=== design 1 ===
File: config.mk
export PLATFORM = sky130hd
export DESIGN_NAME = auto_clk_gate_ctrl
export DESIGN_NICKNAME = d
export VERILOG_FILES = /design/src/rtl/acg_pkg.sv /design/src/rtl/acg_channel.sv /design/src/rtl/auto_clk_gate_ctrl.sv
export SDC_FILE = /design/constraint.sdc
export NUM_CORES = 1
export LEC_CHECK = 0
export CAP_MARGIN = 25
export CORE_MARGIN = 10
export CORE_UTILIZATION = 40
export CTS_CLUSTER_DIAMETER = 30
export DETAILED_ROUTE_END_ITERATION = 6
export GPL_ROUTABILITY_DRIVEN = 0
export PLACE_DENSITY = 0.63
export RECOVER_POWER = 100
export SLEW_MARGIN = 15
export SYNTH_ARGS = -nofsm -noshare
export SYNTH_HDL_FRONTEND = slang
export SYNTH_SLANG_ARGS = --single-unit
File: constraint.sdc
create_clock -name clk -period 3.4 [get_ports clk]
set_input_delay 1.02 -clock clk [delete_from_list [all_inputs] [get_ports clk]]
set_output_delay 1.02 -clock clk [all_outputs]
set_load 0.05 [all_outputs]
File: src/rtl/acg_pkg.sv
// rtl/acg_pkg.sv - shared state encoding and default sizes for the auto clock-gate controller
package acg_pkg;

  typedef enum logic [1:0] {
    RUN   = 2'd0,
    IDLE  = 2'd1,
    GATED = 2'd2
  } acg_state_e;

  localparam int ACG_NUM_CH_DEF = 4;
  localparam int ACG_CNT_W_DEF  = 8;
  localparam int ACG_STAT_W_DEF = 16;

endpackage

File: src/rtl/acg_channel.sv
// rtl/acg_channel.sv - one gated channel: RUN/IDLE/GATED FSM, idle timer, gate-event counter, optional ICG (ACG_ICG_CELL_EN)
module acg_channel
  import acg_pkg::*;
#(
  parameter int CNT_W  = ACG_CNT_W_DEF,
  parameter int STAT_W = ACG_STAT_W_DEF
) (
  input  logic              i_clk,
  input  logic              i_rstn,
  input  logic              i_scan_en,
  input  logic              i_glb_en,
  input  logic [CNT_W-1:0]  i_idle_thresh,
  input  logic              i_busy,
  input  logic              i_force_on,
  input  logic              i_cnt_clr,
  output logic              o_icg_en,
  output logic              o_clk,
  output logic              o_gated,
  output logic [STAT_W-1:0] o_gate_cnt
);

  acg_state_e        r_state;
  acg_state_e        w_next;
  logic [CNT_W-1:0]  r_timer;
  logic [CNT_W-1:0]  w_next_timer;
  logic              r_icg_en;
  logic              r_gated;
  logic [STAT_W-1:0] r_gate_cnt;
  logic              w_hold;
  logic              w_gate_evt;

  assign w_hold = i_busy | i_force_on | ~i_glb_en | (i_idle_thresh == '0);

  always_comb begin
    w_next       = r_state;
    w_next_timer = r_timer;
    case (r_state)
      RUN: begin
        if (w_hold) begin
          w_next_timer = '0;
        end else begin
          w_next       = IDLE;
          w_next_timer = CNT_W'(1);
        end
      end
      IDLE: begin
        // threshold compare is live so lowering it mid-count gates at once
        if (w_hold) begin
          w_next       = RUN;
          w_next_timer = '0;
        end else if (r_timer >= i_idle_thresh) begin
          w_next = GATED;
        end else begin
          w_next_timer = r_timer + CNT_W'(1);
        end
      end
      GATED: begin
        if (w_hold) begin
          w_next       = RUN;
          w_next_timer = '0;
        end
      end
      default: begin
        w_next       = RUN;
        w_next_timer = '0;
      end
    endcase
  end

  assign w_gate_evt = (r_state == IDLE) && (w_next == GATED);

  always_ff @(posedge i_clk) begin
    if (!i_rstn) begin
      r_state    <= RUN;
      r_timer    <= '0;
      r_icg_en   <= 1'b1;
      r_gated    <= 1'b0;
      r_gate_cnt <= '0;
    end else begin
      r_state  <= w_next;
      r_timer  <= w_next_timer;
      r_icg_en <= (w_next != GATED);
      r_gated  <= (w_next == GATED);
      if (i_cnt_clr) begin
        r_gate_cnt <= '0;
      end else if (w_gate_evt && (r_gate_cnt != '1)) begin
        r_gate_cnt <= r_gate_cnt + STAT_W'(1);
      end
    end
  end

  assign o_icg_en   = r_icg_en;
  assign o_gated    = r_gated;
  assign o_gate_cnt = r_gate_cnt;

`ifdef ACG_ICG_CELL_EN
  ckgate_cell u_icg (
    .clkin   (i_clk),
    .enable  (r_icg_en),
    .scan_en (i_scan_en),
    .clkout  (o_clk)
  );
`else
  // without the cell the clock passes through; gating is inferred from o_icg_en
  logic w_unused_scan_en;
  assign w_unused_scan_en = i_scan_en;
  assign o_clk            = i_clk;
`endif

endmodule

File: src/rtl/auto_clk_gate_ctrl.sv
// rtl/auto_clk_gate_ctrl.sv - NUM_CH independent auto clock-gate channels; ICG cell used when ACG_ICG_CELL_EN is defined
module auto_clk_gate_ctrl
  import acg_pkg::*;
#(
  parameter int NUM_CH = ACG_NUM_CH_DEF,
  parameter int CNT_W  = ACG_CNT_W_DEF,
  parameter int STAT_W = ACG_STAT_W_DEF
) (
  input  logic                     clk,
  input  logic                     rstn,
  input  logic                     scan_en,
  input  logic                     glb_en,
  input  logic [CNT_W-1:0]         idle_thresh,
  input  logic [NUM_CH-1:0]        ch_busy,
  input  logic [NUM_CH-1:0]        ch_force_on,
  input  logic                     cnt_clr,
  output logic [NUM_CH-1:0]        ch_icg_en,
  output logic [NUM_CH-1:0]        ch_clk,
  output logic [NUM_CH-1:0]        ch_gated,
  output logic [NUM_CH*STAT_W-1:0] ch_gate_cnt
);

  for (genvar gi = 0; gi < NUM_CH; gi++) begin : g_ch
    acg_channel #(
      .CNT_W  (CNT_W),
      .STAT_W (STAT_W)
    ) u_ch (
      .i_clk         (clk),
      .i_rstn        (rstn),
      .i_scan_en     (scan_en),
      .i_glb_en      (glb_en),
      .i_idle_thresh (idle_thresh),
      .i_busy        (ch_busy[gi]),
      .i_force_on    (ch_force_on[gi]),
      .i_cnt_clr     (cnt_clr),
      .o_icg_en      (ch_icg_en[gi]),
      .o_clk         (ch_clk[gi]),
      .o_gated       (ch_gated[gi]),
      .o_gate_cnt    (ch_gate_cnt[gi*STAT_W +: STAT_W])
    );
  end

endmodule

=== design 2 ===
## src/rtl/spi_cmd_sequencer.sv

```systemverilog
// rtl/spi_cmd_sequencer.sv - SPI command decoder driving a byte-wide register bus.
// First byte of a frame is a command; reads return their data in the following frame.
module spi_cmd_sequencer #(
  parameter int NUM_REGS = 64
) (
  input  logic       clk,
  input  logic       rst_n,
  input  logic       byte_sync,
  input  logic [7:0] data_in,
  input  logic       cs_idle,
  output logic [7:0] data_out,
  output logic [5:0] reg_addr,
  output logic       reg_wr,
  output logic [7:0] reg_wdata,
  output logic       reg_rd,
  input  logic [7:0] reg_rdata,
  output logic       cmd_err
);

  typedef enum logic [2:0] {
    IDLE     = 3'd0,
    WR_DATA  = 3'd1,
    DISCARD  = 3'd2,
    RD_ISSUE = 3'd3,
    RD_WAIT  = 3'd4
  } state_t;

  localparam logic [6:0] NREGS    = 7'(NUM_REGS);
  localparam logic [5:0] LAST_REG = 6'(NUM_REGS - 1);

  state_t     state_q, state_d;
  logic [5:0] addr_q, addr_d;
  logic       inc_q, inc_d;
  logic [5:0] reg_addr_q, reg_addr_d;
  logic [7:0] reg_wdata_q, reg_wdata_d;
  logic       reg_wr_q, reg_wr_d;
  logic       reg_rd_q, reg_rd_d;
  logic [7:0] data_out_q, data_out_d;
  logic       cmd_err_q, cmd_err_d;

  function automatic logic in_range(input logic [5:0] a);
    return {1'b0, a} < NREGS;
  endfunction

  always_ff @(posedge clk or negedge rst_n) begin
    if (!rst_n) begin
      state_q     <= IDLE;
      addr_q      <= '0;
      inc_q       <= 1'b0;
      reg_addr_q  <= '0;
      reg_wdata_q <= '0;
      reg_wr_q    <= 1'b0;
      reg_rd_q    <= 1'b0;
      data_out_q  <= 8'h00;
      cmd_err_q   <= 1'b0;
    end else begin
      state_q     <= state_d;
      addr_q      <= addr_d;
      inc_q       <= inc_d;
      reg_addr_q  <= reg_addr_d;
      reg_wdata_q <= reg_wdata_d;
      reg_wr_q    <= reg_wr_d;
      reg_rd_q    <= reg_rd_d;
      data_out_q  <= data_out_d;
      cmd_err_q   <= cmd_err_d;
    end
  end

  // addr_q is the next write target; reg_addr_q is what the bus sees with the strobe.
  always_comb begin
    state_d     = state_q;
    addr_d      = addr_q;
    inc_d       = inc_q;
    reg_addr_d  = reg_addr_q;
    reg_wdata_d = reg_wdata_q;
    reg_wr_d    = 1'b0;
    reg_rd_d    = 1'b0;
    data_out_d  = data_out_q;
    cmd_err_d   = cmd_err_q;
    case (state_q)
      IDLE: begin
        if (byte_sync) begin
          addr_d     = data_in[5:0];
          reg_addr_d = data_in[5:0];
          inc_d      = data_in[6];
          if (data_in[7]) begin
            state_d = cs_idle ? IDLE : WR_DATA;
          end else begin
            state_d = RD_ISSUE;
            if (in_range(data_in[5:0])) reg_rd_d = 1'b1;
            else                        cmd_err_d = 1'b1;
          end
        end
      end
      WR_DATA: begin
        if (byte_sync) begin
          reg_addr_d  = addr_q;
          reg_wdata_d = data_in;
          if (in_range(addr_q)) reg_wr_d  = 1'b1;
          else                  cmd_err_d = 1'b1;
          if (inc_q) addr_d = (addr_q == LAST_REG) ? 6'd0 : addr_q + 6'd1;
          else       state_d = DISCARD;
        end
        if (cs_idle) state_d = IDLE;
      end
      DISCARD: begin
        if (cs_idle) state_d = IDLE;
      end
      RD_ISSUE: state_d = RD_WAIT;
      RD_WAIT: begin
        data_out_d = in_range(reg_addr_q) ? reg_rdata : 8'h00;
        state_d    = DISCARD;
      end
      default: state_d = IDLE;
    endcase
  end

  assign data_out  = data_out_q;
  assign reg_addr  = reg_addr_q;
  assign reg_wr    = reg_wr_q;
  assign reg_wdata = reg_wdata_q;
  assign reg_rd    = reg_rd_q;
  assign cmd_err   = cmd_err_q;

endmodule

```

## config.mk

```make
export PLATFORM = sky130hd
export DESIGN_NAME = spi_cmd_sequencer
export DESIGN_NICKNAME = d
export VERILOG_FILES = /design/src/rtl/spi_cmd_sequencer.sv
export SDC_FILE = /design/constraint.sdc
export NUM_CORES = 1
export LEC_CHECK = 0
export ABC_AREA = 1
export CAP_MARGIN = 20
export CORE_MARGIN = 4
export CORE_UTILIZATION = 40
export DETAILED_ROUTE_END_ITERATION = 16
export GPL_ROUTABILITY_DRIVEN = 0
export HOLD_SLACK_MARGIN = 0.03
export PLACE_DENSITY = 0.77
export RECOVER_POWER = 50
export REMOVE_ABC_BUFFERS = 1
export SLEW_MARGIN = 5
export SYNTH_ARGS = -nofsm -noshare
export SYNTH_HDL_FRONTEND = slang
export SYNTH_SLANG_ARGS = --single-unit
```

## constraint.sdc

```tcl
create_clock -name clk -period 3.6 [get_ports clk]
set_input_delay 0.54 -clock clk [delete_from_list [all_inputs] [get_ports clk]]
set_output_delay 0.54 -clock clk [all_outputs]
set_load 0.01 [all_outputs]
```

=== design 3 ===
--- config.mk ---
export PLATFORM = sky130hd
export DESIGN_NAME = ahb_lite_bus_arbiter
export DESIGN_NICKNAME = d
export VERILOG_FILES = /design/src/rtl/ahb_lite_pkg.sv /design/src/rtl/ahb_input_stage.sv /design/src/rtl/ahb_lite_bus_arbiter.sv
export SDC_FILE = /design/constraint.sdc
export NUM_CORES = 1
export LEC_CHECK = 0
export ABC_AREA = 1
export CORE_ASPECT_RATIO = 1.1
export CORE_UTILIZATION = 46
export DETAILED_ROUTE_END_ITERATION = 8
export PLACE_DENSITY_LB_ADDON = 0.15
export SYNTH_ARGS = -nofsm -noshare
export SYNTH_HDL_FRONTEND = slang
export SYNTH_SLANG_ARGS = --single-unit
--- constraint.sdc ---
create_clock -name HCLK -period 2.7 [get_ports HCLK]
set_clock_uncertainty 0.15 [all_clocks]
set_input_delay 0.405 -clock HCLK [delete_from_list [all_inputs] [get_ports HCLK]]
set_output_delay 0.405 -clock HCLK [all_outputs]
set_load 0.01 [all_outputs]
--- src/rtl/ahb_lite_pkg.sv ---
`default_nettype none
// ============================================================================
//  Module      : ahb_lite_pkg
//  Description : Shared AHB-Lite encodings and the address-phase record used
//                by the two-port bus arbiter.
//  Revision    : 1.0  initial release
// ============================================================================
package ahb_lite_pkg;

    localparam logic [1:0] HTRANS_IDLE   = 2'b00;
    localparam logic [1:0] HTRANS_BUSY   = 2'b01;
    localparam logic [1:0] HTRANS_NONSEQ = 2'b10;
    localparam logic [1:0] HTRANS_SEQ    = 2'b11;

    localparam logic [2:0] HBURST_INCR   = 3'b001;
    localparam logic [2:0] HSIZE_WORD    = 3'b010;

    // Index of an upstream port: 0 = instruction side, 1 = data side.
    typedef logic port_idx_t;

    // Everything a master presents in its address phase.
    typedef struct packed {
        logic [31:0] addr;
        logic [1:0]  trans;
        logic [2:0]  size;
        logic        write;
    } ahb_ap_t;

    localparam ahb_ap_t AP_IDLE = '{addr: 32'h0, trans: HTRANS_IDLE,
                                    size: HSIZE_WORD, write: 1'b0};

    // NONSEQ and SEQ both carry bit 1 set; they are the only real beats.
    function automatic logic trans_active(input logic [1:0] trans);
        return trans[1];
    endfunction

endpackage
`default_nettype wire

--- src/rtl/ahb_input_stage.sv ---
`default_nettype none
// ============================================================================
//  Module      : ahb_input_stage
//  Description : Per-port front end. Detects a live request, parks a transfer
//                that could not be forwarded and generates the port's HREADY.
//  Revision    : 1.0  initial release
// ============================================================================
module ahb_input_stage
    import ahb_lite_pkg::*;
(
    input  logic    clk,
    input  logic    rst,
    input  ahb_ap_t i_live,        // address phase as driven by the master
    input  logic    i_fwd,         // this port is granted and the bus is ready
    input  logic    i_beat_clr,    // a beat of this port was taken on the bus
    input  logic    i_bus_hready,
    input  logic    i_dphase_mine, // the outstanding data phase belongs here
    output logic    o_req,
    output ahb_ap_t o_src,
    output logic    o_pend_valid,
    output logic    o_hready
);

    ahb_ap_t r_pend;
    logic    r_pend_valid;
    logic    w_live_req;

    // Port ready: stalled while a parked transfer waits, else follows its own data phase.
    always_comb begin
        o_hready = 1'b1;
        if (r_pend_valid) begin
            o_hready = 1'b0;
        end else if (i_dphase_mine) begin
            o_hready = i_bus_hready;
        end
    end

    // A master only issues a transfer in a cycle where it sees its HREADY high.
    assign w_live_req   = trans_active(i_live.trans) && o_hready;
    assign o_req        = r_pend_valid || w_live_req;
    assign o_src        = r_pend_valid ? r_pend : i_live;
    assign o_pend_valid = r_pend_valid;

    // Park a live transfer the bus did not accept; release it once it is forwarded.
    always_ff @(posedge clk) begin
        if (rst) begin
            r_pend_valid <= 1'b0;
            r_pend       <= AP_IDLE;
        end else if (w_live_req && !i_fwd) begin
            r_pend_valid <= 1'b1;
            r_pend       <= i_live;
        end else if (i_beat_clr) begin
            r_pend_valid <= 1'b0;
        end
    end

endmodule
`default_nettype wire

--- src/rtl/ahb_lite_bus_arbiter.sv ---
`default_nettype none
// ============================================================================
//  Module      : ahb_lite_bus_arbiter
//  Description : Two-master AHB-Lite arbiter in front of one memory port.
//                Owner traffic passes through combinationally; a beat budget
//                hands the bus over when the other port is waiting.
//  Revision    : 1.0  initial release
// ============================================================================
module ahb_lite_bus_arbiter
    import ahb_lite_pkg::*;
#(
    parameter int MAX_BEATS   = 8,
    parameter bit RESET_OWNER = 1'b0
) (
    input  logic        HCLK,
    input  logic        HRESET,
    input  logic [31:0] s0_haddr,
    input  logic [1:0]  s0_htrans,
    output logic [31:0] s0_hrdata,
    output logic        s0_hready,
    input  logic [31:0] s1_haddr,
    input  logic [1:0]  s1_htrans,
    input  logic [2:0]  s1_hsize,
    input  logic        s1_hwrite,
    input  logic [31:0] s1_hwdata,
    output logic [31:0] s1_hrdata,
    output logic        s1_hready,
    output logic [31:0] HADDR,
    output logic [1:0]  HTRANS,
    output logic [2:0]  HBURST,
    output logic [2:0]  HSIZE,
    output logic        HWRITE,
    output logic [31:0] HWDATA,
    input  logic [31:0] HRDATA,
    input  logic        HREADY,
    output logic        HMASTER
);

    localparam int                 c_cnt_w     = $clog2(MAX_BEATS + 1);
    localparam logic [c_cnt_w-1:0] c_max_beats = c_cnt_w'(MAX_BEATS);

    ahb_ap_t [1:0]      w_live;
    ahb_ap_t [1:0]      w_src;
    logic    [1:0]      w_req;
    logic    [1:0]      w_pend_valid;
    logic    [1:0]      w_shready;
    ahb_ap_t            w_ap;
    port_idx_t          w_grant;
    port_idx_t          w_other;
    logic               w_seq_ok;
    logic               w_beat;

    port_idx_t          r_owner;
    logic [c_cnt_w-1:0] r_beat_cnt;
    logic               r_lock;
    ahb_ap_t            r_lock_ap;
    port_idx_t          r_lock_master;
    logic               r_dphase_valid;
    port_idx_t          r_dphase_owner;
    logic               r_prev_valid;
    port_idx_t          r_prev_master;

    // The instruction port is always a read of a full word.
    assign w_live[0] = '{addr: s0_haddr, trans: s0_htrans, size: HSIZE_WORD, write: 1'b0};
    assign w_live[1] = '{addr: s1_haddr, trans: s1_htrans, size: s1_hsize,   write: s1_hwrite};

    for (genvar gi = 0; gi < 2; gi++) begin : g_port
        ahb_input_stage u_stage (
            .clk           (HCLK),
            .rst           (HRESET),
            .i_live        (w_live[gi]),
            .i_fwd         ((w_grant == 1'(gi)) && HREADY),
            .i_beat_clr    (w_beat && (w_grant == 1'(gi))),
            .i_bus_hready  (HREADY),
            .i_dphase_mine (r_dphase_valid && (r_dphase_owner == 1'(gi))),
            .o_req         (w_req[gi]),
            .o_src         (w_src[gi]),
            .o_pend_valid  (w_pend_valid[gi]),
            .o_hready      (w_shready[gi])
        );
    end

    // Grant: a stalled address phase pins the master; else owner keeps the bus within its budget.
    always_comb begin
        w_other = ~r_owner;
        if (HRESET) begin
            w_grant = RESET_OWNER;
        end else if (r_lock) begin
            w_grant = r_lock_master;
        end else if (w_req[r_owner] && !(w_req[w_other] && (r_beat_cnt >= c_max_beats))) begin
            w_grant = r_owner;
        end else if (w_req[w_other]) begin
            w_grant = w_other;
        end else begin
            w_grant = r_owner;
        end
    end

    // SEQ only stays SEQ when it directly follows this port's previous beat.
    assign w_seq_ok = r_prev_valid && (r_prev_master == w_grant) && !w_pend_valid[w_grant];

    // Bus address phase: held while stalled, else the granted source, else BUSY or IDLE.
    always_comb begin
        w_ap = AP_IDLE;
        if (HRESET) begin
            w_ap = AP_IDLE;
        end else if (r_lock) begin
            w_ap = r_lock_ap;
        end else if (w_req[w_grant]) begin
            w_ap = w_src[w_grant];
            if ((w_ap.trans == HTRANS_SEQ) && !w_seq_ok) begin
                w_ap.trans = HTRANS_NONSEQ;
            end
        end else if (w_live[w_grant].trans == HTRANS_BUSY) begin
            w_ap = w_live[w_grant];
        end
    end

    assign w_beat    = HREADY && trans_active(w_ap.trans);

    assign HADDR     = w_ap.addr;
    assign HTRANS    = w_ap.trans;
    assign HSIZE     = w_ap.size;
    assign HWRITE    = w_ap.write;
    assign HBURST    = HBURST_INCR;
    assign HWDATA    = s1_hwdata;
    assign HMASTER   = w_grant;
    assign s0_hrdata = HRDATA;
    assign s1_hrdata = HRDATA;
    assign s0_hready = w_shready[0];
    assign s1_hready = w_shready[1];

    // Ownership and beat budget; a handover that carries a beat counts it for the new owner.
    always_ff @(posedge HCLK) begin
        if (HRESET) begin
            r_owner    <= RESET_OWNER;
            r_beat_cnt <= '0;
        end else begin
            r_owner <= w_grant;
            if (w_grant != r_owner) begin
                r_beat_cnt <= w_beat ? c_cnt_w'(1) : '0;
            end else if (w_beat && (r_beat_cnt < c_max_beats)) begin
                r_beat_cnt <= r_beat_cnt + c_cnt_w'(1);
            end
        end
    end

    // Freeze the address phase of an active transfer until the bus accepts it.
    always_ff @(posedge HCLK) begin
        if (HRESET) begin
            r_lock        <= 1'b0;
            r_lock_ap     <= AP_IDLE;
            r_lock_master <= RESET_OWNER;
        end else if (HREADY) begin
            r_lock <= 1'b0;
        end else if (!r_lock && trans_active(w_ap.trans)) begin
            r_lock        <= 1'b1;
            r_lock_ap     <= w_ap;
            r_lock_master <= w_grant;
        end
    end

    // Track whose data phase is outstanding and who issued the most recent beat.
    always_ff @(posedge HCLK) begin
        if (HRESET) begin
            r_dphase_valid <= 1'b0;
            r_dphase_owner <= RESET_OWNER;
            r_prev_valid   <= 1'b0;
            r_prev_master  <= RESET_OWNER;
        end else begin
            if (HREADY) begin
                r_dphase_valid <= w_beat;
                if (w_beat) begin
                    r_dphase_owner <= w_grant;
                end
            end
            if (w_beat) begin
                r_prev_valid  <= 1'b1;
                r_prev_master <= w_grant;
            end
        end
    end

endmodule
`default_nettype wire

=== design 4 ===
<file path="src/rtl/golomb_job_scheduler_if.sv">
// golomb_job_scheduler_if: host-side job and result handshakes of the
// Golomb job scheduler. The host drives through the master modport; the
// scheduler attaches through the slave modport.
interface golomb_job_scheduler_if #(
   parameter int NUMPOSITIONS = 5,
   parameter int VALBITS      = 9
);
   localparam int W = (NUMPOSITIONS + 1) * VALBITS;

   logic         job_valid;
   logic         job_ready;
   logic [W-1:0] job_prefix;

   logic         res_valid;
   logic         res_ready;
   logic [5:0]   res_count;
   logic [W-1:0] res_marks;
   logic [31:0]  res_cycles;
   logic         res_timeout;

   modport master (
      output job_valid, job_prefix, res_ready,
      input  job_ready, res_valid, res_count, res_marks, res_cycles, res_timeout
   );

   modport slave (
      input  job_valid, job_prefix, res_ready,
      output job_ready, res_valid, res_count, res_marks, res_cycles, res_timeout
   );
endinterface

</file>
<file path="src/rtl/golomb_job_scheduler.sv">
// golomb_job_scheduler: sequences one mark_counter_assembly through a stream
// of ruler-prefix jobs. Each job loads the prefix, holds the assembly in reset
// for RSTCYCLES cycles, runs it until done and reports numResults, the ruler
// seen just before the last numResults change and the run-cycle count.
// Optional run-cycle budget (MAXCYCLES): define JOB_TIMEOUT_EN.
module golomb_job_scheduler #(
   parameter int          NUMPOSITIONS = 5,
   parameter int          VALBITS      = 9,
   parameter int          RSTCYCLES    = 2,
   parameter logic [31:0] MAXCYCLES    = 32'hFFFF_FFFF
) (
   input  logic                                 clock,
   input  logic                                 reset,
   golomb_job_scheduler_if.slave                host,
   output logic                                 asm_reset,
   output logic [(NUMPOSITIONS+1)*VALBITS-1:0]  asm_firstvalues,
   input  logic                                 asm_done,
   input  logic [(NUMPOSITIONS+1)*VALBITS-1:0]  asm_marks,
   input  logic [5:0]                           asm_num_results,
   output logic                                 busy,
   output logic [15:0]                          jobs_done
);
   localparam int W = (NUMPOSITIONS + 1) * VALBITS;

   typedef enum logic [1:0] {IDLE, LOAD, RUN, REPORT} state_t;

   state_t       state_reg, state_next;
   logic [3:0]   rcnt_reg;
   logic [31:0]  cyc_reg;
   logic [5:0]   num_dly_reg;
   logic [W-1:0] prev_marks_reg;
   logic [W-1:0] cap_marks_reg, cap_marks_next;
   logic [W-1:0] firstvalues_reg;
   logic         res_valid_reg;
   logic [5:0]   res_count_reg;
   logic [W-1:0] res_marks_reg;
   logic [31:0]  res_cycles_reg;
   logic [15:0]  jobs_done_reg;
   logic         accept, done_seen, budget_hit, release_res;
`ifdef JOB_TIMEOUT_EN
   logic         res_timeout_reg;
`endif

   // Next state, handshake strobes and state-decoded outputs
   always_comb begin
      state_next     = state_reg;
      accept         = 1'b0;
      done_seen      = 1'b0;
      budget_hit     = 1'b0;
      release_res    = 1'b0;
      host.job_ready = 1'b0;
      // A numResults change in the same cycle as done must still be captured,
      // so the report path uses this look-ahead value, not cap_marks_reg.
      cap_marks_next = (asm_num_results != num_dly_reg) ? prev_marks_reg : cap_marks_reg;
      case (state_reg)
         IDLE: begin
            host.job_ready = !reset;
            accept         = host.job_valid && !reset;
            if (accept) state_next = LOAD;
         end
         LOAD: begin
            // done is deliberately ignored here: it may be stale from the last job
            if (rcnt_reg == 4'd1) state_next = RUN;
         end
         RUN: begin
            // cyc only reads zero on the first RUN cycle (it saturates, never wraps)
            done_seen = asm_done && (cyc_reg != 32'd0);
`ifdef JOB_TIMEOUT_EN
            budget_hit = !done_seen && (cyc_reg == MAXCYCLES - 32'd1);
`endif
            if (done_seen || budget_hit) state_next = REPORT;
         end
         REPORT: begin
            release_res = host.res_ready;
            if (release_res) state_next = IDLE;
         end
         default: state_next = IDLE;
      endcase
      asm_reset = reset || (state_reg == LOAD);
      busy      = (state_reg != IDLE);
   end

   // State register
   always_ff @(posedge clock) begin
      if (reset) state_reg <= IDLE;
      else       state_reg <= state_next;
   end

   // Job datapath: prefix latch, reset counter, run counter, capture and results
   always_ff @(posedge clock) begin
      if (reset) begin
         rcnt_reg        <= '0;
         cyc_reg         <= '0;
         num_dly_reg     <= '0;
         prev_marks_reg  <= '0;
         cap_marks_reg   <= '0;
         firstvalues_reg <= '0;
         res_valid_reg   <= 1'b0;
         res_count_reg   <= '0;
         res_marks_reg   <= '0;
         res_cycles_reg  <= '0;
         jobs_done_reg   <= '0;
`ifdef JOB_TIMEOUT_EN
         res_timeout_reg <= 1'b0;
`endif
      end else begin
         prev_marks_reg <= asm_marks;
         case (state_reg)
            IDLE: begin
               if (accept) begin
                  firstvalues_reg <= host.job_prefix;
                  cap_marks_reg   <= '0;
                  rcnt_reg        <= 4'(RSTCYCLES);
               end
            end
            LOAD: begin
               rcnt_reg <= rcnt_reg - 4'd1;
               if (rcnt_reg == 4'd1) begin
                  cyc_reg     <= '0;
                  num_dly_reg <= '0;
               end
            end
            RUN: begin
               if (cyc_reg != 32'hFFFF_FFFF) cyc_reg <= cyc_reg + 32'd1;
               num_dly_reg   <= asm_num_results;
               cap_marks_reg <= cap_marks_next;
               if (done_seen) begin
                  res_valid_reg   <= 1'b1;
                  res_count_reg   <= asm_num_results;
                  res_marks_reg   <= cap_marks_next;
                  res_cycles_reg  <= cyc_reg;
`ifdef JOB_TIMEOUT_EN
                  res_timeout_reg <= 1'b0;
`endif
               end
`ifdef JOB_TIMEOUT_EN
               else if (budget_hit) begin
                  res_valid_reg   <= 1'b1;
                  res_count_reg   <= asm_num_results;
                  res_marks_reg   <= cap_marks_next;
                  res_cycles_reg  <= MAXCYCLES;
                  res_timeout_reg <= 1'b1;
               end
`endif
            end
            REPORT: begin
               if (release_res) begin
                  res_valid_reg <= 1'b0;
                  jobs_done_reg <= jobs_done_reg + 16'd1;
               end
            end
            default: ;
         endcase
      end
   end

   assign asm_firstvalues = firstvalues_reg;
   assign jobs_done       = jobs_done_reg;
   assign host.res_valid  = res_valid_reg;
   assign host.res_count  = res_count_reg;
   assign host.res_marks  = res_marks_reg;
   assign host.res_cycles = res_cycles_reg;
`ifdef JOB_TIMEOUT_EN
   assign host.res_timeout = res_timeout_reg;
`else
   assign host.res_timeout = 1'b0;
`endif
endmodule

</file>
<file path="src/flat_wrapper.sv">
// flat-port wrapper written by rule: the top's interface ports become plain ports
module golomb_job_scheduler_flat 
#(
   parameter int          NUMPOSITIONS = 5,
   parameter int          VALBITS      = 9,
   parameter int          RSTCYCLES    = 2,
   parameter logic [31:0] MAXCYCLES    = 32'hFFFF_FFFF
)
  (clock, reset, asm_reset, asm_firstvalues, asm_done, asm_marks, asm_num_results, busy, jobs_done, host_job_valid, host_job_prefix, host_res_ready, host_job_ready, host_res_valid, host_res_count, host_res_marks, host_res_cycles, host_res_timeout);
  golomb_job_scheduler_if #(.NUMPOSITIONS(NUMPOSITIONS), .VALBITS(VALBITS)) host_i ();
  input  logic clock;
  input  logic reset;
  output logic asm_reset;
  output logic [(NUMPOSITIONS+1)*VALBITS-1:0] asm_firstvalues;
  input  logic asm_done;
  input  logic [(NUMPOSITIONS+1)*VALBITS-1:0] asm_marks;
  input  logic [5:0] asm_num_results;
  output logic busy;
  output logic [15:0] jobs_done;
  input wire logic [$bits(host_i.job_valid)-1:0] host_job_valid;
  input wire logic [$bits(host_i.job_prefix)-1:0] host_job_prefix;
  input wire logic [$bits(host_i.res_ready)-1:0] host_res_ready;
  output wire logic [$bits(host_i.job_ready)-1:0] host_job_ready;
  output wire logic [$bits(host_i.res_valid)-1:0] host_res_valid;
  output wire logic [$bits(host_i.res_count)-1:0] host_res_count;
  output wire logic [$bits(host_i.res_marks)-1:0] host_res_marks;
  output wire logic [$bits(host_i.res_cycles)-1:0] host_res_cycles;
  output wire logic [$bits(host_i.res_timeout)-1:0] host_res_timeout;
  assign host_i.job_valid = host_job_valid;
  assign host_i.job_prefix = host_job_prefix;
  assign host_i.res_ready = host_res_ready;
  assign host_job_ready = host_i.job_ready;
  assign host_res_valid = host_i.res_valid;
  assign host_res_count = host_i.res_count;
  assign host_res_marks = host_i.res_marks;
  assign host_res_cycles = host_i.res_cycles;
  assign host_res_timeout = host_i.res_timeout;
  golomb_job_scheduler #(.NUMPOSITIONS(NUMPOSITIONS), .VALBITS(VALBITS), .RSTCYCLES(RSTCYCLES), .MAXCYCLES(MAXCYCLES)) u_core (.clock(clock), .reset(reset), .host(host_i), .asm_reset(asm_reset), .asm_firstvalues(asm_firstvalues), .asm_done(asm_done), .asm_marks(asm_marks), .asm_num_results(asm_num_results), .busy(busy), .jobs_done(jobs_done));
endmodule
</file>
<file path="config.mk">
export PLATFORM = sky130hd
export DESIGN_NAME = golomb_job_scheduler_flat
export DESIGN_NICKNAME = d
export VERILOG_FILES = /design/src/rtl/golomb_job_scheduler_if.sv /design/src/rtl/golomb_job_scheduler.sv /design/src/flat_wrapper.sv
export SDC_FILE = /design/constraint.sdc
export NUM_CORES = 1
export LEC_CHECK = 0
export ABC_AREA = 0
export CAP_MARGIN = 30
export CELL_PAD_IN_SITES_DETAIL_PLACEMENT = 1
export CELL_PAD_IN_SITES_GLOBAL_PLACEMENT = 2
export CORE_AREA = 2 2 205 207
export DETAILED_ROUTE_END_ITERATION = 12
export DIE_AREA = 0 0 207 209
export PLACE_DENSITY = 0.87
export SYNTH_ARGS = -nofsm -noshare
export SYNTH_HDL_FRONTEND = slang
export SYNTH_SLANG_ARGS = --single-unit
</file>
<file path="constraint.sdc">
create_clock -name clock -period 2.3 [get_ports clock]
set_clock_uncertainty 0.1 [all_clocks]
set_input_delay 0.46 -clock clock [delete_from_list [all_inputs] [get_ports clock]]
set_output_delay 0.46 -clock clock [all_outputs]
set_load 0.005 [all_outputs]
</file>
design_1/met2.png
Cells faint in the background.
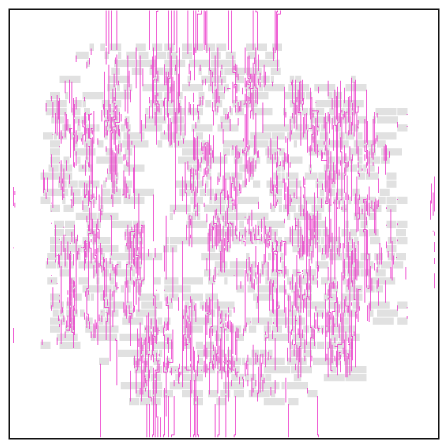
nets with wire on the layer: 821
main direction: vertical
share of all routed wire: 46%

design_1/final_congestion.png
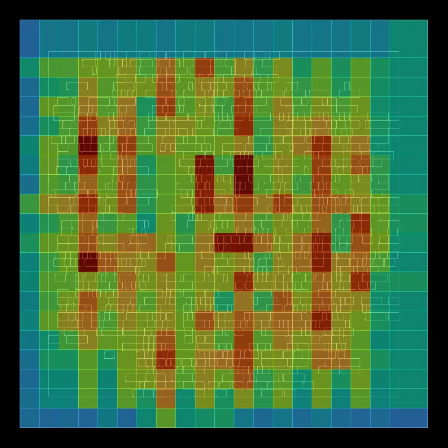
routing usage on met1: 0.2112
GRT busiest layer: met2

==> qor.yml, design 1 <==
clock_network:
  cts_tree: "yes"
  cts_setup_buffers: 0
worst_setup_path:
  critPathCaptureType: "primary output"
  reg2reg_depth: 8
  r2r_start: "g_ch[0].u_ch.r_timer[0]$_SDFFE_PN0P_"
  crit_end: "ch_clk[3]"
  r2r-end: "g_ch[0].u_ch.r_timer[5]$_SDFFE_PN0P_"
  crit_family: "buffers and inverters"
  cp_num_buf_inv: 3
  worst_ep_arrival_time_ns: 2.29
placement:
  dp.cells: 1055
  dp_slack_ns: -0.3570
  placed_area_mm2: 0.007707
route:
  routed_wl_um: 17020
  vias: 6004
  dr_wl_met3_um: 1139
  vias_per_cell: 5.590
die:
  die_y_um: 144.5
  die_width_um: 144.5
  fp_util: 0.4078
  core_area_mm2: 0.01520
cells_and_area:
  finalNonFillerCells: 1074
  design_area_mm2: 0.007991
  final_cell_mix: "dfxtp_1 (112), dlygate4sd3_1 (73), nor2_1 (59), nand2_1 (59), a21oi_1 (55)"
  lay_top_count: "dfxtp_1"
  finalNetCount: 943
  fin_util: 0.5257
global_routing:
  grt_usage: 0.1670
  grt_pass1_vias: 5807
  grt_max_degree: 40
  grtUsageMet3: 0.05674
  met2_usage: 0.2576
logic_synthesis:
  ys_seq_elements: 112
  synth.most_common_cell: "dfxtp_1"
  syn_nets: 805
  avgSynthCellArea_um2: 8.333
  synth_cell_types: 62
  top_area_frac: 0.3617
  area_leaders: "dfxtp_1 (36%), ha_1 (8.1%), a21oi_1 (4.4%)"
  yosys.area_share.simple: 0.2807
  async_reset_ff_frac: 0
  mux_share: 0.01130
  ys_cells: 744
  postSynthCellCount: 744
  syn_area_mm2: 0.006200
  ys_seq_share: 0.3617
job:
  max_cap_violations: 0
sta:
  slew_headroom: 0.4546
  setup_tns_ns: 0
  whs_ns: 0.4944
  setup_viol: 0
power_and_ir_drop:
  p_per_area_mw_per_mm2: 368.4
  power.leakage_nw: 3.230
status:
  status: "completed"
worst_hold_path:
  hold_depth: 2
  hold_class: "reg2reg"
## design 1: final cells by class
cell class / instances / area [um2]
tap: 188 / 235.2
clock buffer: 18 / 331.6
fill: 1412 / 7211
inverter: 31 / 116.4
clock inverter: 5 / 63.81
timing repair buffer: 159 / 1364
multi-input combinational: 561 / 3638
sequential: 112 / 2242
## design 1: power by group
group / switching (mW) / internal [mW] / total, mW
logic: 0.0726 / 0.0656 / 0.138
clock network: 0.733 / 0.756 / 1.49
registers: 0.00396 / 1.31 / 1.32
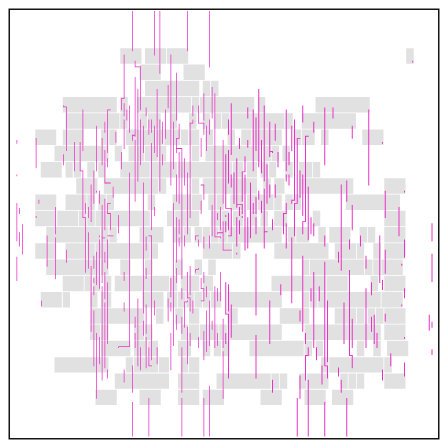
design_2/met2.png
Cells faint in the background.
share of all routed wire: 45%
nets with wire on the layer: 205
wire length on this layer: 1,600 um
main direction: vertical

==> qor.yml, design 2 <==
global_routing:
  globalRouteMet1Util: 0.2027
  grt_pass1_wl_um: 6037
  grt_overflow_total: 0
  grt_pass1_vias: 1360
  grt_usage: 0.1501
  grt-busiest-layer: "met2"
logic_synthesis:
  synthAoiAreaFrac: 0.05873
  yosys.area_share.simple: 0.3431
  synth_cell_types: 26
  ys_seq_elements: 34
  yosys-stat-area_mm2: 0.001619
  ys_sh_adder: 0.007728
  synthTopLogicFamily: "simple AND/OR/NAND/NOR gates"
clock_network:
  cts_sinks: 34
  cts_resized: 0
  cts_tree: "yes"
  cts.clk_slew.worst_paths_ns: 0.06
  worst_skew_pair.late_latency_ns: 0.29
worst_setup_path:
  cpPeakStageDelay_ns: 1.27
  path_max_fanout: 34
  r2r_start: "state_q[2]$_DFFE_PN0P_"
  crit_slowest_cell: "clkbuf_1"
  crit_chain: "dlygate4sd3_1, clkbuf_1"
  critical_path_depth: 2
  crit_end: "reg_wr$_DFF_PN0_"
  critPathCaptureType: "asynchronous set/reset pin"
cells_and_area:
  lay_top_count: "nand2_1"
  combGateArea_um2: 654.4
  signal_buffers: 44
  bufAreaShareNonClock: 0.2022
  inverters: 15
  largest_class: "registers"
  areaGrowthSynthToFinish_pct: 32.61
  finalNetCount: 269
die:
  ios: 45
  die_y_um: 71.62
power_and_ir_drop:
  clkPwrFrac: 0.156
  power.leakage_nw: 1.047
  p_comb_mw: 0.852
  maxPowerGroup: "combinational cells"
  p_sw_mw: 0.7172
  internal_power_mw: 1.119
  ir_drop_mv: 0.3932
placement:
  dpl.hpwl_um: 2612
  dp_slack_ns: 1.578
route:
  ant_nets: 0
  drtPass1Iterations: 4
  drc: 0
  routed_wl_um: 3575
sta:
  setup_viol: 0
  slew_viol_final: 35
  rsz0062_at_grt: "false"
  hold_viol: 0
  tightest_slew_ns: 1.776
  min_period_ns: 2.294
worst_hold_path:
  hold_class: "reg2reg"
job:
  max_cap_violations: 1
status:
  status: "complete, but fails checks"
  violations: "max-capacitance violations, max-slew violations"
==> design 2: routing by layer <==
layer,part of all wire,up-vias
met5,0,-
met4,0.010,0
met3,0.064,4
met2,0.45,48
met1,0.48,649
li1,-,726
==> design 2: per-stage QoR <==
step | hold WS [ns] | area (um2) | power (mW)
after global routing | 0.5048 | 2147 | 1.989
after detailed placement | 0.4581 | 2081 | 1.576
after floorplan | 0.2444 | 1583 | 1.174
after CTS | 0.4745 | 2172 | 1.873
after global placement | 0.4524 | 2081 | 1.551
final | 0.4683 | 2147 | 1.836
design_4/met2.png
Cells faint in the background.
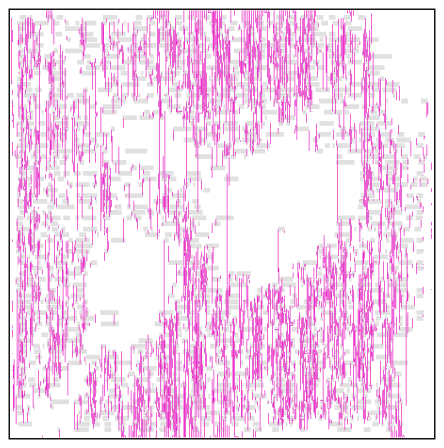
main direction: vertical
wire length on this layer: 18,500 um
longest straight run: 83.3 um

design_4/metal_stack.png
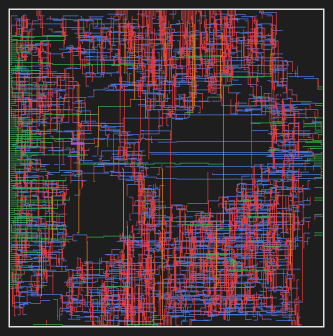
[purple] met5 | wire length: 7.40 um
[orange] met4 | wire length: 994 um
[blue] met1 | wire length: 16,200 um
[red] met2 | wire length: 18,500 um
[green] met3 | wire length: 2,830 um

==> qor.yml, design 4 <==
worst_hold_path:
  worstHoldStart: "reset"
sta:
  setup_tns_ns: 0
  hold_viol: 0
logic_synthesis:
  edf_count: 0
  yosys.area_share.simple: 0.2076
cells_and_area:
  nFillCells: 4675
  finalNonFillerCells: 2211
  comb_share: 0.3160
placement:
  dp.cells: 2138
die:
  die_area_mm2: 0.04326
worst_setup_path:
  reg2reg_slack_ns: 0.06
status:
  status: "completed"
clock_network:
  ctsHoldBuffers: 0
route:
  vias_per_cell: 4.902
global_routing:
  met2_usage: 0.2928
[design 4: power groups by stage]
stage               clock network (mW)  logic (mW)  registers, mW
finish                            6.17        2.66           6.06
global route                      6.55        2.94           6.11
CTS                               6.37        2.67           6.06
detailed placement                   0        2.60           6.16
global placement                     0        2.56           6.14
floorplan                            0        1.17           6.14
[design 4: logic make-up (layout without fill, tap and decap cells)]
kind of cell    after synthesis  after routing
compound gates              301            301
xor+xnor                     19             19
fa+ha+maj                    10             10
buf+inv                     123            461
flops                       315            315
mux                          58             58
other cells                   1              2
simple gates                506            506
design_3/metal_stack.png
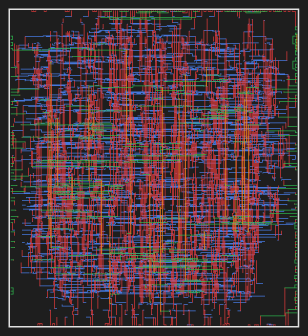
[green] met3 | wire length: 1,990 um
[blue] met1 | wire length: 10,400 um
[orange] met4 | wire length: 1,010 um
[red] met2 | wire length: 12,500 um

==> qor.yml, design 3 <==
logic_synthesis:
  ys_cells: 1281
  avgSynthCellArea_um2: 6.064
  ys_sh_adder: 0.003222
  synthTopCellsByCount: "nand2_1 (283), nor2_1 (211), o21ai_0 (154)"
  mux_share: 0
  async_reset_ff_frac: 0
  ys_seq_share: 0.3144
  top_area_frac: 0.3144
  ff_type: "dfxtp_1"
  synthTopLogicFamily: "simple AND/OR/NAND/NOR gates"
cells_and_area:
  combGateArea_mm2: 0.004504
  final_cell_mix: "nand2_1 (214), nor2_1 (206), inv_1 (128), dfxtp_1 (120), o21ai_0 (114)"
  drive_above_1_share: 0.2696
  signal_buffers: 243
  bufAreaShareNonClock: 0.2236
  largest_class: "combinational gates"
  nFillCells: 1428
  insertedDiodeCount: 0
  lay_top_count: "nand2_1"
  fin_util: 0.6562
  largest_register_ffs: 72
  largest_registers: "g_port.u_stage.r_pend (72), r_lock_ap (38), r_beat_cnt (4)"
  inverters: 136
sta:
  setup_viol: 83
  worst_slack_ns: -0.5616
  max_freq_mhz: 306.6
  fin_crit_sh: 1.208
  hold_viol: 0
  slew_headroom: 0.4342
die:
  die_width_um: 125.9
  die_area_mm2: 0.01741
worst_setup_path:
  timing_worst_setup_path_type: "reg2out"
  reg2reg_depth: 22
  worst_path_most_repeated_cell: "nand2_2"
  r2r_start: "r_dphase_owner$_SDFFE_PP0P_"
  critical_path_depth: 17
  r2r-end: "r_lock_ap[31]$_SDFFE_PP0P_"
  critPathCaptureType: "primary output"
  crit_end: "HTRANS[0]"
route:
  vias_per_cell: 5.323
  routed_wl_um: 25930
  drc: 0
status:
  violations: "negative setup slack"
  status: "complete, but fails checks"
clock_network:
  htreeDepth: 4
  worst_skew_pair.late_latency_ns: 0.43
  root_buffer: "clkbuf_16"
  clock_path_buffers: 2
  ctsHoldBuffers: 0
global_routing:
  grt_pass1_vias: 7766
  grt_usage: 0.2861
placement:
  dpl.hpwl_um: 16040
  dp_slack_ns: -1.170
  port_buffers: 115
[design 3: report_power, final]
| part | switching, mW | internal, mW | total [mW] |
|---|---|---|---|
| Sequential | 0.105 | 2.00 | 2.11 |
| Clock | 0.908 | 1.57 | 2.48 |
| Combinational | 1.87 | 1.47 | 3.34 |
| Total | 2.89 | 5.04 | 7.93 |
[design 3: routing by layer]
metal	vias up	wire, um	global-route usage
li1	4095	-	-
met1	3858	10380	0.3447
met2	400	12540	0.4862
met3	58	1989	0.05689
met4	0	1011	0.1357
met5	-	0	0

=== design 5 ===
$ cat src/rtl/sample_avg_40k.sv
// Moving average over the last 2^LOG2_TAPS audio samples, one new sample per rising edge of
// freq_40k. Three-stage pipeline: capture/history swap, running-sum update, scaled output.
`timescale 1ns / 1ps

module sample_avg_40k #(
  parameter int unsigned DW        = 16,
  parameter int unsigned LOG2_TAPS = 3
) (
  input  logic                 clk,
  input  logic                 rst_n,
  input  logic                 freq_40k,
  input  logic signed [DW-1:0] din,
  input  logic                 clr,
  output logic signed [DW-1:0] dout,
  output logic                 dout_valid,
  output logic                 primed,
  output logic                 busy
);

  localparam int unsigned TAPS = 2 ** LOG2_TAPS;
  localparam int unsigned AW   = DW + LOG2_TAPS;
  localparam int unsigned PW   = LOG2_TAPS;
  localparam int unsigned CW   = LOG2_TAPS + 1;

  typedef enum logic [0:0] {StClear, StRun} state_e;

  state_e state_q, state_d;

  logic f_d1_q, f_d2_q;
  logic tick;

  logic [PW-1:0] clr_ptr_q, clr_ptr_d;
  logic [PW-1:0] wr_ptr_q, wr_ptr_d;
  logic [CW-1:0] fill_cnt_q, fill_cnt_d;

  logic signed [DW-1:0] s_new_q, s_new_d;
  logic signed [DW-1:0] s_old_q, s_old_d;
  logic                 v1_q, v1_d;
  logic                 v2_q, v2_d;
  logic                 full1_q, full1_d;
  logic                 full2_q, full2_d;

  logic signed [AW-1:0] acc_q, acc_d;
  logic signed [DW-1:0] dout_q, dout_d;
  logic                 dout_valid_q, dout_valid_d;
  logic                 primed_q, primed_d;

  logic signed [DW-1:0] hist_mem [TAPS];
  logic                 hist_we;
  logic [PW-1:0]        hist_waddr;
  logic signed [DW-1:0] hist_wdata;

  assign tick = f_d1_q & ~f_d2_q;

  always_comb begin
    state_d      = state_q;
    clr_ptr_d    = clr_ptr_q;
    wr_ptr_d     = wr_ptr_q;
    fill_cnt_d   = fill_cnt_q;
    s_new_d      = s_new_q;
    s_old_d      = s_old_q;
    v1_d         = 1'b0;
    v2_d         = 1'b0;
    full1_d      = full1_q;
    full2_d      = full2_q;
    acc_d        = acc_q;
    dout_d       = dout_q;
    dout_valid_d = 1'b0;
    primed_d     = primed_q;
    hist_we      = 1'b0;
    hist_waddr   = wr_ptr_q;
    hist_wdata   = din;

    unique case (state_q)
      StClear: begin
        // Zero one history slot per cycle; running state is held at its empty value.
        hist_we    = 1'b1;
        hist_waddr = clr_ptr_q;
        hist_wdata = '0;
        clr_ptr_d  = clr_ptr_q + PW'(1);
        acc_d      = '0;
        wr_ptr_d   = '0;
        fill_cnt_d = '0;
        primed_d   = 1'b0;
        if (clr_ptr_q == PW'(TAPS - 1)) begin
          state_d = StRun;
        end
      end

      StRun: begin
        if (clr) begin
          // Leaving the valid bits at their zero defaults drops every in-flight sample.
          state_d   = StClear;
          clr_ptr_d = '0;
          primed_d  = 1'b0;
        end else begin
          if (tick) begin
            s_new_d  = din;
            s_old_d  = hist_mem[wr_ptr_q];
            hist_we  = 1'b1;
            wr_ptr_d = wr_ptr_q + PW'(1);
            full1_d  = (fill_cnt_q >= CW'(TAPS - 1));
            if (fill_cnt_q < CW'(TAPS)) begin
              fill_cnt_d = fill_cnt_q + CW'(1);
            end
            v1_d = 1'b1;
          end

          if (v1_q) begin
            acc_d   = acc_q + AW'(s_new_q) - AW'(s_old_q);
            full2_d = full1_q;
            v2_d    = 1'b1;
          end

          if (v2_q) begin
            dout_d       = DW'(acc_q >>> LOG2_TAPS);
            dout_valid_d = 1'b1;
            if (full2_q) begin
              primed_d = 1'b1;
            end
          end
        end
      end

      default: state_d = StClear;
    endcase
  end

  always_ff @(posedge clk or negedge rst_n) begin
    if (!rst_n) begin
      state_q      <= StClear;
      f_d1_q       <= 1'b0;
      f_d2_q       <= 1'b0;
      clr_ptr_q    <= '0;
      wr_ptr_q     <= '0;
      fill_cnt_q   <= '0;
      s_new_q      <= '0;
      s_old_q      <= '0;
      v1_q         <= 1'b0;
      v2_q         <= 1'b0;
      full1_q      <= 1'b0;
      full2_q      <= 1'b0;
      acc_q        <= '0;
      dout_q       <= '0;
      dout_valid_q <= 1'b0;
      primed_q     <= 1'b0;
    end else begin
      state_q      <= state_d;
      f_d1_q       <= freq_40k;
      f_d2_q       <= f_d1_q;
      clr_ptr_q    <= clr_ptr_d;
      wr_ptr_q     <= wr_ptr_d;
      fill_cnt_q   <= fill_cnt_d;
      s_new_q      <= s_new_d;
      s_old_q      <= s_old_d;
      v1_q         <= v1_d;
      v2_q         <= v2_d;
      full1_q      <= full1_d;
      full2_q      <= full2_d;
      acc_q        <= acc_d;
      dout_q       <= dout_d;
      dout_valid_q <= dout_valid_d;
      primed_q     <= primed_d;
    end
  end

  // History storage has no reset: the CLEAR pass after reset zeroes it before first use.
  always_ff @(posedge clk) begin
    if (hist_we) begin
      hist_mem[hist_waddr] <= hist_wdata;
    end
  end

  assign dout       = dout_q;
  assign dout_valid = dout_valid_q;
  assign primed     = primed_q;
  assign busy       = (state_q == StClear);

endmodule

$ cat config.mk
export PLATFORM = sky130hd
export DESIGN_NAME = sample_avg_40k
export DESIGN_NICKNAME = d
export VERILOG_FILES = /design/src/rtl/sample_avg_40k.sv
export SDC_FILE = /design/constraint.sdc
export NUM_CORES = 1
export LEC_CHECK = 0
export ABC_AREA = 1
export ABC_CLOCK_PERIOD_IN_PS = 3300
export CORE_MARGIN = 2
export CORE_UTILIZATION = 30
export CTS_BUF_LIST = sky130_fd_sc_hd__clkbuf_4 sky130_fd_sc_hd__clkbuf_8 sky130_fd_sc_hd__clkbuf_16
export CTS_CLUSTER_DIAMETER = 100
export DETAILED_ROUTE_END_ITERATION = 16
export PLACE_DENSITY = 0.49
export SYNTH_ARGS = -nofsm -noshare
export SYNTH_HDL_FRONTEND = slang
export SYNTH_SLANG_ARGS = --single-unit
$ cat constraint.sdc
create_clock -name clk -period 3.3 [get_ports clk]
set_input_delay 0.66 -clock clk [delete_from_list [all_inputs] [get_ports clk]]
set_output_delay 0.66 -clock clk [all_outputs]
set_load 0.005 [all_outputs]
=== design 6 ===
### config.mk
export PLATFORM = sky130hd
export DESIGN_NAME = conv_window_seq
export DESIGN_NICKNAME = d
export VERILOG_FILES = /design/src/rtl/conv_pkg.sv /design/src/rtl/win_counter.sv /design/src/rtl/conv_window_seq.sv
export SDC_FILE = /design/constraint.sdc
export NUM_CORES = 1
export LEC_CHECK = 0
export CAP_MARGIN = 20
export CORE_ASPECT_RATIO = 1.1
export CORE_MARGIN = 2
export CORE_UTILIZATION = 45
export CTS_CLUSTER_DIAMETER = 150
export DETAILED_ROUTE_END_ITERATION = 8
export PLACE_DENSITY = 0.66
export SETUP_SLACK_MARGIN = 0.1
export SLEW_MARGIN = 10
export SYNTH_ARGS = -nofsm -noshare
export SYNTH_HDL_FRONTEND = slang
export SYNTH_SLANG_ARGS = --single-unit
### constraint.sdc
create_clock -name clk -period 17.67 [get_ports clk]
set_input_delay 3.534 -clock clk [delete_from_list [all_inputs] [get_ports clk]]
set_output_delay 3.534 -clock clk [all_outputs]
set_load 0.01 [all_outputs]
### src/rtl/conv_pkg.sv
// Shared types and constants for the convolution window scanner.
package conv_pkg;

  // Layer sequencing states.
  typedef enum logic [1:0] {
    IDLE  = 2'd0,
    RUN   = 2'd1,
    DRAIN = 2'd2,
    DONE  = 2'd3
  } state_t;

  // Width of one registered int8 x int8 product.
  localparam int PROD_W = 16;

  // Signed pixel / weight byte.
  typedef logic signed [7:0] byte_t;

  // Counter width for a range of n values, never less than one bit.
  function automatic int cw(input int n);
    return (n > 1) ? $clog2(n) : 1;
  endfunction

endpackage

### src/rtl/win_counter.sv
// Wrapping up-counter 0..MAX-1. wrap is high on the enabled cycle that
// rolls the count back to 0, so chaining wrap into the next enable builds
// a multi-digit scan counter.
module win_counter #(
  parameter int MAX = 3,
  parameter int W   = 2
) (
  input  logic         clk,
  input  logic         xrst,
  input  logic         en,
  output logic [W-1:0] cnt,
  output logic         wrap
);

  assign wrap = en && (cnt == W'(MAX - 1));

  // Count on enable, roll to zero after MAX-1.
  always_ff @(posedge clk or negedge xrst) begin
    if (!xrst) begin
      cnt <= '0;
    end else if (wrap) begin
      cnt <= '0;
    end else if (en) begin
      cnt <= cnt + 1'b1;
    end
  end

endmodule

### src/rtl/conv_window_seq.sv
// KxK window scanner with multiply-accumulate over N_FILT filters, one tap
// per cycle, emitting one signed sum per output pixel on a valid/ready port.
// Optional feature macro: RELU_EN clamps negative window sums to zero.
module conv_window_seq
  import conv_pkg::*;
#(
  parameter int K       = 3,
  parameter int OUT_W   = 19,
  parameter int OUT_H   = 19,
  parameter int N_FILT  = 16,
  parameter int IADDR_W = 9,
  parameter int WADDR_W = 4,
  parameter int OADDR_W = 13,
  parameter int ACC_W   = 20
) (
  input  logic                 clk,
  input  logic                 xrst,
  input  logic                 start,
  output logic                 busy,
  output logic                 finish,
  output logic [IADDR_W-1:0]   img_raddr,
  output logic                 img_ren,
  input  logic [7:0]           img_rdata,
  output logic [WADDR_W-1:0]   w_raddr,
  output logic                 w_ren,
  input  logic [8*K*K-1:0]     w_rdata,
  output logic                 out_valid,
  input  logic                 out_ready,
  output logic [ACC_W-1:0]     out_data,
  output logic [OADDR_W-1:0]   out_addr
);

  localparam int IN_W  = OUT_W + K - 1;
  localparam int IN_H  = OUT_H + K - 1;
  localparam int KK    = K * K;
  localparam int KW    = cw(K);
  localparam int XW    = cw(OUT_W);
  localparam int YW    = cw(OUT_H);
  localparam int FW    = cw(N_FILT);
  localparam int TAP_W = cw(KK);

  if (ACC_W < PROD_W + $clog2(KK)) begin : g_acc_chk
    $error("conv_window_seq: ACC_W too narrow for K*K products");
  end
  if ((1 << IADDR_W) < IN_W * IN_H) begin : g_iaddr_chk
    $error("conv_window_seq: IADDR_W too narrow for image");
  end

  function automatic logic signed [ACC_W-1:0] sext_prod(input logic signed [PROD_W-1:0] p);
    return {{(ACC_W - PROD_W){p[PROD_W-1]}}, p};
  endfunction

  function automatic logic signed [ACC_W-1:0] relu(input logic signed [ACC_W-1:0] a);
`ifdef RELU_EN
    return (a < 0) ? '0 : a;
`else
    return a;
`endif
  endfunction

  state_t state, state_nxt;
  logic   adv, issue;

  logic [KW-1:0] kx, ky;
  logic [XW-1:0] ox;
  logic [YW-1:0] oy;
  logic [FW-1:0] fi;
  logic          kx_wrap, ky_wrap, ox_wrap, oy_wrap, fi_wrap;

  logic [TAP_W-1:0]   tap_s0;
  logic [OADDR_W-1:0] oaddr_s0;

  logic                      vld_p1, first_p1, last_p1;
  logic [TAP_W-1:0]          tap_p1;
  logic [OADDR_W-1:0]        oaddr_p1;
  byte_t                     pix_s1, wt_s1;
  logic signed [PROD_W-1:0]  prod_s1;

  logic                      vld_p2, first_p2, last_p2;
  logic signed [PROD_W-1:0]  prod_p2;
  logic [OADDR_W-1:0]        oaddr_p2;
  logic signed [ACC_W-1:0]   sum_s2;

  logic signed [ACC_W-1:0]   acc_p3;

  // Whole datapath stalls only while a finished sum waits for the consumer.
  assign adv    = !(out_valid && !out_ready);
  assign issue  = adv && (state == RUN);
  assign busy   = (state != IDLE);
  assign finish = (state == DONE);

  // ---- S0: scan counters and read address issue ----
  win_counter #(.MAX(K),      .W(KW)) u_kx (.clk(clk), .xrst(xrst), .en(issue),   .cnt(kx), .wrap(kx_wrap));
  win_counter #(.MAX(K),      .W(KW)) u_ky (.clk(clk), .xrst(xrst), .en(kx_wrap), .cnt(ky), .wrap(ky_wrap));
  win_counter #(.MAX(OUT_W),  .W(XW)) u_ox (.clk(clk), .xrst(xrst), .en(ky_wrap), .cnt(ox), .wrap(ox_wrap));
  win_counter #(.MAX(OUT_H),  .W(YW)) u_oy (.clk(clk), .xrst(xrst), .en(ox_wrap), .cnt(oy), .wrap(oy_wrap));
  win_counter #(.MAX(N_FILT), .W(FW)) u_fi (.clk(clk), .xrst(xrst), .en(oy_wrap), .cnt(fi), .wrap(fi_wrap));

  assign img_raddr = IADDR_W'((int'(oy) + int'(ky)) * IN_W + int'(ox) + int'(kx));
  assign w_raddr   = WADDR_W'(fi);
  assign img_ren   = adv && busy;
  assign w_ren     = img_ren;
  assign tap_s0    = TAP_W'(int'(ky) * K + int'(kx));
  assign oaddr_s0  = OADDR_W'(int'(fi) * OUT_W * OUT_H + int'(oy) * OUT_W + int'(ox));

  // Layer state register.
  always_ff @(posedge clk or negedge xrst) begin
    if (!xrst) state <= IDLE;
    else       state <= state_nxt;
  end

  // Next-state: the layer ends once the final sum leaves with nothing behind it.
  always_comb begin
    state_nxt = state;
    unique case (state)
      IDLE:    if (start) state_nxt = RUN;
      RUN:     if (issue && fi_wrap) state_nxt = DRAIN;
      DRAIN:   if (out_valid && out_ready && !vld_p1 && !vld_p2) state_nxt = DONE;
      DONE:    state_nxt = IDLE;
      default: state_nxt = IDLE;
    endcase
  end

  // ---- S0 -> S1: tap tag travels with the read ----
  always_ff @(posedge clk or negedge xrst) begin
    if (!xrst) begin
      vld_p1   <= 1'b0;
      first_p1 <= 1'b0;
      last_p1  <= 1'b0;
      tap_p1   <= '0;
      oaddr_p1 <= '0;
    end else if (adv) begin
      vld_p1   <= issue;
      first_p1 <= (kx == '0) && (ky == '0);
      last_p1  <= (kx == KW'(K - 1)) && (ky == KW'(K - 1));
      tap_p1   <= tap_s0;
      oaddr_p1 <= oaddr_s0;
    end
  end

  assign pix_s1  = img_rdata;
  assign wt_s1   = w_rdata[8*tap_p1 +: 8];
  assign prod_s1 = PROD_W'(pix_s1) * PROD_W'(wt_s1);

  // ---- S1 -> S2: registered signed product ----
  always_ff @(posedge clk or negedge xrst) begin
    if (!xrst) begin
      vld_p2   <= 1'b0;
      first_p2 <= 1'b0;
      last_p2  <= 1'b0;
      prod_p2  <= '0;
      oaddr_p2 <= '0;
    end else if (adv) begin
      vld_p2   <= vld_p1;
      first_p2 <= first_p1;
      last_p2  <= last_p1;
      prod_p2  <= prod_s1;
      oaddr_p2 <= oaddr_p1;
    end
  end

  assign sum_s2 = first_p2 ? sext_prod(prod_p2) : acc_p3 + sext_prod(prod_p2);

  // ---- S2 -> out: accumulate, publish sum on the last tap of a window ----
  always_ff @(posedge clk or negedge xrst) begin
    if (!xrst) begin
      acc_p3    <= '0;
      out_valid <= 1'b0;
      out_data  <= '0;
      out_addr  <= '0;
    end else if (adv) begin
      if (vld_p2) acc_p3 <= sum_s2;
      out_valid <= vld_p2 && last_p2;
      if (vld_p2 && last_p2) begin
        out_data <= relu(sum_s2);
        out_addr <= oaddr_p2;
      end
    end
  end

endmodule

design_6/final_congestion.png
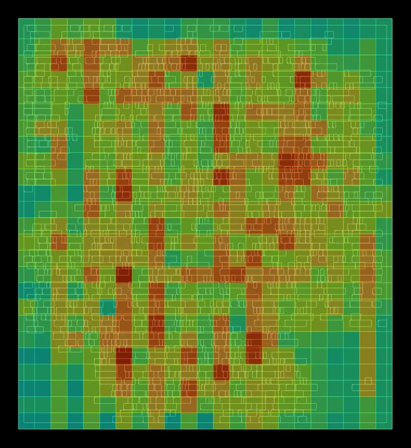
met2 GRT Util: 0.3039
GRT busiest layer: met2

==> qor.yml, design 6 <==
status:
  status: "completed"
logic_synthesis:
  ys_cells: 1265
  yosys-stat-area_mm2: 0.01185
  yosysTopAreaCell: "dfrtp_1"
  synth_cell_types: 62
  synthAoiAreaFrac: 0.1214
  ff_type: "dfrtp_1"
  mux_share: 0.06314
  synth.most_common_cell: "inv_1"
  xor_share: 0.03917
  syn_nets: 1579
  synthTopCellsByCount: "inv_1 (186), nand2_1 (175), ha_1 (141)"
cells_and_area:
  logic_gates: 913
  combGateArea_mm2: 0.007839
  insertedDiodeCount: 0
  largest_class: "combinational gates"
  seq_area_frac: 0.2227
  inverters: 186
  regArea_mm2: 0.003153
  final_cell_mix: "inv_1 (186), nand2_1 (174), ha_1 (141), clkdlybuf4s50_1 (133), dfrtp_1 (126)"
clock_network:
  clock_path_buffers: 2
  cts_sinks: 126
  cts.clk_slew.worst_paths_ns: 0.05
  cts_setup_buffers: 0
  cts_resized: 0
  ctsHoldBuffers: 0
worst_hold_path:
  worstHoldStart: "oaddr_p2[5]$_DFFE_PN0N_"
  hold_end: "oaddr_p2[5]$_DFFE_PN0N_"
  hold_depth: 2
global_routing:
  grt_usage: 0.1822
sta:
  setup_tns_ns: 0
  min_period_ns: 8.818
  hold_viol: 0
placement:
  dp_slack_ns: 8.537
  gp_congestion: 0.8671
  placed_area_mm2: 0.01351
  dpl.hpwl_um: 19130
die:
  die_area_mm2: 0.02765
  taps: 352
  die_width_um: 158.7
job:
  warnings: 37
worst_setup_path:
  cp_num_buf_inv: 3
  crit_family: "buffers and inverters"
  crit_slowest_cell: "clkdlybuf4s50_1"
  critical_path_depth: 5
  worst_ep_arrival_time_ns: 5.28
  crit_end: "img_ren"
  timing_worst_setup_path_type: "in2out"
  reg2reg_slack_ns: 11.58
route:
  highest_layer: "met4"
  met2WireLength_um: 11210
  drtPass1Iterations: 4
  routed_wl_um: 24130
[design 6: flip-flops by register name (all words and copies together) (netlist names), 5 cells and up]
register  flops
oaddr_p2     13
u_oy.cnt      5
prod_p2      16
out_data     20
oaddr_p1     13
u_ox.cnt      5
acc_p3       20
out_addr     13
[design 6: cells by family after synthesis]
| family | after synthesis |
|---|---|
| buffers and inverters | 226 |
| flip-flops | 126 |
| multiplexers | 52 |
| XOR/XNOR | 53 |
| adder cells (fa/ha/maj) | 230 |
| AND/OR/NAND/NOR | 350 |
| AND-OR/OR-AND | 228 |
design_5/met3.png
Scale bar: 50 um. Cells faint in the background.
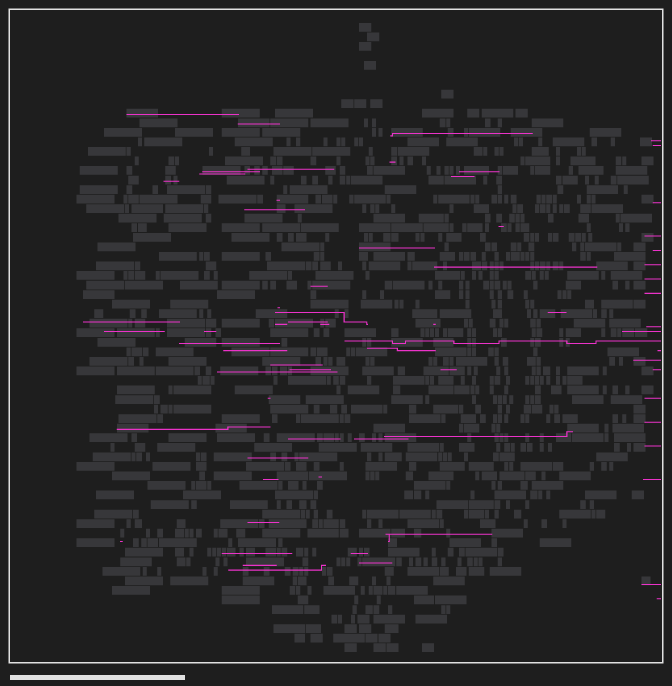
nets with wire on the layer: 46
wire length on this layer: 916 um

design_5/metal_stack.png
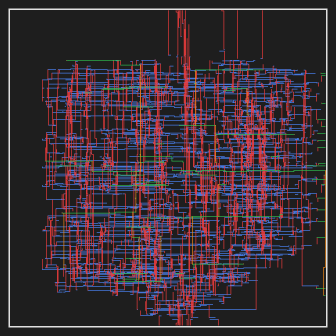
[red] met2 | wire length: 10,600 um
[green] met3 | wire length: 916 um
[blue] met1 | wire length: 11,100 um
[orange] met4 | wire length: 380 um

==> qor.yml, design 5 <==
sta:
  slew_headroom: 0.3306
  min_period_ns: 2.417
route:
  vias: 6632
  routed_wl_um: 23030
  highest_layer: "met4"
  drc: 0
  met2WireLength_um: 10600
  dr.first_iter.drc_count: 324
  vias_per_cell: 4.542
clock_network:
  cts_sinks: 214
  root_buffer: "clkbuf_16"
  cts_tree: "yes"
  clock_path_buffers: 3
logic_synthesis:
  synthTopCellsByCount: "nand2_1 (184), edfxtp_1 (128), inv_1 (122)"
  area_leaders: "edfxtp_1 (39%), dfrtp_1 (22%), nand2_1 (7.0%)"
  yosys.area_share.simple: 0.1378
  synth_cell_types: 32
  ys_seq_elements: 214
  ys_sh_adder: 0.06662
  yosysTopAreaCell: "edfxtp_1"
  syn_area_mm2: 0.009917
  synthTopLogicFamily: "simple AND/OR/NAND/NOR gates"
worst_setup_path:
  reg2reg_slack_ns: 0.93
  required_ns: 2.64
  r2r_start: "s_new_q[5]$_DFFE_PN0P_"
  crit_path_start_kind: "flip-flop"
die:
  die_width_um: 185.8
  num_rows: 66
cells_and_area:
  signal_buffers: 57
  comb_share: 0.2797
  areaGrowthSynthToFinish_pct: 16.00
  flops: 214
  design_area_mm2: 0.01150
global_routing:
  grtUsageMet3: 0.02250
  grt_usage: 0.1382
  globalRouteMet1Util: 0.1938
  grt_overflow_total: 0
status:
  status: "completed"
placement:
  placed_area_mm2: 0.01078
worst_hold_path:
  hold_class: "in2async"
-- design 5: stage by stage --
step,setup WS (ns),hold slack (ns),std cells,utilization
finish,0.8833,0.3171,1460,0.3536
global route,0.6235,0.4007,1460,0.3536
CTS,0.8376,0.3546,1460,0.3536
detailed placement,0.7765,0.3633,1419,0.3313
global placement,0.8289,0.3594,1419,0.3313
floorplan,1.003,0.3537,958,-

## Gallery

Clock wires, drivers and flops.
Scale bar: 50 um.
image #1
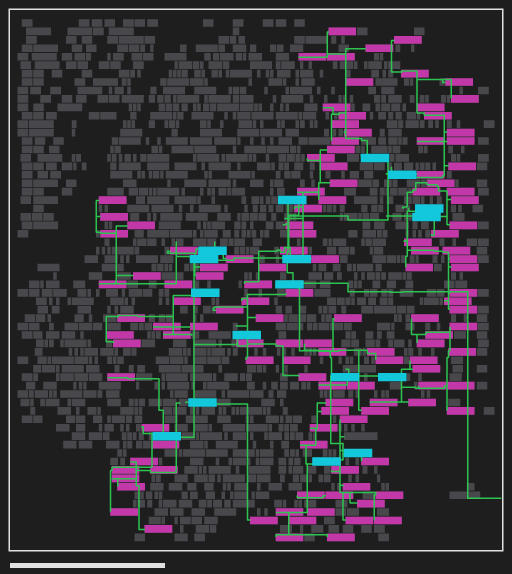
image #2
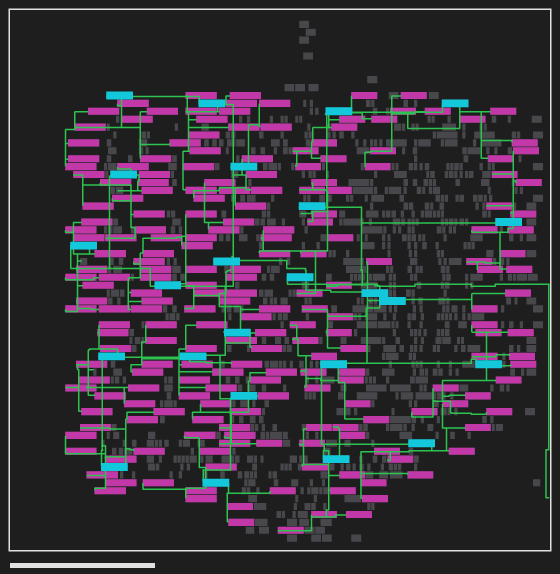
| from | picture |
|---|---|
| design 5 | image #2 |
| design 6 | image #1 |
- largest die: image #2
- most sequential cells: image #2

Key to image #1:
[green] clock wires | length: 1,790 um
[magenta] flip-flops | count: 126
[cyan] cells driving clock nets | count: 17
flops lie: widely spread
routed clock nets: 18


=== design 7 ===
design_7/met3.png
Scale bar: 20 um. Cells faint in the background.
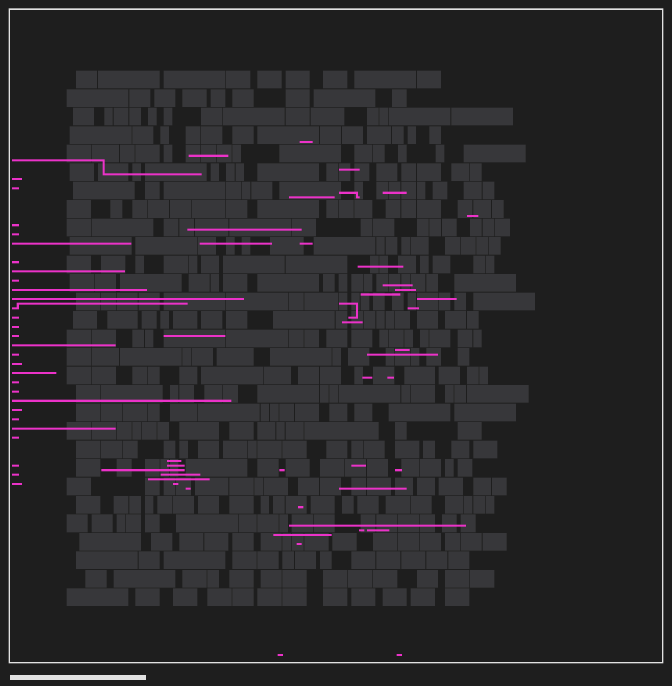

File: config.mk
export PLATFORM = sky130hd
export DESIGN_NAME = pipe_hazard_ctrl
export DESIGN_NICKNAME = d
export VERILOG_FILES = /design/src/rtl/pipe_hazard_ctrl_pkg.sv /design/src/rtl/pipe_hazard_ctrl_fwd_sel.sv /design/src/rtl/pipe_hazard_ctrl.sv
export SDC_FILE = /design/constraint.sdc
export NUM_CORES = 1
export LEC_CHECK = 0
export CORE_MARGIN = 8
export CORE_UTILIZATION = 50
export DETAILED_ROUTE_END_ITERATION = 6
export PLACE_DENSITY = 0.86
export REMOVE_ABC_BUFFERS = 1
export SLEW_MARGIN = 40
export SYNTH_ARGS = -nofsm -noshare
export SYNTH_HDL_FRONTEND = slang
export SYNTH_SLANG_ARGS = --single-unit
File: constraint.sdc
create_clock -name clk -period 3 [get_ports clk]
set_input_delay 0.3 -clock clk [delete_from_list [all_inputs] [get_ports clk]]
set_output_delay 0.3 -clock clk [all_outputs]
set_load 0.005 [all_outputs]
File: src/rtl/pipe_hazard_ctrl_pkg.sv
// Shared encodings for the pipeline hazard controller.
//   FWD_* : operand forwarding select values for FwdA/FwdB
//   state_t : memory-wait sequencing FSM state
package pipe_hazard_ctrl_pkg;

  localparam int unsigned REG_W  = 5;
  localparam int unsigned FWD_W  = 2;
  localparam int unsigned TCNT_W = 16;

  localparam logic [FWD_W-1:0] FWD_RF  = 2'b00;
  localparam logic [FWD_W-1:0] FWD_EX  = 2'b01;
  localparam logic [FWD_W-1:0] FWD_MEM = 2'b10;
  localparam logic [FWD_W-1:0] FWD_WB  = 2'b11;

  typedef enum logic {
    RUN     = 1'b0,
    MEMWAIT = 1'b1
  } state_t;

endpackage

File: src/rtl/pipe_hazard_ctrl_fwd_sel.sv
// Forwarding select for one ID-stage source operand.
//   src           : source register read in ID
//   en            : operand is actually read (else regfile select)
//   ex/mem/wb_*   : destination register and write enable per stage
//   sel           : FWD_EX > FWD_MEM > FWD_WB > FWD_RF, $0 never forwarded
module pipe_hazard_ctrl_fwd_sel
  import pipe_hazard_ctrl_pkg::*;
(
  input  logic [REG_W-1:0] src,
  input  logic             en,
  input  logic [REG_W-1:0] ex_addr,
  input  logic             ex_wr,
  input  logic [REG_W-1:0] mem_addr,
  input  logic             mem_wr,
  input  logic [REG_W-1:0] wb_addr,
  input  logic             wb_wr,
  output logic [FWD_W-1:0] sel
);

  always_comb begin
    sel = FWD_RF;
    if (en && src != '0) begin
      if (ex_wr && ex_addr == src)
        sel = FWD_EX;
      else if (mem_wr && mem_addr == src)
        sel = FWD_MEM;
      else if (wb_wr && wb_addr == src)
        sel = FWD_WB;
    end
  end

endmodule

File: src/rtl/pipe_hazard_ctrl.sv
// Hazard and sequencing controller for the 5-stage pipeline.
//   Inputs : per-stage register addresses/write enables, load flag in EX,
//            branch/jump resolution, IRQ level, MemBusy from data memory.
//   Outputs: hold/flush/bubble controls (combinational), FwdA/FwdB selects,
//            IrqTake pulse, sticky MemErr, saturating StallCnt/FlushCnt.
module pipe_hazard_ctrl
  import pipe_hazard_ctrl_pkg::*;
#(
  parameter int unsigned CNT_W       = 16,
  parameter int unsigned MEM_TIMEOUT = 255
) (
  input  logic             clk,
  input  logic             reset,
  input  logic [REG_W-1:0] ID_Rs,
  input  logic [REG_W-1:0] ID_Rt,
  input  logic             ID_UsesRt,
  input  logic [REG_W-1:0] EX_AddrC,
  input  logic             EX_RegWr,
  input  logic             EX_MemRd,
  input  logic [REG_W-1:0] MEM_AddrC,
  input  logic             MEM_RegWr,
  input  logic [REG_W-1:0] WB_AddrC,
  input  logic             WB_RegWr,
  input  logic             EX_BranchTaken,
  input  logic             ID_Jump,
  input  logic             IRQ,
  input  logic             MemBusy,
  output logic             PC_Hold,
  output logic             IFID_Hold,
  output logic             IFID_Flush,
  output logic             IDEX_Hold,
  output logic             IDEX_Stall,
  output logic             EXMEM_Hold,
  output logic             MEMWB_Bubble,
  output logic [FWD_W-1:0] FwdA,
  output logic [FWD_W-1:0] FwdB,
  output logic             IrqTake,
  output logic             MemErr,
  output logic [CNT_W-1:0] StallCnt,
  output logic [CNT_W-1:0] FlushCnt
);

  localparam logic [TCNT_W-1:0] TIMEOUT = TCNT_W'(MEM_TIMEOUT);

  state_t            state;
  logic              irq_prev;
  logic [TCNT_W-1:0] tcnt;
  logic [TCNT_W-1:0] tcnt_inc;
  logic              irq_edge;
  logic              load_use;
  logic              irq_upd;
  logic [FWD_W-1:0]  fwda_raw;
  logic [FWD_W-1:0]  fwdb_raw;

  pipe_hazard_ctrl_fwd_sel u_fwd_a (
    .src      (ID_Rs),
    .en       (1'b1),
    .ex_addr  (EX_AddrC),
    .ex_wr    (EX_RegWr),
    .mem_addr (MEM_AddrC),
    .mem_wr   (MEM_RegWr),
    .wb_addr  (WB_AddrC),
    .wb_wr    (WB_RegWr),
    .sel      (fwda_raw)
  );

  pipe_hazard_ctrl_fwd_sel u_fwd_b (
    .src      (ID_Rt),
    .en       (ID_UsesRt),
    .ex_addr  (EX_AddrC),
    .ex_wr    (EX_RegWr),
    .mem_addr (MEM_AddrC),
    .mem_wr   (MEM_RegWr),
    .wb_addr  (WB_AddrC),
    .wb_wr    (WB_RegWr),
    .sel      (fwdb_raw)
  );

  // Prioritised hazard decision; reset forces a flushed, bubbled pipeline.
  always_comb begin
    PC_Hold      = 1'b0;
    IFID_Hold    = 1'b0;
    IFID_Flush   = 1'b0;
    IDEX_Hold    = 1'b0;
    IDEX_Stall   = 1'b0;
    EXMEM_Hold   = 1'b0;
    MEMWB_Bubble = 1'b0;
    IrqTake      = 1'b0;
    FwdA         = reset ? FWD_RF : fwda_raw;
    FwdB         = reset ? FWD_RF : fwdb_raw;
    irq_edge     = IRQ && !irq_prev;
    load_use     = EX_MemRd && (EX_AddrC != '0) &&
                   ((EX_AddrC == ID_Rs) || (ID_UsesRt && (EX_AddrC == ID_Rt)));
    // EX is frozen or squashed in these cases, so a pending IRQ edge waits.
    irq_upd      = !(MemBusy || EX_BranchTaken);
    tcnt_inc     = (tcnt == '1) ? tcnt : tcnt + 1'b1;

    if (reset) begin
      IFID_Flush = 1'b1;
      IDEX_Stall = 1'b1;
    end else if (MemBusy) begin
      PC_Hold      = 1'b1;
      IFID_Hold    = 1'b1;
      IDEX_Hold    = 1'b1;
      EXMEM_Hold   = 1'b1;
      MEMWB_Bubble = 1'b1;
    end else if (EX_BranchTaken) begin
      IFID_Flush = 1'b1;
      IDEX_Stall = 1'b1;
    end else if (irq_edge) begin
      IrqTake    = 1'b1;
      IFID_Flush = 1'b1;
      IDEX_Stall = 1'b1;
    end else if (load_use) begin
      PC_Hold    = 1'b1;
      IFID_Hold  = 1'b1;
      IDEX_Stall = 1'b1;
    end else if (ID_Jump) begin
      IFID_Flush = 1'b1;
    end
  end

  // Memory-wait FSM, timeout tracking, IRQ history and performance counters.
  always_ff @(posedge clk or posedge reset) begin
    if (reset) begin
      state    <= RUN;
      tcnt     <= '0;
      irq_prev <= 1'b0;
      MemErr   <= 1'b0;
      StallCnt <= '0;
      FlushCnt <= '0;
    end else begin
      if (irq_upd)
        irq_prev <= IRQ;

      case (state)
        RUN: begin
          if (MemBusy) begin
            state <= MEMWAIT;
            tcnt  <= TCNT_W'(1);
            if (TCNT_W'(1) >= TIMEOUT)
              MemErr <= 1'b1;
          end
        end
        MEMWAIT: begin
          if (MemBusy) begin
            tcnt <= tcnt_inc;
            if (tcnt_inc >= TIMEOUT)
              MemErr <= 1'b1;
          end else begin
            state <= RUN;
            tcnt  <= '0;
          end
        end
        default: begin
          state <= RUN;
          tcnt  <= '0;
        end
      endcase

      if (PC_Hold && StallCnt != '1)
        StallCnt <= StallCnt + 1'b1;
      if (IFID_Flush && FlushCnt != '1)
        FlushCnt <= FlushCnt + 1'b1;
    end
  end

endmodule

=== design 8 ===
$ cat src/rtl/imm_gen_pipe.sv
// RV32I immediate generator with PC-relative target, registered behind a 2-entry skid buffer.
// Optional IMM_GEN_ILLEGAL_EN adds out_illegal for unknown or non-32-bit encodings.
module imm_gen_pipe #(
   parameter int               WIDTH    = 32,
   parameter logic [WIDTH-1:0] RESET_PC = '0
) (
   input  logic             clk,
   input  logic             rst_n,
   input  logic             flush,
   input  logic             in_valid,
   output logic             in_ready,
   input  logic [31:0]      in_instr,
   input  logic [WIDTH-1:0] in_pc,
   output logic             out_valid,
   input  logic             out_ready,
   output logic [WIDTH-1:0] out_imm,
   output logic [2:0]       out_fmt,
   output logic [WIDTH-1:0] out_pc,
   output logic [WIDTH-1:0] out_target
`ifdef IMM_GEN_ILLEGAL_EN
   ,
   output logic             out_illegal
`endif
);

   localparam logic [2:0] FMT_NONE  = 3'd0;
   localparam logic [2:0] FMT_I     = 3'd1;
   localparam logic [2:0] FMT_S     = 3'd2;
   localparam logic [2:0] FMT_B     = 3'd3;
   localparam logic [2:0] FMT_U     = 3'd4;
   localparam logic [2:0] FMT_J     = 3'd5;
   localparam logic [2:0] FMT_SHAMT = 3'd6;

   localparam logic [6:0] OPC_LOAD   = 7'b0000011;
   localparam logic [6:0] OPC_JALR   = 7'b1100111;
   localparam logic [6:0] OPC_OPIMM  = 7'b0010011;
   localparam logic [6:0] OPC_STORE  = 7'b0100011;
   localparam logic [6:0] OPC_BRANCH = 7'b1100011;
   localparam logic [6:0] OPC_LUI    = 7'b0110111;
   localparam logic [6:0] OPC_AUIPC  = 7'b0010111;
   localparam logic [6:0] OPC_JAL    = 7'b1101111;
`ifdef IMM_GEN_ILLEGAL_EN
   localparam logic [6:0] OPC_OP     = 7'b0110011;
   localparam logic [6:0] OPC_FENCE  = 7'b0001111;
   localparam logic [6:0] OPC_SYSTEM = 7'b1110011;
`endif

   typedef struct packed {
      logic [WIDTH-1:0] imm;
      logic [2:0]       fmt;
      logic [WIDTH-1:0] pc;
      logic [WIDTH-1:0] target;
`ifdef IMM_GEN_ILLEGAL_EN
      logic             illegal;
`endif
   } res_t;

   logic [6:0]  opc;
   logic [2:0]  funct3;
   logic        is_i;
   logic        is_s;
   logic        is_b;
   logic        is_u;
   logic        is_j;
   logic        is_shamt;
   logic [31:0] imm32;
   logic [2:0]  fmt;
   res_t        dec;
   res_t        out_q;
   res_t        skid_q;
   logic        skid_valid;
   logic        accept;
   logic        load_out;

   assign opc    = in_instr[6:0];
   assign funct3 = in_instr[14:12];

   assign is_shamt = (opc == OPC_OPIMM) &&
                     ((funct3 == 3'b001) || (funct3 == 3'b101));
   assign is_i = (opc == OPC_LOAD) || (opc == OPC_JALR) ||
                 ((opc == OPC_OPIMM) && !is_shamt);
   assign is_s = (opc == OPC_STORE);
   assign is_b = (opc == OPC_BRANCH);
   assign is_u = (opc == OPC_LUI) || (opc == OPC_AUIPC);
   assign is_j = (opc == OPC_JAL);

   always_comb begin
      imm32 = '0;
      fmt   = FMT_NONE;
      unique case (1'b1)
         is_shamt: begin
            imm32 = {27'b0, in_instr[24:20]};
            fmt   = FMT_SHAMT;
         end
         is_i: begin
            imm32 = {{20{in_instr[31]}}, in_instr[31:20]};
            fmt   = FMT_I;
         end
         is_s: begin
            imm32 = {{20{in_instr[31]}},
                     in_instr[31:25], in_instr[11:7]};
            fmt   = FMT_S;
         end
         is_b: begin
            imm32 = {{20{in_instr[31]}}, in_instr[7],
                     in_instr[30:25], in_instr[11:8], 1'b0};
            fmt   = FMT_B;
         end
         is_u: begin
            imm32 = {in_instr[31:12], 12'b0};
            fmt   = FMT_U;
         end
         is_j: begin
            imm32 = {{12{in_instr[31]}}, in_instr[19:12],
                     in_instr[20], in_instr[30:21], 1'b0};
            fmt   = FMT_J;
         end
         default: ;
      endcase
   end

   // Every 32-bit immediate is already sign-correct, so one widening cast suffices.
   always_comb begin
      dec        = '0;
      dec.imm    = WIDTH'($signed(imm32));
      dec.fmt    = fmt;
      dec.pc     = in_pc;
      dec.target = in_pc + dec.imm;
`ifdef IMM_GEN_ILLEGAL_EN
      dec.illegal = (in_instr[1:0] != 2'b11) ||
                    ((fmt == FMT_NONE) &&
                     (opc != OPC_OP) &&
                     (opc != OPC_FENCE) &&
                     (opc != OPC_SYSTEM));
`endif
   end

   assign in_ready = !skid_valid;
   assign accept   = in_valid && in_ready;
   assign load_out = !out_valid || out_ready;

   always_ff @(posedge clk or negedge rst_n) begin
      if (!rst_n) begin
         out_valid    <= 1'b0;
         skid_valid   <= 1'b0;
         out_q        <= '0;
         out_q.pc     <= RESET_PC;
         out_q.target <= RESET_PC;
         skid_q       <= '0;
      end else if (flush) begin
         out_valid  <= 1'b0;
         skid_valid <= 1'b0;
      end else if (load_out) begin
         if (skid_valid) begin
            // Skid is older than anything arriving now; new data queues behind it.
            out_q      <= skid_q;
            out_valid  <= 1'b1;
            skid_valid <= accept;
            if (accept) skid_q <= dec;
         end else begin
            out_valid <= accept;
            if (accept) out_q <= dec;
         end
      end else if (accept) begin
         skid_q     <= dec;
         skid_valid <= 1'b1;
      end
   end

   assign out_imm    = out_q.imm;
   assign out_fmt    = out_q.fmt;
   assign out_pc     = out_q.pc;
   assign out_target = out_q.target;
`ifdef IMM_GEN_ILLEGAL_EN
   assign out_illegal = out_q.illegal;
`endif

endmodule
$ cat config.mk
export PLATFORM = sky130hd
export DESIGN_NAME = imm_gen_pipe
export DESIGN_NICKNAME = d
export VERILOG_FILES = /design/src/rtl/imm_gen_pipe.sv
export SDC_FILE = /design/constraint.sdc
export NUM_CORES = 1
export LEC_CHECK = 0
export CORE_ASPECT_RATIO = 0.5
export CORE_MARGIN = 4
export CORE_UTILIZATION = 54
export CTS_CLUSTER_SIZE = 25
export DETAILED_ROUTE_END_ITERATION = 8
export GPL_TIMING_DRIVEN = 0
export HOLD_SLACK_MARGIN = 0.08
export PLACE_DENSITY = 0.81
export SLEW_MARGIN = 25
export SYNTH_ARGS = -nofsm -noshare
export SYNTH_HDL_FRONTEND = slang
export SYNTH_SLANG_ARGS = --single-unit
$ cat constraint.sdc
create_clock -name clk -period 2.3 [get_ports clk]
set_clock_uncertainty 0.1 [all_clocks]
set_input_delay 0.46 -clock clk [delete_from_list [all_inputs] [get_ports clk]]
set_output_delay 0.46 -clock clk [all_outputs]
set_load 0.05 [all_outputs]
=== design 9 ===
===== src/rtl/gpu_addr_unpack_if.sv =====
// Handshake bundle for gpu_addr_unpack: address request in, (x, y, err) result out.
interface gpu_addr_unpack_if #(
  parameter int WIDTH_BITS  = 10,
  parameter int HEIGHT_BITS = 9,
  parameter int ADDR_BITS   = WIDTH_BITS + HEIGHT_BITS + 1
);
  logic [ADDR_BITS-1:0]   in_addr;
  logic                   in_valid;
  logic                   in_ready;
  logic [WIDTH_BITS-1:0]  out_x;
  logic [HEIGHT_BITS-1:0] out_y;
  logic                   out_err;
  logic                   out_valid;
  logic                   out_ready;

  modport master (
    output in_addr, in_valid, out_ready,
    input  in_ready, out_x, out_y, out_err, out_valid
  );

  modport slave (
    input  in_addr, in_valid, out_ready,
    output in_ready, out_x, out_y, out_err, out_valid
  );
endinterface


===== src/rtl/gpu_addr_unpack.sv =====
// Linear framebuffer address -> (x, y) via a restoring divider, one quotient bit per clock.
// Define GPU_UNPACK_BACK2BACK_EN to accept a new address on the edge that retires a result.
module gpu_addr_unpack #(
  parameter int WIDTH       = 640,
  parameter int HEIGHT      = 480,
  parameter int WIDTH_BITS  = 10,
  parameter int HEIGHT_BITS = 9,
  parameter int ADDR_BITS   = WIDTH_BITS + HEIGHT_BITS + 1
) (
  input  logic             clk,
  input  logic             rst,
  gpu_addr_unpack_if.slave bus
);

  localparam int REM_W = ADDR_BITS + 1;
  localparam int K_W   = $clog2(HEIGHT_BITS + 1);
  localparam logic [REM_W-1:0] DIVISOR = REM_W'(WIDTH);
  localparam logic [REM_W-1:0] LIMIT   = REM_W'(WIDTH * HEIGHT);

  typedef enum logic [1:0] {S_IDLE, S_DIV, S_DONE} state_t;

  state_t                 state_q, state_d;
  logic [REM_W-1:0]       rem_q, rem_d;
  logic [HEIGHT_BITS-1:0] quo_q, quo_d;
  logic [K_W-1:0]         k_q, k_d;
  logic [WIDTH_BITS-1:0]  x_q, x_d;
  logic [HEIGHT_BITS-1:0] y_q, y_d;
  logic                   err_q, err_d;
  logic                   vld_q, vld_d;

  logic                   in_ready;
  logic                   accept;
  logic [REM_W:0]         step;
  logic [HEIGHT_BITS-1:0] quo_nx;

  // One restoring step: {quotient bit, updated remainder}; the shifted divisor is kept at full width.
  function automatic logic [REM_W:0] div_step(input logic [REM_W-1:0] rem,
                                              input logic [K_W-1:0]   k);
    logic [REM_W-1:0] shifted;
    shifted = DIVISOR << k;
    if (rem >= shifted) return {1'b1, rem - shifted};
    return {1'b0, rem};
  endfunction

`ifdef GPU_UNPACK_BACK2BACK_EN
  assign in_ready = (state_q == S_IDLE) | ((state_q == S_DONE) & bus.out_ready);
`else
  assign in_ready = (state_q == S_IDLE);
`endif

  assign accept = bus.in_valid & in_ready;

  always_comb begin
    state_d = state_q;
    rem_d   = rem_q;
    quo_d   = quo_q;
    k_d     = k_q;
    x_d     = x_q;
    y_d     = y_q;
    err_d   = err_q;
    vld_d   = vld_q;
    step    = div_step(rem_q, k_q);
    quo_nx  = quo_q;
    quo_nx[k_q] = step[REM_W];

    case (state_q)
      S_DIV: begin
        rem_d = step[REM_W-1:0];
        quo_d = quo_nx;
        if (k_q == '0) begin
          state_d = S_DONE;
          vld_d   = 1'b1;
          err_d   = 1'b0;
          y_d     = quo_nx;
          x_d     = step[WIDTH_BITS-1:0];
        end else begin
          k_d = k_q - K_W'(1);
        end
      end
      S_DONE: begin
        if (bus.out_ready) begin
          state_d = S_IDLE;
          vld_d   = 1'b0;
        end
      end
      default: ;
    endcase

    // A new request overrides the retire path above when both land on one edge.
    if (accept) begin
      rem_d = {1'b0, bus.in_addr};
      quo_d = '0;
      if ({1'b0, bus.in_addr} >= LIMIT) begin
        state_d = S_DONE;
        vld_d   = 1'b1;
        err_d   = 1'b1;
        x_d     = '0;
        y_d     = '0;
      end else begin
        state_d = S_DIV;
        vld_d   = 1'b0;
        k_d     = K_W'(HEIGHT_BITS - 1);
      end
    end
  end

  always_ff @(posedge clk or posedge rst) begin
    if (rst) begin
      state_q <= S_IDLE;
      rem_q   <= '0;
      quo_q   <= '0;
      k_q     <= '0;
      x_q     <= '0;
      y_q     <= '0;
      err_q   <= 1'b0;
      vld_q   <= 1'b0;
    end else begin
      state_q <= state_d;
      rem_q   <= rem_d;
      quo_q   <= quo_d;
      k_q     <= k_d;
      x_q     <= x_d;
      y_q     <= y_d;
      err_q   <= err_d;
      vld_q   <= vld_d;
    end
  end

  assign bus.in_ready  = in_ready;
  assign bus.out_x     = x_q;
  assign bus.out_y     = y_q;
  assign bus.out_err   = err_q;
  assign bus.out_valid = vld_q;

endmodule

===== src/flat_wrapper.sv =====
// flat-port wrapper written by rule: the top's interface ports become plain ports
module gpu_addr_unpack_flat 
#(
  parameter int WIDTH       = 640,
  parameter int HEIGHT      = 480,
  parameter int WIDTH_BITS  = 10,
  parameter int HEIGHT_BITS = 9,
  parameter int ADDR_BITS   = WIDTH_BITS + HEIGHT_BITS + 1
)
  (clk, rst, bus_in_addr, bus_in_valid, bus_out_ready, bus_in_ready, bus_out_x, bus_out_y, bus_out_err, bus_out_valid);
  gpu_addr_unpack_if #(.WIDTH_BITS(WIDTH_BITS), .HEIGHT_BITS(HEIGHT_BITS), .ADDR_BITS(ADDR_BITS)) bus_i ();
  input  logic clk;
  input  logic rst;
  input wire logic [$bits(bus_i.in_addr)-1:0] bus_in_addr;
  input wire logic [$bits(bus_i.in_valid)-1:0] bus_in_valid;
  input wire logic [$bits(bus_i.out_ready)-1:0] bus_out_ready;
  output wire logic [$bits(bus_i.in_ready)-1:0] bus_in_ready;
  output wire logic [$bits(bus_i.out_x)-1:0] bus_out_x;
  output wire logic [$bits(bus_i.out_y)-1:0] bus_out_y;
  output wire logic [$bits(bus_i.out_err)-1:0] bus_out_err;
  output wire logic [$bits(bus_i.out_valid)-1:0] bus_out_valid;
  assign bus_i.in_addr = bus_in_addr;
  assign bus_i.in_valid = bus_in_valid;
  assign bus_i.out_ready = bus_out_ready;
  assign bus_in_ready = bus_i.in_ready;
  assign bus_out_x = bus_i.out_x;
  assign bus_out_y = bus_i.out_y;
  assign bus_out_err = bus_i.out_err;
  assign bus_out_valid = bus_i.out_valid;
  gpu_addr_unpack #(.WIDTH(WIDTH), .HEIGHT(HEIGHT), .WIDTH_BITS(WIDTH_BITS), .HEIGHT_BITS(HEIGHT_BITS), .ADDR_BITS(ADDR_BITS)) u_core (.clk(clk), .rst(rst), .bus(bus_i));
endmodule

===== config.mk =====
export PLATFORM = sky130hd
export DESIGN_NAME = gpu_addr_unpack_flat
export DESIGN_NICKNAME = d
export VERILOG_FILES = /design/src/rtl/gpu_addr_unpack_if.sv /design/src/rtl/gpu_addr_unpack.sv /design/src/flat_wrapper.sv
export SDC_FILE = /design/constraint.sdc
export NUM_CORES = 1
export LEC_CHECK = 0
export CAP_MARGIN = 20
export CORE_MARGIN = 2
export CORE_UTILIZATION = 52
export CTS_BUF_LIST = sky130_fd_sc_hd__clkbuf_4
export CTS_CLUSTER_SIZE = 16
export DETAILED_ROUTE_END_ITERATION = 10
export HOLD_SLACK_MARGIN = 0.15
export PLACE_DENSITY_LB_ADDON = 0.2
export SLEW_MARGIN = 20
export SYNTH_ARGS = -nofsm -noshare
export SYNTH_HDL_FRONTEND = slang
export SYNTH_SLANG_ARGS = --single-unit

===== constraint.sdc =====
create_clock -name clk -period 3.1 [get_ports clk]
set_input_delay 0.465 -clock clk [delete_from_list [all_inputs] [get_ports clk]]
set_output_delay 0.465 -clock clk [all_outputs]
set_load 0.03 [all_outputs]

=== design 10 ===
[config.mk]
export PLATFORM = sky130hd
export DESIGN_NAME = alu_result_collector_flat
export DESIGN_NICKNAME = d
export VERILOG_FILES = /design/src/rtl/alu_result_collector_if.sv /design/src/rtl/alu_result_collector.sv /design/src/flat_wrapper.sv
export SDC_FILE = /design/constraint.sdc
export NUM_CORES = 1
export LEC_CHECK = 0
export ABC_AREA = 1
export CORE_MARGIN = 1
export CORE_UTILIZATION = 40
export DETAILED_ROUTE_END_ITERATION = 12
export SKIP_LAST_GASP = 1
export SLEW_MARGIN = 20
export SYNTH_ARGS = -nofsm -noshare
export SYNTH_HDL_FRONTEND = slang
export SYNTH_SLANG_ARGS = --single-unit
export TNS_END_PERCENT = 100
[constraint.sdc]
create_clock -name clk -period 3.8 [get_ports clk]
set_input_delay 0.38 -clock clk [delete_from_list [all_inputs] [get_ports clk]]
set_output_delay 0.38 -clock clk [all_outputs]
set_load 0.01 [all_outputs]
[src/rtl/alu_result_collector_if.sv]
// Bundle of the ALU snoop inputs, the result-record stream and the status
// outputs of the result collector. The collector connects through the slave
// modport. Whatever drives the ALU side and consumes records connects through
// the master modport.
interface alu_result_collector_if #(
  parameter int DATA_W = 8,
  parameter int TAG_W  = 8,
  parameter int DEPTH  = 4
);
  localparam int CNT_W = $clog2(DEPTH) + 1;

  logic              valid_in;
  logic [TAG_W-1:0]  pkt_num;
  logic              valid_out;
  logic [DATA_W-1:0] alu;
  logic              carry;
  logic              zero;
  logic              res_valid;
  logic              res_ready;
  logic [TAG_W-1:0]  res_tag;
  logic [DATA_W-1:0] res_data;
  logic              res_carry;
  logic              res_zero;
  logic [CNT_W-1:0]  in_flight;
  logic [15:0]       zero_cnt;
  logic              ovf_err;
  logic              tag_err;

  modport master (
    output valid_in, pkt_num, valid_out, alu, carry, zero, res_ready,
    input  res_valid, res_tag, res_data, res_carry, res_zero,
           in_flight, zero_cnt, ovf_err, tag_err
  );

  modport slave (
    input  valid_in, pkt_num, valid_out, alu, carry, zero, res_ready,
    output res_valid, res_tag, res_data, res_carry, res_zero,
           in_flight, zero_cnt, ovf_err, tag_err
  );
endinterface

[src/rtl/alu_result_collector.sv]
// The collector snoops ALU issue tags into a tag FIFO. It pairs each ALU
// result with the oldest outstanding tag, in order, and queues the paired
// record in a first-word-fall-through result FIFO for a ready/valid consumer.
// DEPTH must be a power of two and at least 2, so the pointers wrap naturally.
module alu_result_collector #(
  parameter int DATA_W = 8,
  parameter int TAG_W  = 8,
  parameter int DEPTH  = 4
) (
  input  logic                  clk,
  input  logic                  reset,
  alu_result_collector_if.slave bus
);
  localparam int AW    = $clog2(DEPTH);
  localparam int CW    = AW + 1;
  localparam int REC_W = TAG_W + DATA_W + 2;

  logic [TAG_W-1:0] tag_mem [DEPTH];
  logic [AW-1:0]    tag_wr;
  logic [AW-1:0]    tag_rd;
  logic [CW-1:0]    tag_cnt;

  logic [REC_W-1:0] res_mem [DEPTH];
  logic [AW-1:0]    res_wr;
  logic [AW-1:0]    res_rd;
  logic [CW-1:0]    res_cnt;

  logic [15:0]      zero_cnt_q;
  logic             ovf_q;
  logic             tag_err_q;

  logic             tag_empty;
  logic             tag_full;
  logic             tag_pop;
  logic             tag_push;
  logic             res_empty;
  logic             res_full;
  logic             res_pop;
  logic             res_push;
  logic [REC_W-1:0] rec_in;
  logic [REC_W-1:0] rec_head;

  // Push/pop decisions for both FIFOs. A pop frees a slot in the same cycle,
  // so a full FIFO still accepts a push when it is also being popped.
  always_comb begin
    tag_empty = (tag_cnt == '0);
    tag_full  = (tag_cnt == CW'(DEPTH));
    res_empty = (res_cnt == '0);
    res_full  = (res_cnt == CW'(DEPTH));
    tag_pop   = bus.valid_out && !tag_empty;
    tag_push  = bus.valid_in && (!tag_full || tag_pop);
    res_pop   = !res_empty && bus.res_ready;
    res_push  = tag_pop && (!res_full || res_pop);
    rec_in    = {tag_mem[tag_rd], bus.alu, bus.carry, bus.zero};
  end

  // Storage arrays. These need no reset because the pointers and counts
  // decide which entries are live.
  always_ff @(posedge clk) begin
    if (tag_push) tag_mem[tag_wr] <= bus.pkt_num;
    if (res_push) res_mem[res_wr] <= rec_in;
  end

  // Pointers, occupancy counts, the zero-result counter and the sticky
  // error flags. Reset takes priority over any traffic in the same cycle.
  always_ff @(posedge clk) begin
    if (reset) begin
      tag_wr     <= '0;
      tag_rd     <= '0;
      tag_cnt    <= '0;
      res_wr     <= '0;
      res_rd     <= '0;
      res_cnt    <= '0;
      zero_cnt_q <= '0;
      ovf_q      <= 1'b0;
      tag_err_q  <= 1'b0;
    end else begin
      if (tag_push) tag_wr <= tag_wr + 1'b1;
      if (tag_pop)  tag_rd <= tag_rd + 1'b1;
      tag_cnt <= tag_cnt + CW'(tag_push) - CW'(tag_pop);

      if (res_push) res_wr <= res_wr + 1'b1;
      if (res_pop)  res_rd <= res_rd + 1'b1;
      res_cnt <= res_cnt + CW'(res_push) - CW'(res_pop);

      if (res_push && bus.zero && (zero_cnt_q != 16'hFFFF))
        zero_cnt_q <= zero_cnt_q + 16'd1;

      if ((bus.valid_in && !tag_push) || (tag_pop && !res_push))
        ovf_q <= 1'b1;
      if (bus.valid_out && tag_empty)
        tag_err_q <= 1'b1;
    end
  end

  // The head record is forced to zero while the FIFO is empty, so stale
  // array contents never show on res_* (this includes just after reset).
  always_comb begin
    rec_head = res_empty ? '0 : res_mem[res_rd];
  end

  assign bus.res_valid = !res_empty;
  assign {bus.res_tag, bus.res_data, bus.res_carry, bus.res_zero} = rec_head;
  assign bus.in_flight = tag_cnt;
  assign bus.zero_cnt  = zero_cnt_q;
  assign bus.ovf_err   = ovf_q;
  assign bus.tag_err   = tag_err_q;
endmodule

[src/flat_wrapper.sv]
// flat-port wrapper written by rule: the top's interface ports become plain ports
module alu_result_collector_flat 
#(
  parameter int DATA_W = 8,
  parameter int TAG_W  = 8,
  parameter int DEPTH  = 4
)
  (clk, reset, bus_valid_in, bus_pkt_num, bus_valid_out, bus_alu, bus_carry, bus_zero, bus_res_ready, bus_res_valid, bus_res_tag, bus_res_data, bus_res_carry, bus_res_zero, bus_in_flight, bus_zero_cnt, bus_ovf_err, bus_tag_err);
  alu_result_collector_if #(.DATA_W(DATA_W), .TAG_W(TAG_W), .DEPTH(DEPTH)) bus_i ();
  input  logic clk;
  input  logic reset;
  input wire logic [$bits(bus_i.valid_in)-1:0] bus_valid_in;
  input wire logic [$bits(bus_i.pkt_num)-1:0] bus_pkt_num;
  input wire logic [$bits(bus_i.valid_out)-1:0] bus_valid_out;
  input wire logic [$bits(bus_i.alu)-1:0] bus_alu;
  input wire logic [$bits(bus_i.carry)-1:0] bus_carry;
  input wire logic [$bits(bus_i.zero)-1:0] bus_zero;
  input wire logic [$bits(bus_i.res_ready)-1:0] bus_res_ready;
  output wire logic [$bits(bus_i.res_valid)-1:0] bus_res_valid;
  output wire logic [$bits(bus_i.res_tag)-1:0] bus_res_tag;
  output wire logic [$bits(bus_i.res_data)-1:0] bus_res_data;
  output wire logic [$bits(bus_i.res_carry)-1:0] bus_res_carry;
  output wire logic [$bits(bus_i.res_zero)-1:0] bus_res_zero;
  output wire logic [$bits(bus_i.in_flight)-1:0] bus_in_flight;
  output wire logic [$bits(bus_i.zero_cnt)-1:0] bus_zero_cnt;
  output wire logic [$bits(bus_i.ovf_err)-1:0] bus_ovf_err;
  output wire logic [$bits(bus_i.tag_err)-1:0] bus_tag_err;
  assign bus_i.valid_in = bus_valid_in;
  assign bus_i.pkt_num = bus_pkt_num;
  assign bus_i.valid_out = bus_valid_out;
  assign bus_i.alu = bus_alu;
  assign bus_i.carry = bus_carry;
  assign bus_i.zero = bus_zero;
  assign bus_i.res_ready = bus_res_ready;
  assign bus_res_valid = bus_i.res_valid;
  assign bus_res_tag = bus_i.res_tag;
  assign bus_res_data = bus_i.res_data;
  assign bus_res_carry = bus_i.res_carry;
  assign bus_res_zero = bus_i.res_zero;
  assign bus_in_flight = bus_i.in_flight;
  assign bus_zero_cnt = bus_i.zero_cnt;
  assign bus_ovf_err = bus_i.ovf_err;
  assign bus_tag_err = bus_i.tag_err;
  alu_result_collector #(.DATA_W(DATA_W), .TAG_W(TAG_W), .DEPTH(DEPTH)) u_core (.clk(clk), .reset(reset), .bus(bus_i));
endmodule
design_10/metal_stack.png
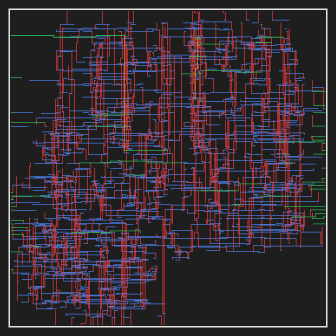
[blue] met1 | wire length: 5,540 um
[green] met3 | wire length: 469 um
[orange] met4 | wire length: 69.6 um
[red] met2 | wire length: 5,710 um

design_10/met2.png
Cells faint in the background.
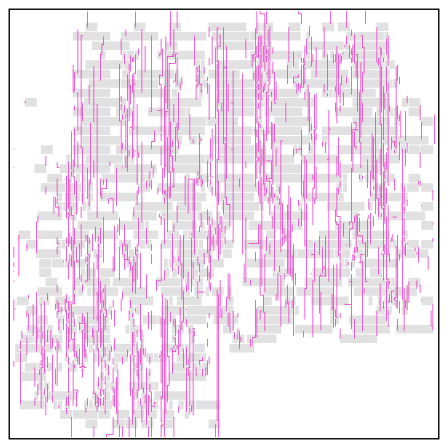
nets with wire on the layer: 492
share of all routed wire: 48%

==> qor.yml, design 10 <==
status:
  status: "completed"
power_and_ir_drop:
  power_mw: 4.851
  p_per_area_mw_per_mm2: 668.5
  ir_drop_mv: 0.3828
global_routing:
  grtUsageMet3: 0.04566
  grt_pass1_vias: 3855
clock_network:
  worst_skew_pair.late_latency_ns: 0.41
  cts_tree: "yes"
worst_setup_path:
  required_ns: 3.42
  timing_worst_setup_path_type: "reg2out"
  worst_ep_arrival_time_ns: 2.73
  reg2reg_slack_ns: 1.22
logic_synthesis:
  syn_nets: 591
  synth_cell_types: 33
  postSynthCellCount: 553
  synth-warning-count: 0
  ys_cells: 553
worst_hold_path:
  hold_class: "reg2reg"
  hold_depth: 2
placement:
  placed_area_mm2: 0.006674
  gp_congestion: 0.7599
cells_and_area:
  comb_share: 0.2424
  inverters: 48
  drive_above_1_share: 0.07402
  bufAreaShareNonClock: 0.09172
die:
  die_width_um: 123.2
job:
  warnings: 32
sta:
  slew_headroom: 0.4673
-- design 10: layer usage --
metal  share of wire  vias up
met5               0        -
met4          0.0059        0
met3           0.040        5
met2            0.48       85
met1            0.47     1922
li1                -     2036
-- design 10: registers in the layout, indices dropped and copies added (netlist names), named ones only --
signal / count
u_core.res_cnt: 3
u_core.bus.ovf_err: 1
u_core.tag_mem: 32
u_core.tag_wr: 2
u_core.res_rd: 2
u_core.bus.in_flight: 3
u_core.res_wr: 2
u_core.tag_rd: 2
u_core.bus.tag_err: 1
u_core.res_mem: 72
u_core.bus.zero_cnt: 16
design_7/clock_map.png
Scale bar: 20 um.
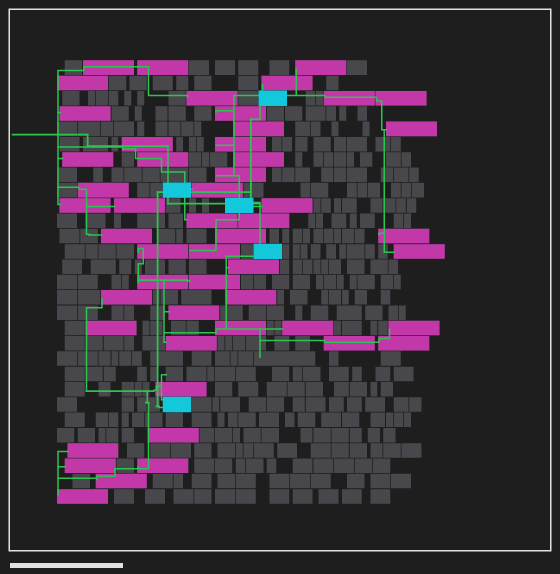
[cyan] cells driving clock nets | count: 5
[magenta] flip-flops | count: 51
[green] clock wires | length: 564 um
routed clock nets: 6

## Picture notes: design_7/met3.png
share of all routed wire: 4.8%
main direction: horizontal
wire length on this layer: 417 um

==> qor.yml, design 7 <==
clock_network:
  cts_tree: "yes"
  htreeDepth: 2
  cts.clk_slew.worst_paths_ns: 0.09
  cts_setup_buffers: 0
  cts_sinks: 51
job:
  warnings: 25
  max_cap_violations: 0
route:
  drc: 0
  drtPass1Iterations: 5
  vias_per_cell: 5.808
  routedWlPerCell_um: 16.95
  dr.first_iter.drc_count: 146
  vias: 2968
global_routing:
  grt_pass1_wl_um: 14350
  grt_max_degree: 52
worst_setup_path:
  r2r_start: "tcnt[0]$_DFFE_PP0P_"
  r2r-end: "MemErr$_DFFE_PP0P_"
  crit_path_start_kind: "input pin"
  reg2reg_slack_ns: 0.51
  crit_family: "buffers and inverters"
  cp_num_buf_inv: 3
  crit_chain: "clkdlybuf4s50_1, or4_1, o21ai_2, nor2_1, o21a_4, or2_1, inv_1, clkdlybuf4s50_1"
  critical_path_depth: 8
placement:
  dp_slack_ns: 0.1733
  dp.cells: 503
  port_buffers: 80
cells_and_area:
  drive_above_1_share: 0.05300
  insertedDiodeCount: 0
  clockBufferCount: 6
  largest_registers: "FlushCnt (16), StallCnt (16), tcnt (16)"
  comb_share: 0.4355
  final_cell_mix: "clkdlybuf4s50_1 (80), dfrtp_1 (51), nand2_1 (38), xor2_1 (31), xnor2_1 (30)"
  clk_share: 0.02905
  finalNetCount: 472
logic_synthesis:
  yosysTopAreaCell: "dfrtp_1"
  synth_cell_types: 49
  synthTopCellsByCount: "dfrtp_1 (51), nand2_1 (38), xor2_1 (31)"
  async_reset_ff_frac: 1.000
  ff_type: "dfrtp_1"
  syn_area_mm2: 0.003193
  top_area_frac: 0.3997
  yosys-stat-area_mm2: 0.003193
  synth.most_common_cell: "dfrtp_1"
power_and_ir_drop:
  power.leakage_nw: 1.666
  maxPowerGroup: "registers"
  p_sw_frac: 0.3022
  clock_power_mw: 0.507
  p_seq_frac: 0.461
  p_per_area_mw_per_mm2: 486.4
die:
  die_y_um: 95.92
  core_area_mm2: 0.006277
  die_width_um: 95.92
  fp_util: 0.5087
worst_hold_path:
  hold_end: "tcnt[0]$_DFFE_PP0P_"
status:
  status: "completed"
sta:
  slew_viol_final: 0
  slew_headroom: 0.5828
  fin_crit_sh: 0.9536
==> design 7: cell families after synthesis <==
group	after synthesis	synth area share
simple gates	157	0.2527
xor+xnor	62	0.1724
compound gates	56	0.1129
flops	51	0.3997
buf+inv	21	0.03056
mux	6	0.01998
fa+ha+maj	3	0.01176
==> design 7: layer usage <==
layer,vias up,GRT usage,share of wire
li1,1419,-,-
met1,1431,0.2194,0.41
met2,99,0.3634,0.53
met3,19,0.03978,0.048
met4,0,0.07554,0.020
met5,-,0,0
design_8/final_congestion.png
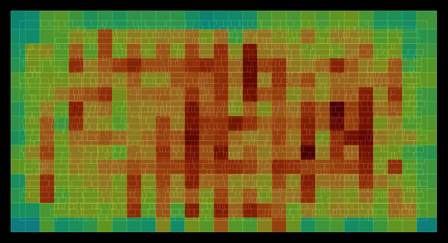
met2 GRT Util: 0.4945
GRT busiest layer: met2
routed length per instance: 22.47 um

design_8/metal_stack.png
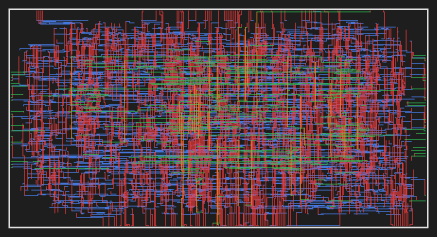
[orange] met4 | wire length: 965 um
[blue] met1 | wire length: 14,800 um
[red] met2 | wire length: 16,100 um
[green] met3 | wire length: 3,260 um

==> qor.yml, design 8 <==
cells_and_area:
  top_register: "skid_q"
  combGateArea_mm2: 0.005966
  fin_util: 0.7901
  flops: 200
logic_synthesis:
  synth_cell_types: 65
  postSynthCellCount: 1038
  top_area_frac: 0.4890
status:
  status: "complete, but fails checks"
  violations: "negative setup slack"
power_and_ir_drop:
  ir_drop_mv: 0.5269
  clkPwrFrac: 0.304
  comb_power_share: 0.273
  p_per_area_mw_per_mm2: 704.4
  power.leakage_nw: 6.614
die:
  die_y_um: 105.4
sta:
  slew_viol_final: 0
  worst_slack_ns: -1.390
  setup_viol: 61
  fin_crit_sh: 1.605
  max_freq_mhz: 271.0
worst_hold_path:
  hold_end: "out_pc[24]$_DFFE_PN0P_"
route:
  drt-met1-wl_um: 14820
  met2WireLength_um: 16070
worst_setup_path:
  reg2reg_depth: 5
  crit_path_start_kind: "input pin"
placement:
  port_buffers: 169
design 8: cells by family after synthesis:
family	share of synthesized area
AND/OR/NAND/NOR	0.1185
adder cells (fa/ha/maj)	0.03985
XOR/XNOR	0.02482
flip-flops	0.4890
multiplexers	0.1183
buffers and inverters	0.03288
AND-OR/OR-AND	0.1767
design 8: through the flow:
step                hold slack (ns)  cell area, um2  cells  TNS (ns)
floorplan                   0.06441           10390   1038    -55.10
global placement             0.3566           12410   1466  -1668.50
detailed placement           0.3082           12470   1468   -197.77
CTS                          0.3852           14180   1542    -50.08
global route                 0.4110           14600   1563    -60.93
finish                       0.3836           14600   1563    -56.69
design_9/met2.png
Cells faint in the background.
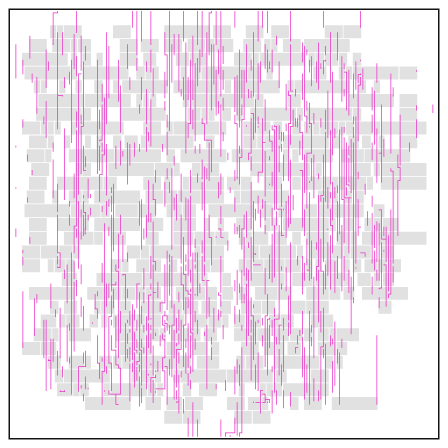
wire length on this layer: 3,730 um
share of all routed wire: 45%
main direction: vertical

==> qor.yml, design 9 <==
route:
  vias_per_cell: 5.711
  drt-met1-wl_um: 3956
sta:
  fin_worst_skew_ns: 0.01656
  worst_slack_ns: 0.1252
  slew_headroom: 0.5218
  whs_ns: 0.4967
  max_freq_mhz: 336.2
cells_and_area:
  nFillCells: 531
  drive_above_1_share: 0.1247
  insertedDiodeCount: 0
  finalNetCount: 494
  top_register: "u_core.rem_q"
logic_synthesis:
  avgSynthCellArea_um2: 8.713
  synth.most_common_cell: "nand2_1"
  async_reset_ff_frac: 1.000
  ys_seq_share: 0.4082
  yosysTopAreaCell: "dfrtp_1"
  syn_area_mm2: 0.003372
  yosys-stat-area_mm2: 0.003372
  edf_count: 0
  synth-warning-count: 0
  ff_type: "dfrtp_1"
  mux_share: 0.06011
  yosys.area_share.simple: 0.2223
  synthTopCellsByCount: "nand2_1 (77), dfrtp_1 (55), nor2_1 (37)"
global_routing:
  grt_overflow_total: 0
  grt_pass1_wl_um: 13880
  antenna_found_initial: 0
  grt_max_degree: 56
  grt-busiest-layer: "met2"
  grt_pass1_vias: 2938
die:
  die_y_um: 84.53
  ios: 46
  die_area_mm2: 0.007144
  num_rows: 29
worst_setup_path:
  startpoint: "u_core.k_q[2]$_DFF_PP0_"
  required_ns: 3.40
  reg2reg_depth: 12
  worst_ep_arrival_time_ns: 3.27
  critPathCaptureType: "flip-flop"
  timing_worst_setup_path_type: "reg2reg"
power_and_ir_drop:
  ir_drop_mv: 0.7062
  clock_power_mw: 0.361
placement:
  dp_slack_ns: 0.01564
  dpl.hpwl_um: 5886
worst_hold_path:
  hold_depth: 2
  worstHoldStart: "u_core.rem_q[4]$_DFFE_PP0N_"
status:
  status: "completed"
clock_network:
  root_buffer: "clkbuf_4"
  cts_tree: "yes"
## design 9: cell type report
| cell class | count | area, um2 | area share |
|---|---|---|---|
| Multi-Input combinational cell | 303 | 1893 | 0.4568 |
| Sequential cell | 55 | 1379 | 0.3327 |
| Timing Repair Buffer | 73 | 673.1 | 0.1624 |
| Tap cell | 77 | 96.34 | 0.02325 |
| Clock buffer | 5 | 37.54 | 0.009058 |
| Inverter | 10 | 37.54 | 0.009058 |
| Clock inverter | 3 | 27.53 | 0.006643 |

==> layout pictures side by side <==
Met3 routing.
panel A
Scale bar: 50 um. Cells faint in the background.
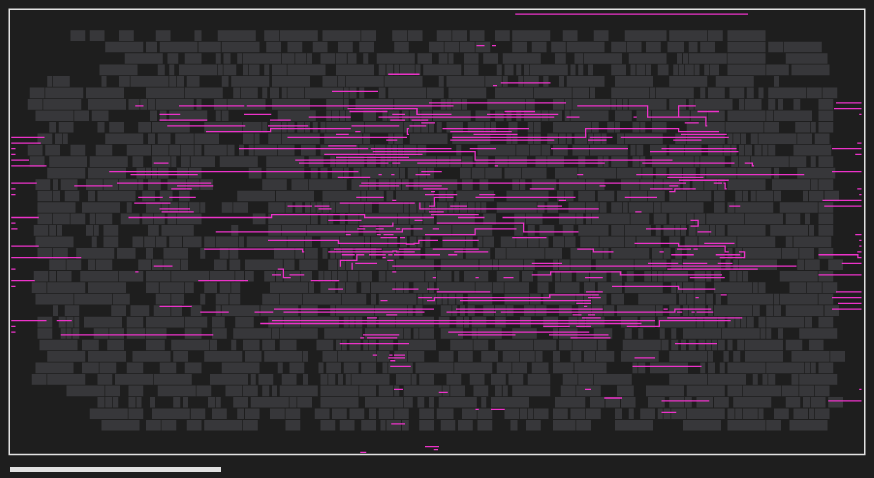
panel B
Scale bar: 20 um. Cells faint in the background.
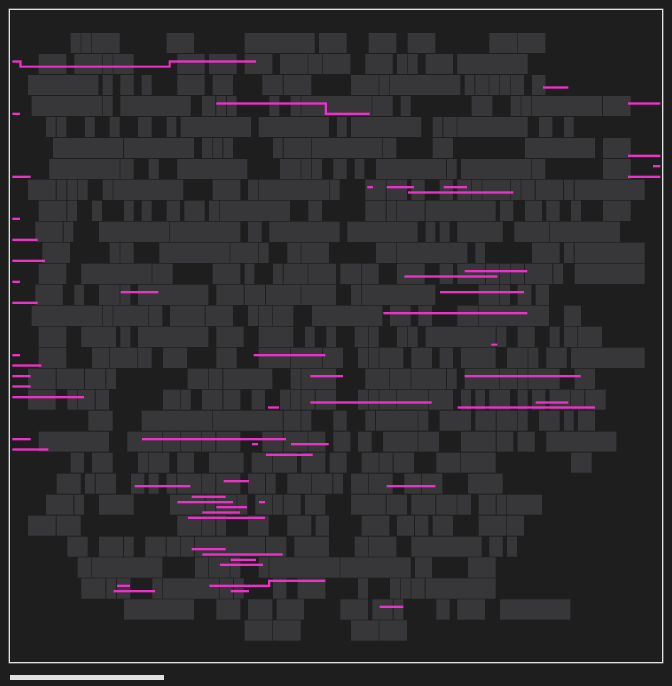
panel C
Scale bar: 20 um. Cells faint in the background.
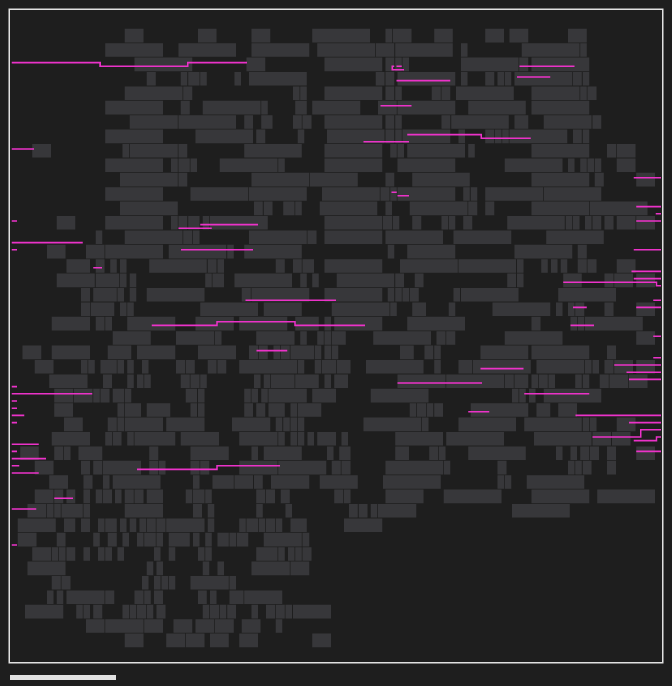
design 8: panel A
design 10: panel C
design 9: panel B

Key to panel B:
main direction: horizontal
nets with wire on the layer: 49


=== design 11 ===
[src/rtl/vga_bw_sync_gen.sv]
`default_nettype none
// ============================================================================
// Module   : vga_bw_sync_gen
// Purpose  : 640x480@60Hz VGA timing generator with a 1-bit (black/white)
//            test-pattern output. Free-running horizontal/vertical counters
//            are decoded combinationally into hsync, vsync and video, so the
//            outputs carry no extra pipeline latency against the counters.
// Ports    : clk_25mhz  in   1  pixel clock (25 MHz), the only clock
//            reset      in   1  synchronous, active-low reset
//            hsync      out  1  horizontal sync, active level = SYNC_POL
//            vsync      out  1  vertical sync, active level = SYNC_POL
//            video      out  1  pixel value, 1 = white, 0 = black
// Revision : 1.0  initial release
// ============================================================================
module vga_bw_sync_gen #(
   parameter int H_VISIBLE = 640,
   parameter int H_FRONT   = 16,
   parameter int H_SYNC    = 96,
   parameter int H_BACK    = 48,
   parameter int V_VISIBLE = 480,
   parameter int V_FRONT   = 10,
   parameter int V_SYNC    = 2,
   parameter int V_BACK    = 33,
   parameter int SYNC_POL  = 1,
   parameter int PATTERN   = 0,
   parameter int CELL_LOG2 = 5
) (
   input  logic clk_25mhz,
   input  logic reset,
   output logic hsync,
   output logic vsync,
   output logic video
);

   // Timing landmarks, all expressed as counter values.
   localparam logic [9:0] c_h_last     = 10'(H_VISIBLE + H_FRONT + H_SYNC + H_BACK - 1);
   localparam logic [9:0] c_v_last     = 10'(V_VISIBLE + V_FRONT + V_SYNC + V_BACK - 1);
   localparam logic [9:0] c_hs_start   = 10'(H_VISIBLE + H_FRONT);
   localparam logic [9:0] c_hs_end     = 10'(H_VISIBLE + H_FRONT + H_SYNC - 1);
   localparam logic [9:0] c_vs_start   = 10'(V_VISIBLE + V_FRONT);
   localparam logic [9:0] c_vs_end     = 10'(V_VISIBLE + V_FRONT + V_SYNC - 1);
   localparam logic [9:0] c_h_vis      = 10'(H_VISIBLE);
   localparam logic [9:0] c_v_vis      = 10'(V_VISIBLE);
   localparam logic [9:0] c_h_vis_last = 10'(H_VISIBLE - 1);
   localparam logic [9:0] c_v_vis_last = 10'(V_VISIBLE - 1);
   localparam logic       c_sync_on    = (SYNC_POL != 0);

   logic [9:0] h_count;
   logic [9:0] v_count;

   logic w_h_wrap;
   logic w_v_wrap;
   logic w_hs_active;
   logic w_vs_active;
   logic w_visible;
   logic w_pattern_bit;

   assign w_h_wrap = (h_count == c_h_last);
   assign w_v_wrap = (v_count == c_v_last);

   // Line counter advances only on the pixel that ends a line; the last pixel
   // of the last line therefore wraps both counters on the same edge.
   always_ff @(posedge clk_25mhz) begin
      if (!reset) begin
         h_count <= 10'd0;
         v_count <= 10'd0;
      end else if (w_h_wrap) begin
         h_count <= 10'd0;
         if (w_v_wrap) begin
            v_count <= 10'd0;
         end else begin
            v_count <= v_count + 10'd1;
         end
      end else begin
         h_count <= h_count + 10'd1;
      end
   end

   assign w_hs_active = (h_count >= c_hs_start) && (h_count <= c_hs_end);
   assign w_vs_active = (v_count >= c_vs_start) && (v_count <= c_vs_end);
   assign w_visible   = (h_count < c_h_vis) && (v_count < c_v_vis);

   // Pattern selection is fixed at elaboration; unknown codes fall back to
   // the checkerboard.
   generate
      if (PATTERN == 1) begin : g_bars
         assign w_pattern_bit = h_count[CELL_LOG2];
      end else if (PATTERN == 2) begin : g_white
         assign w_pattern_bit = 1'b1;
      end else if (PATTERN == 3) begin : g_border
         assign w_pattern_bit = (h_count == 10'd0) || (h_count == c_h_vis_last) ||
                                (v_count == 10'd0) || (v_count == c_v_vis_last);
      end else begin : g_checker
         assign w_pattern_bit = h_count[CELL_LOG2] ^ v_count[CELL_LOG2];
      end
   endgenerate

   // Outputs are forced idle directly from reset so they are clean even
   // before the first clock edge has cleared the counters.
   always_comb begin
      hsync = ~c_sync_on;
      vsync = ~c_sync_on;
      video = 1'b0;
      if (reset) begin
         hsync = w_hs_active ? c_sync_on : ~c_sync_on;
         vsync = w_vs_active ? c_sync_on : ~c_sync_on;
         video = w_visible & w_pattern_bit;
      end
   end

endmodule
`default_nettype wire

[config.mk]
export PLATFORM = sky130hd
export DESIGN_NAME = vga_bw_sync_gen
export DESIGN_NICKNAME = d
export VERILOG_FILES = /design/src/rtl/vga_bw_sync_gen.sv
export SDC_FILE = /design/constraint.sdc
export NUM_CORES = 1
export LEC_CHECK = 0
export ABC_AREA = 1
export CELL_PAD_IN_SITES_DETAIL_PLACEMENT = 1
export CELL_PAD_IN_SITES_GLOBAL_PLACEMENT = 1
export CORE_MARGIN = 2
export CORE_UTILIZATION = 35
export CTS_BUF_LIST = sky130_fd_sc_hd__clkbuf_2 sky130_fd_sc_hd__clkbuf_4 sky130_fd_sc_hd__clkbuf_8
export DETAILED_ROUTE_END_ITERATION = 10
export PLACE_DENSITY = 0.73
export SYNTH_ARGS = -nofsm -noshare
export SYNTH_HDL_FRONTEND = slang
export SYNTH_SLANG_ARGS = --single-unit
[constraint.sdc]
create_clock -name clk_25mhz -period 1.5 [get_ports clk_25mhz]
set_clock_uncertainty 0.2 [all_clocks]
set_input_delay 0.15 -clock clk_25mhz [delete_from_list [all_inputs] [get_ports clk_25mhz]]
set_output_delay 0.15 -clock clk_25mhz [all_outputs]
set_load 0.05 [all_outputs]
design_11/metal_stack.png
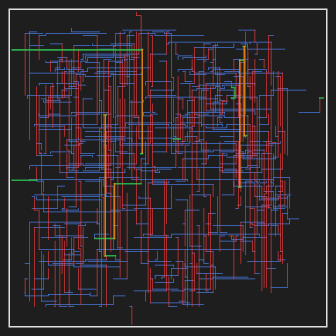
[blue] met1 | wire length: 1,640 um
[orange] met4 | wire length: 102 um
[green] met3 | wire length: 49.4 um
[red] met2 | wire length: 2,270 um

design_11/met3.png
Scale bar: 20 um. Cells faint in the background.
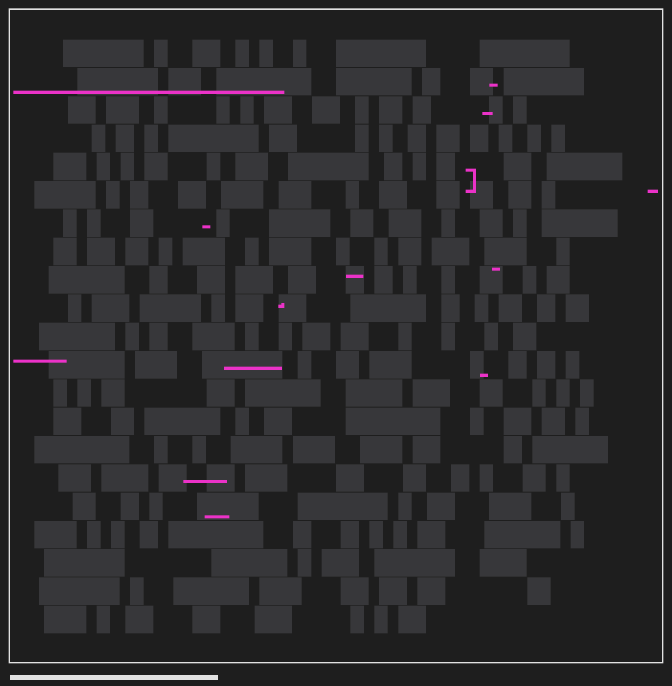
longest straight run: 25.8 um
share of all routed wire: 1.2%

==> qor.yml <==
route:
  dr.first_iter.drc_count: 48
  routedWlPerCell_um: 15.39
  drtPass1Iterations: 4
  ant_nets: 0
  routed_wl_um: 4063
  dr_wl_met3_um: 49
worst_setup_path:
  startpoint: "v_count[7]$_SDFFE_PN0P_"
  path_max_fanout: 4
  worst_ep_arrival_time_ns: 1.43
  crit_end: "video"
  timing_worst_setup_path_type: "reg2out"
  reg2reg_slack_ns: -0.08
die:
  die_y_um: 62.65
cells_and_area:
  signal_buffers: 38
  flops: 20
  inverters: 26
  nFillCells: 430
clock_network:
  clock_path_buffers: 2
  cts_inserted_buffers: 3
  ctsHoldBuffers: 0
  cts_resized: 34
  worst_skew_pair.late_latency_ns: 0.32
  htreeDepth: 1
sta:
  worst_slack_ns: -0.2812
  fin_crit_sh: 1.187
  min_period_ns: 1.781
  setup_viol: 22
global_routing:
  grt-busiest-layer: "met2"
  grt_usage: 0.1897
  grt_pass1_wl_um: 5865
  met2_usage: 0.3723
  grtUsageMet3: 0.02162
status:
  violations: "negative setup slack"
  status: "complete, but fails checks"
logic_synthesis:
  syn_nets: 184
  postSynthCellCount: 177
  ys_cells: 177
  avgSynthCellArea_um2: 6.800
  synth-warning-count: 0
  synthTopCellsByCount: "nand2_1 (36), nor2_1 (34), inv_1 (23)"
worst_hold_path:
  hold_end: "h_count[9]$_SDFF_PP0_"
placement:
  dp.cells: 249
power_and_ir_drop:
  power_mw: 0.9544
[power by group]
part,switching (mW),internal (mW),total (mW),leakage [nW]
logic,0.0412,0.0397,0.0809,0.630
clock network,0.186,0.149,0.335,0.0210
registers,0.00752,0.531,0.539,0.169
[worst max-delay path: stages (launching register included)]
cell and delay [ns]:
dfxtp_4 0.39, inv_4 0.06, nor2_2 0.04, a21oi_2 0.15, nand3_2 0.11, nor3_4 0.17
clkbuf_16 0.20
[sequential cells by signal, indices dropped and copies added, names as in the netlist]
register and cells:
h_count 10, v_count 10


## Gallery

Met3 routing.
shot_01.png
Scale bar: 50 um. Cells faint in the background.
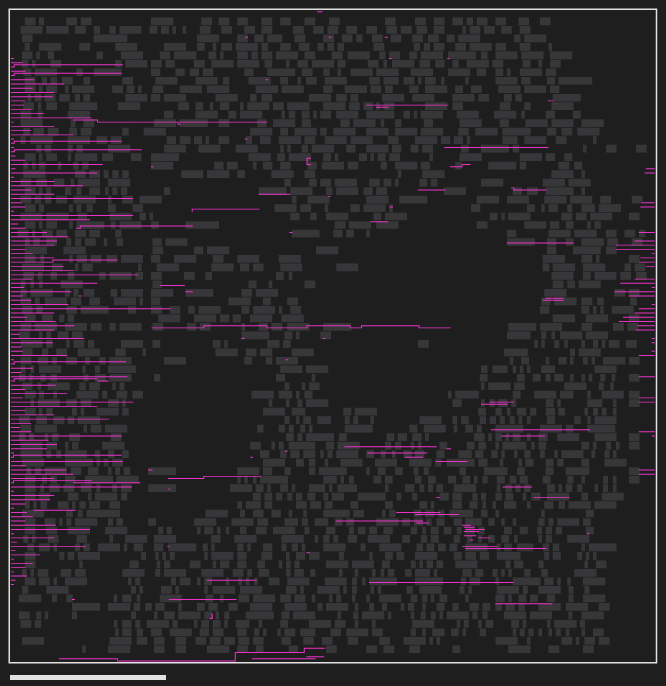
shot_02.png
Scale bar: 50 um. Cells faint in the background.
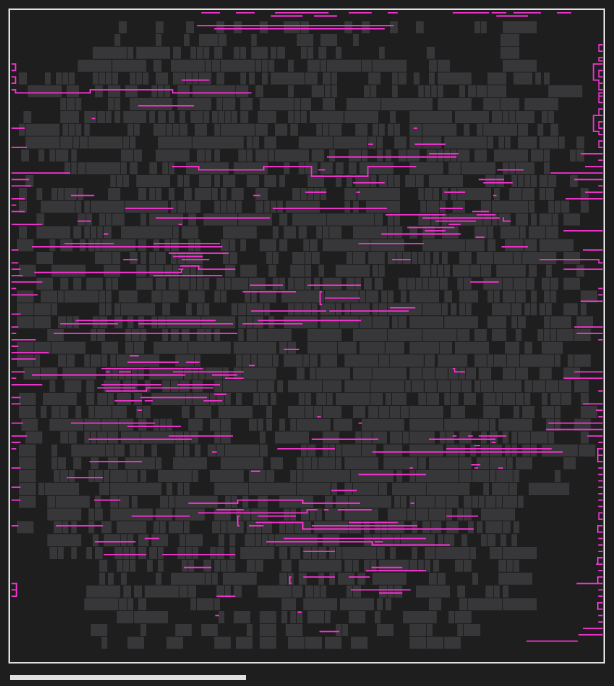
shot_03.png
Scale bar: 50 um. Cells faint in the background.
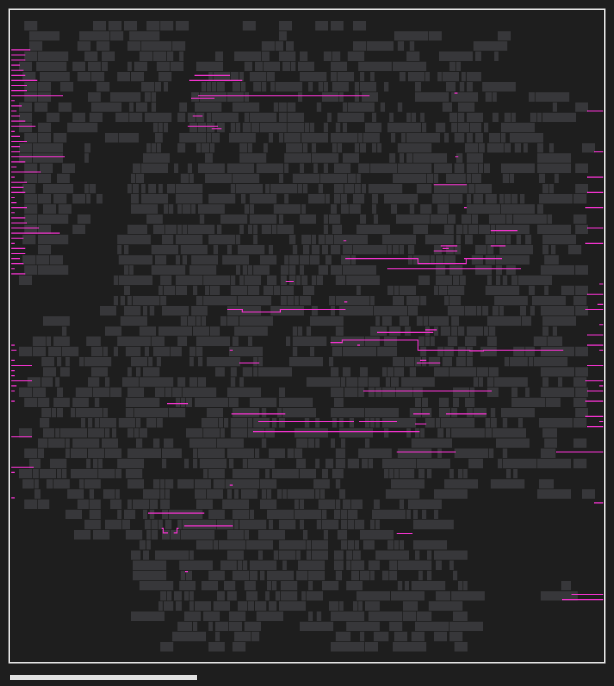
shot_04.png
Scale bar: 50 um. Cells faint in the background.
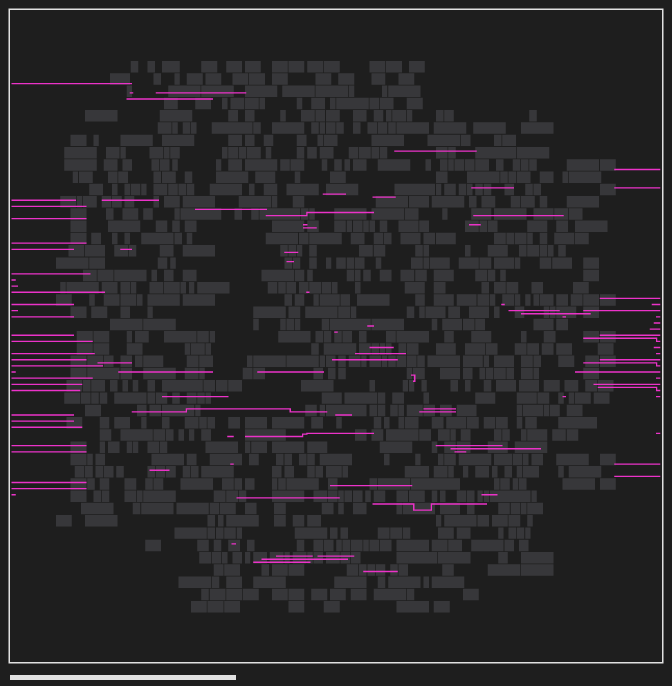
shot_05.png
Scale bar: 20 um. Cells faint in the background.
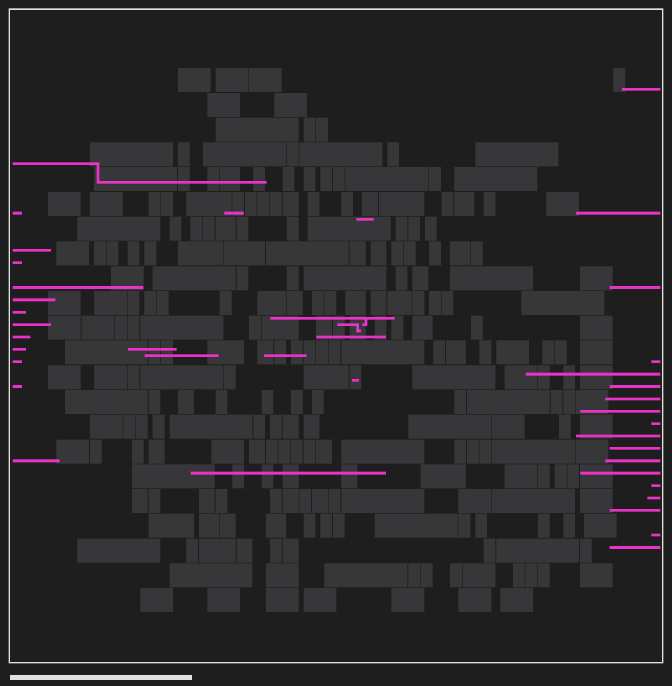
shot_05.png -> design 2
shot_02.png -> design 3
shot_03.png -> design 6
shot_04.png -> design 1
shot_01.png -> design 4
Of these, smallest die: shot_05.png
Of these, largest die: shot_01.png

Key to shot_05.png:
share of all routed wire: 6.4%
nets with wire on the layer: 38
main direction: horizontal
wire length on this layer: 229 um
longest straight run: 21.2 um


==> notes/layouts.md <==
Pictures saved along the way, in no particular order.

Metal layers overlaid.
(a)
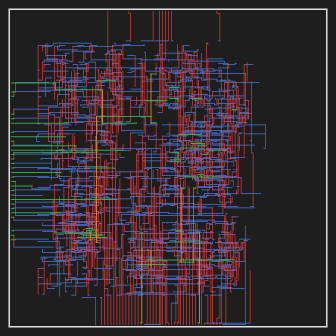
(b)
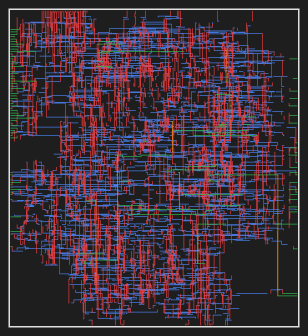
(c)
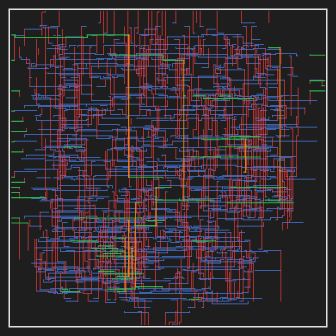
(d)
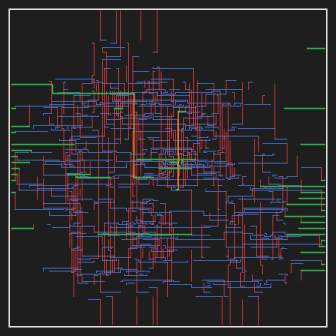
(e)
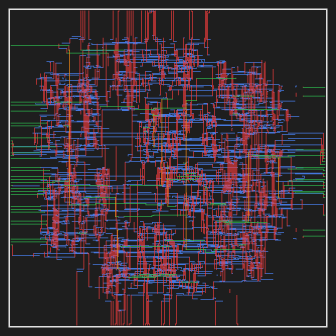
Of these, most wire: (b)
- (d) = design 2
- (e) = design 1
- (b) = design 6
- (a) = design 7
- (c) = design 9

Power figures rest on the tool's default switching activity, not on a simulated workload.
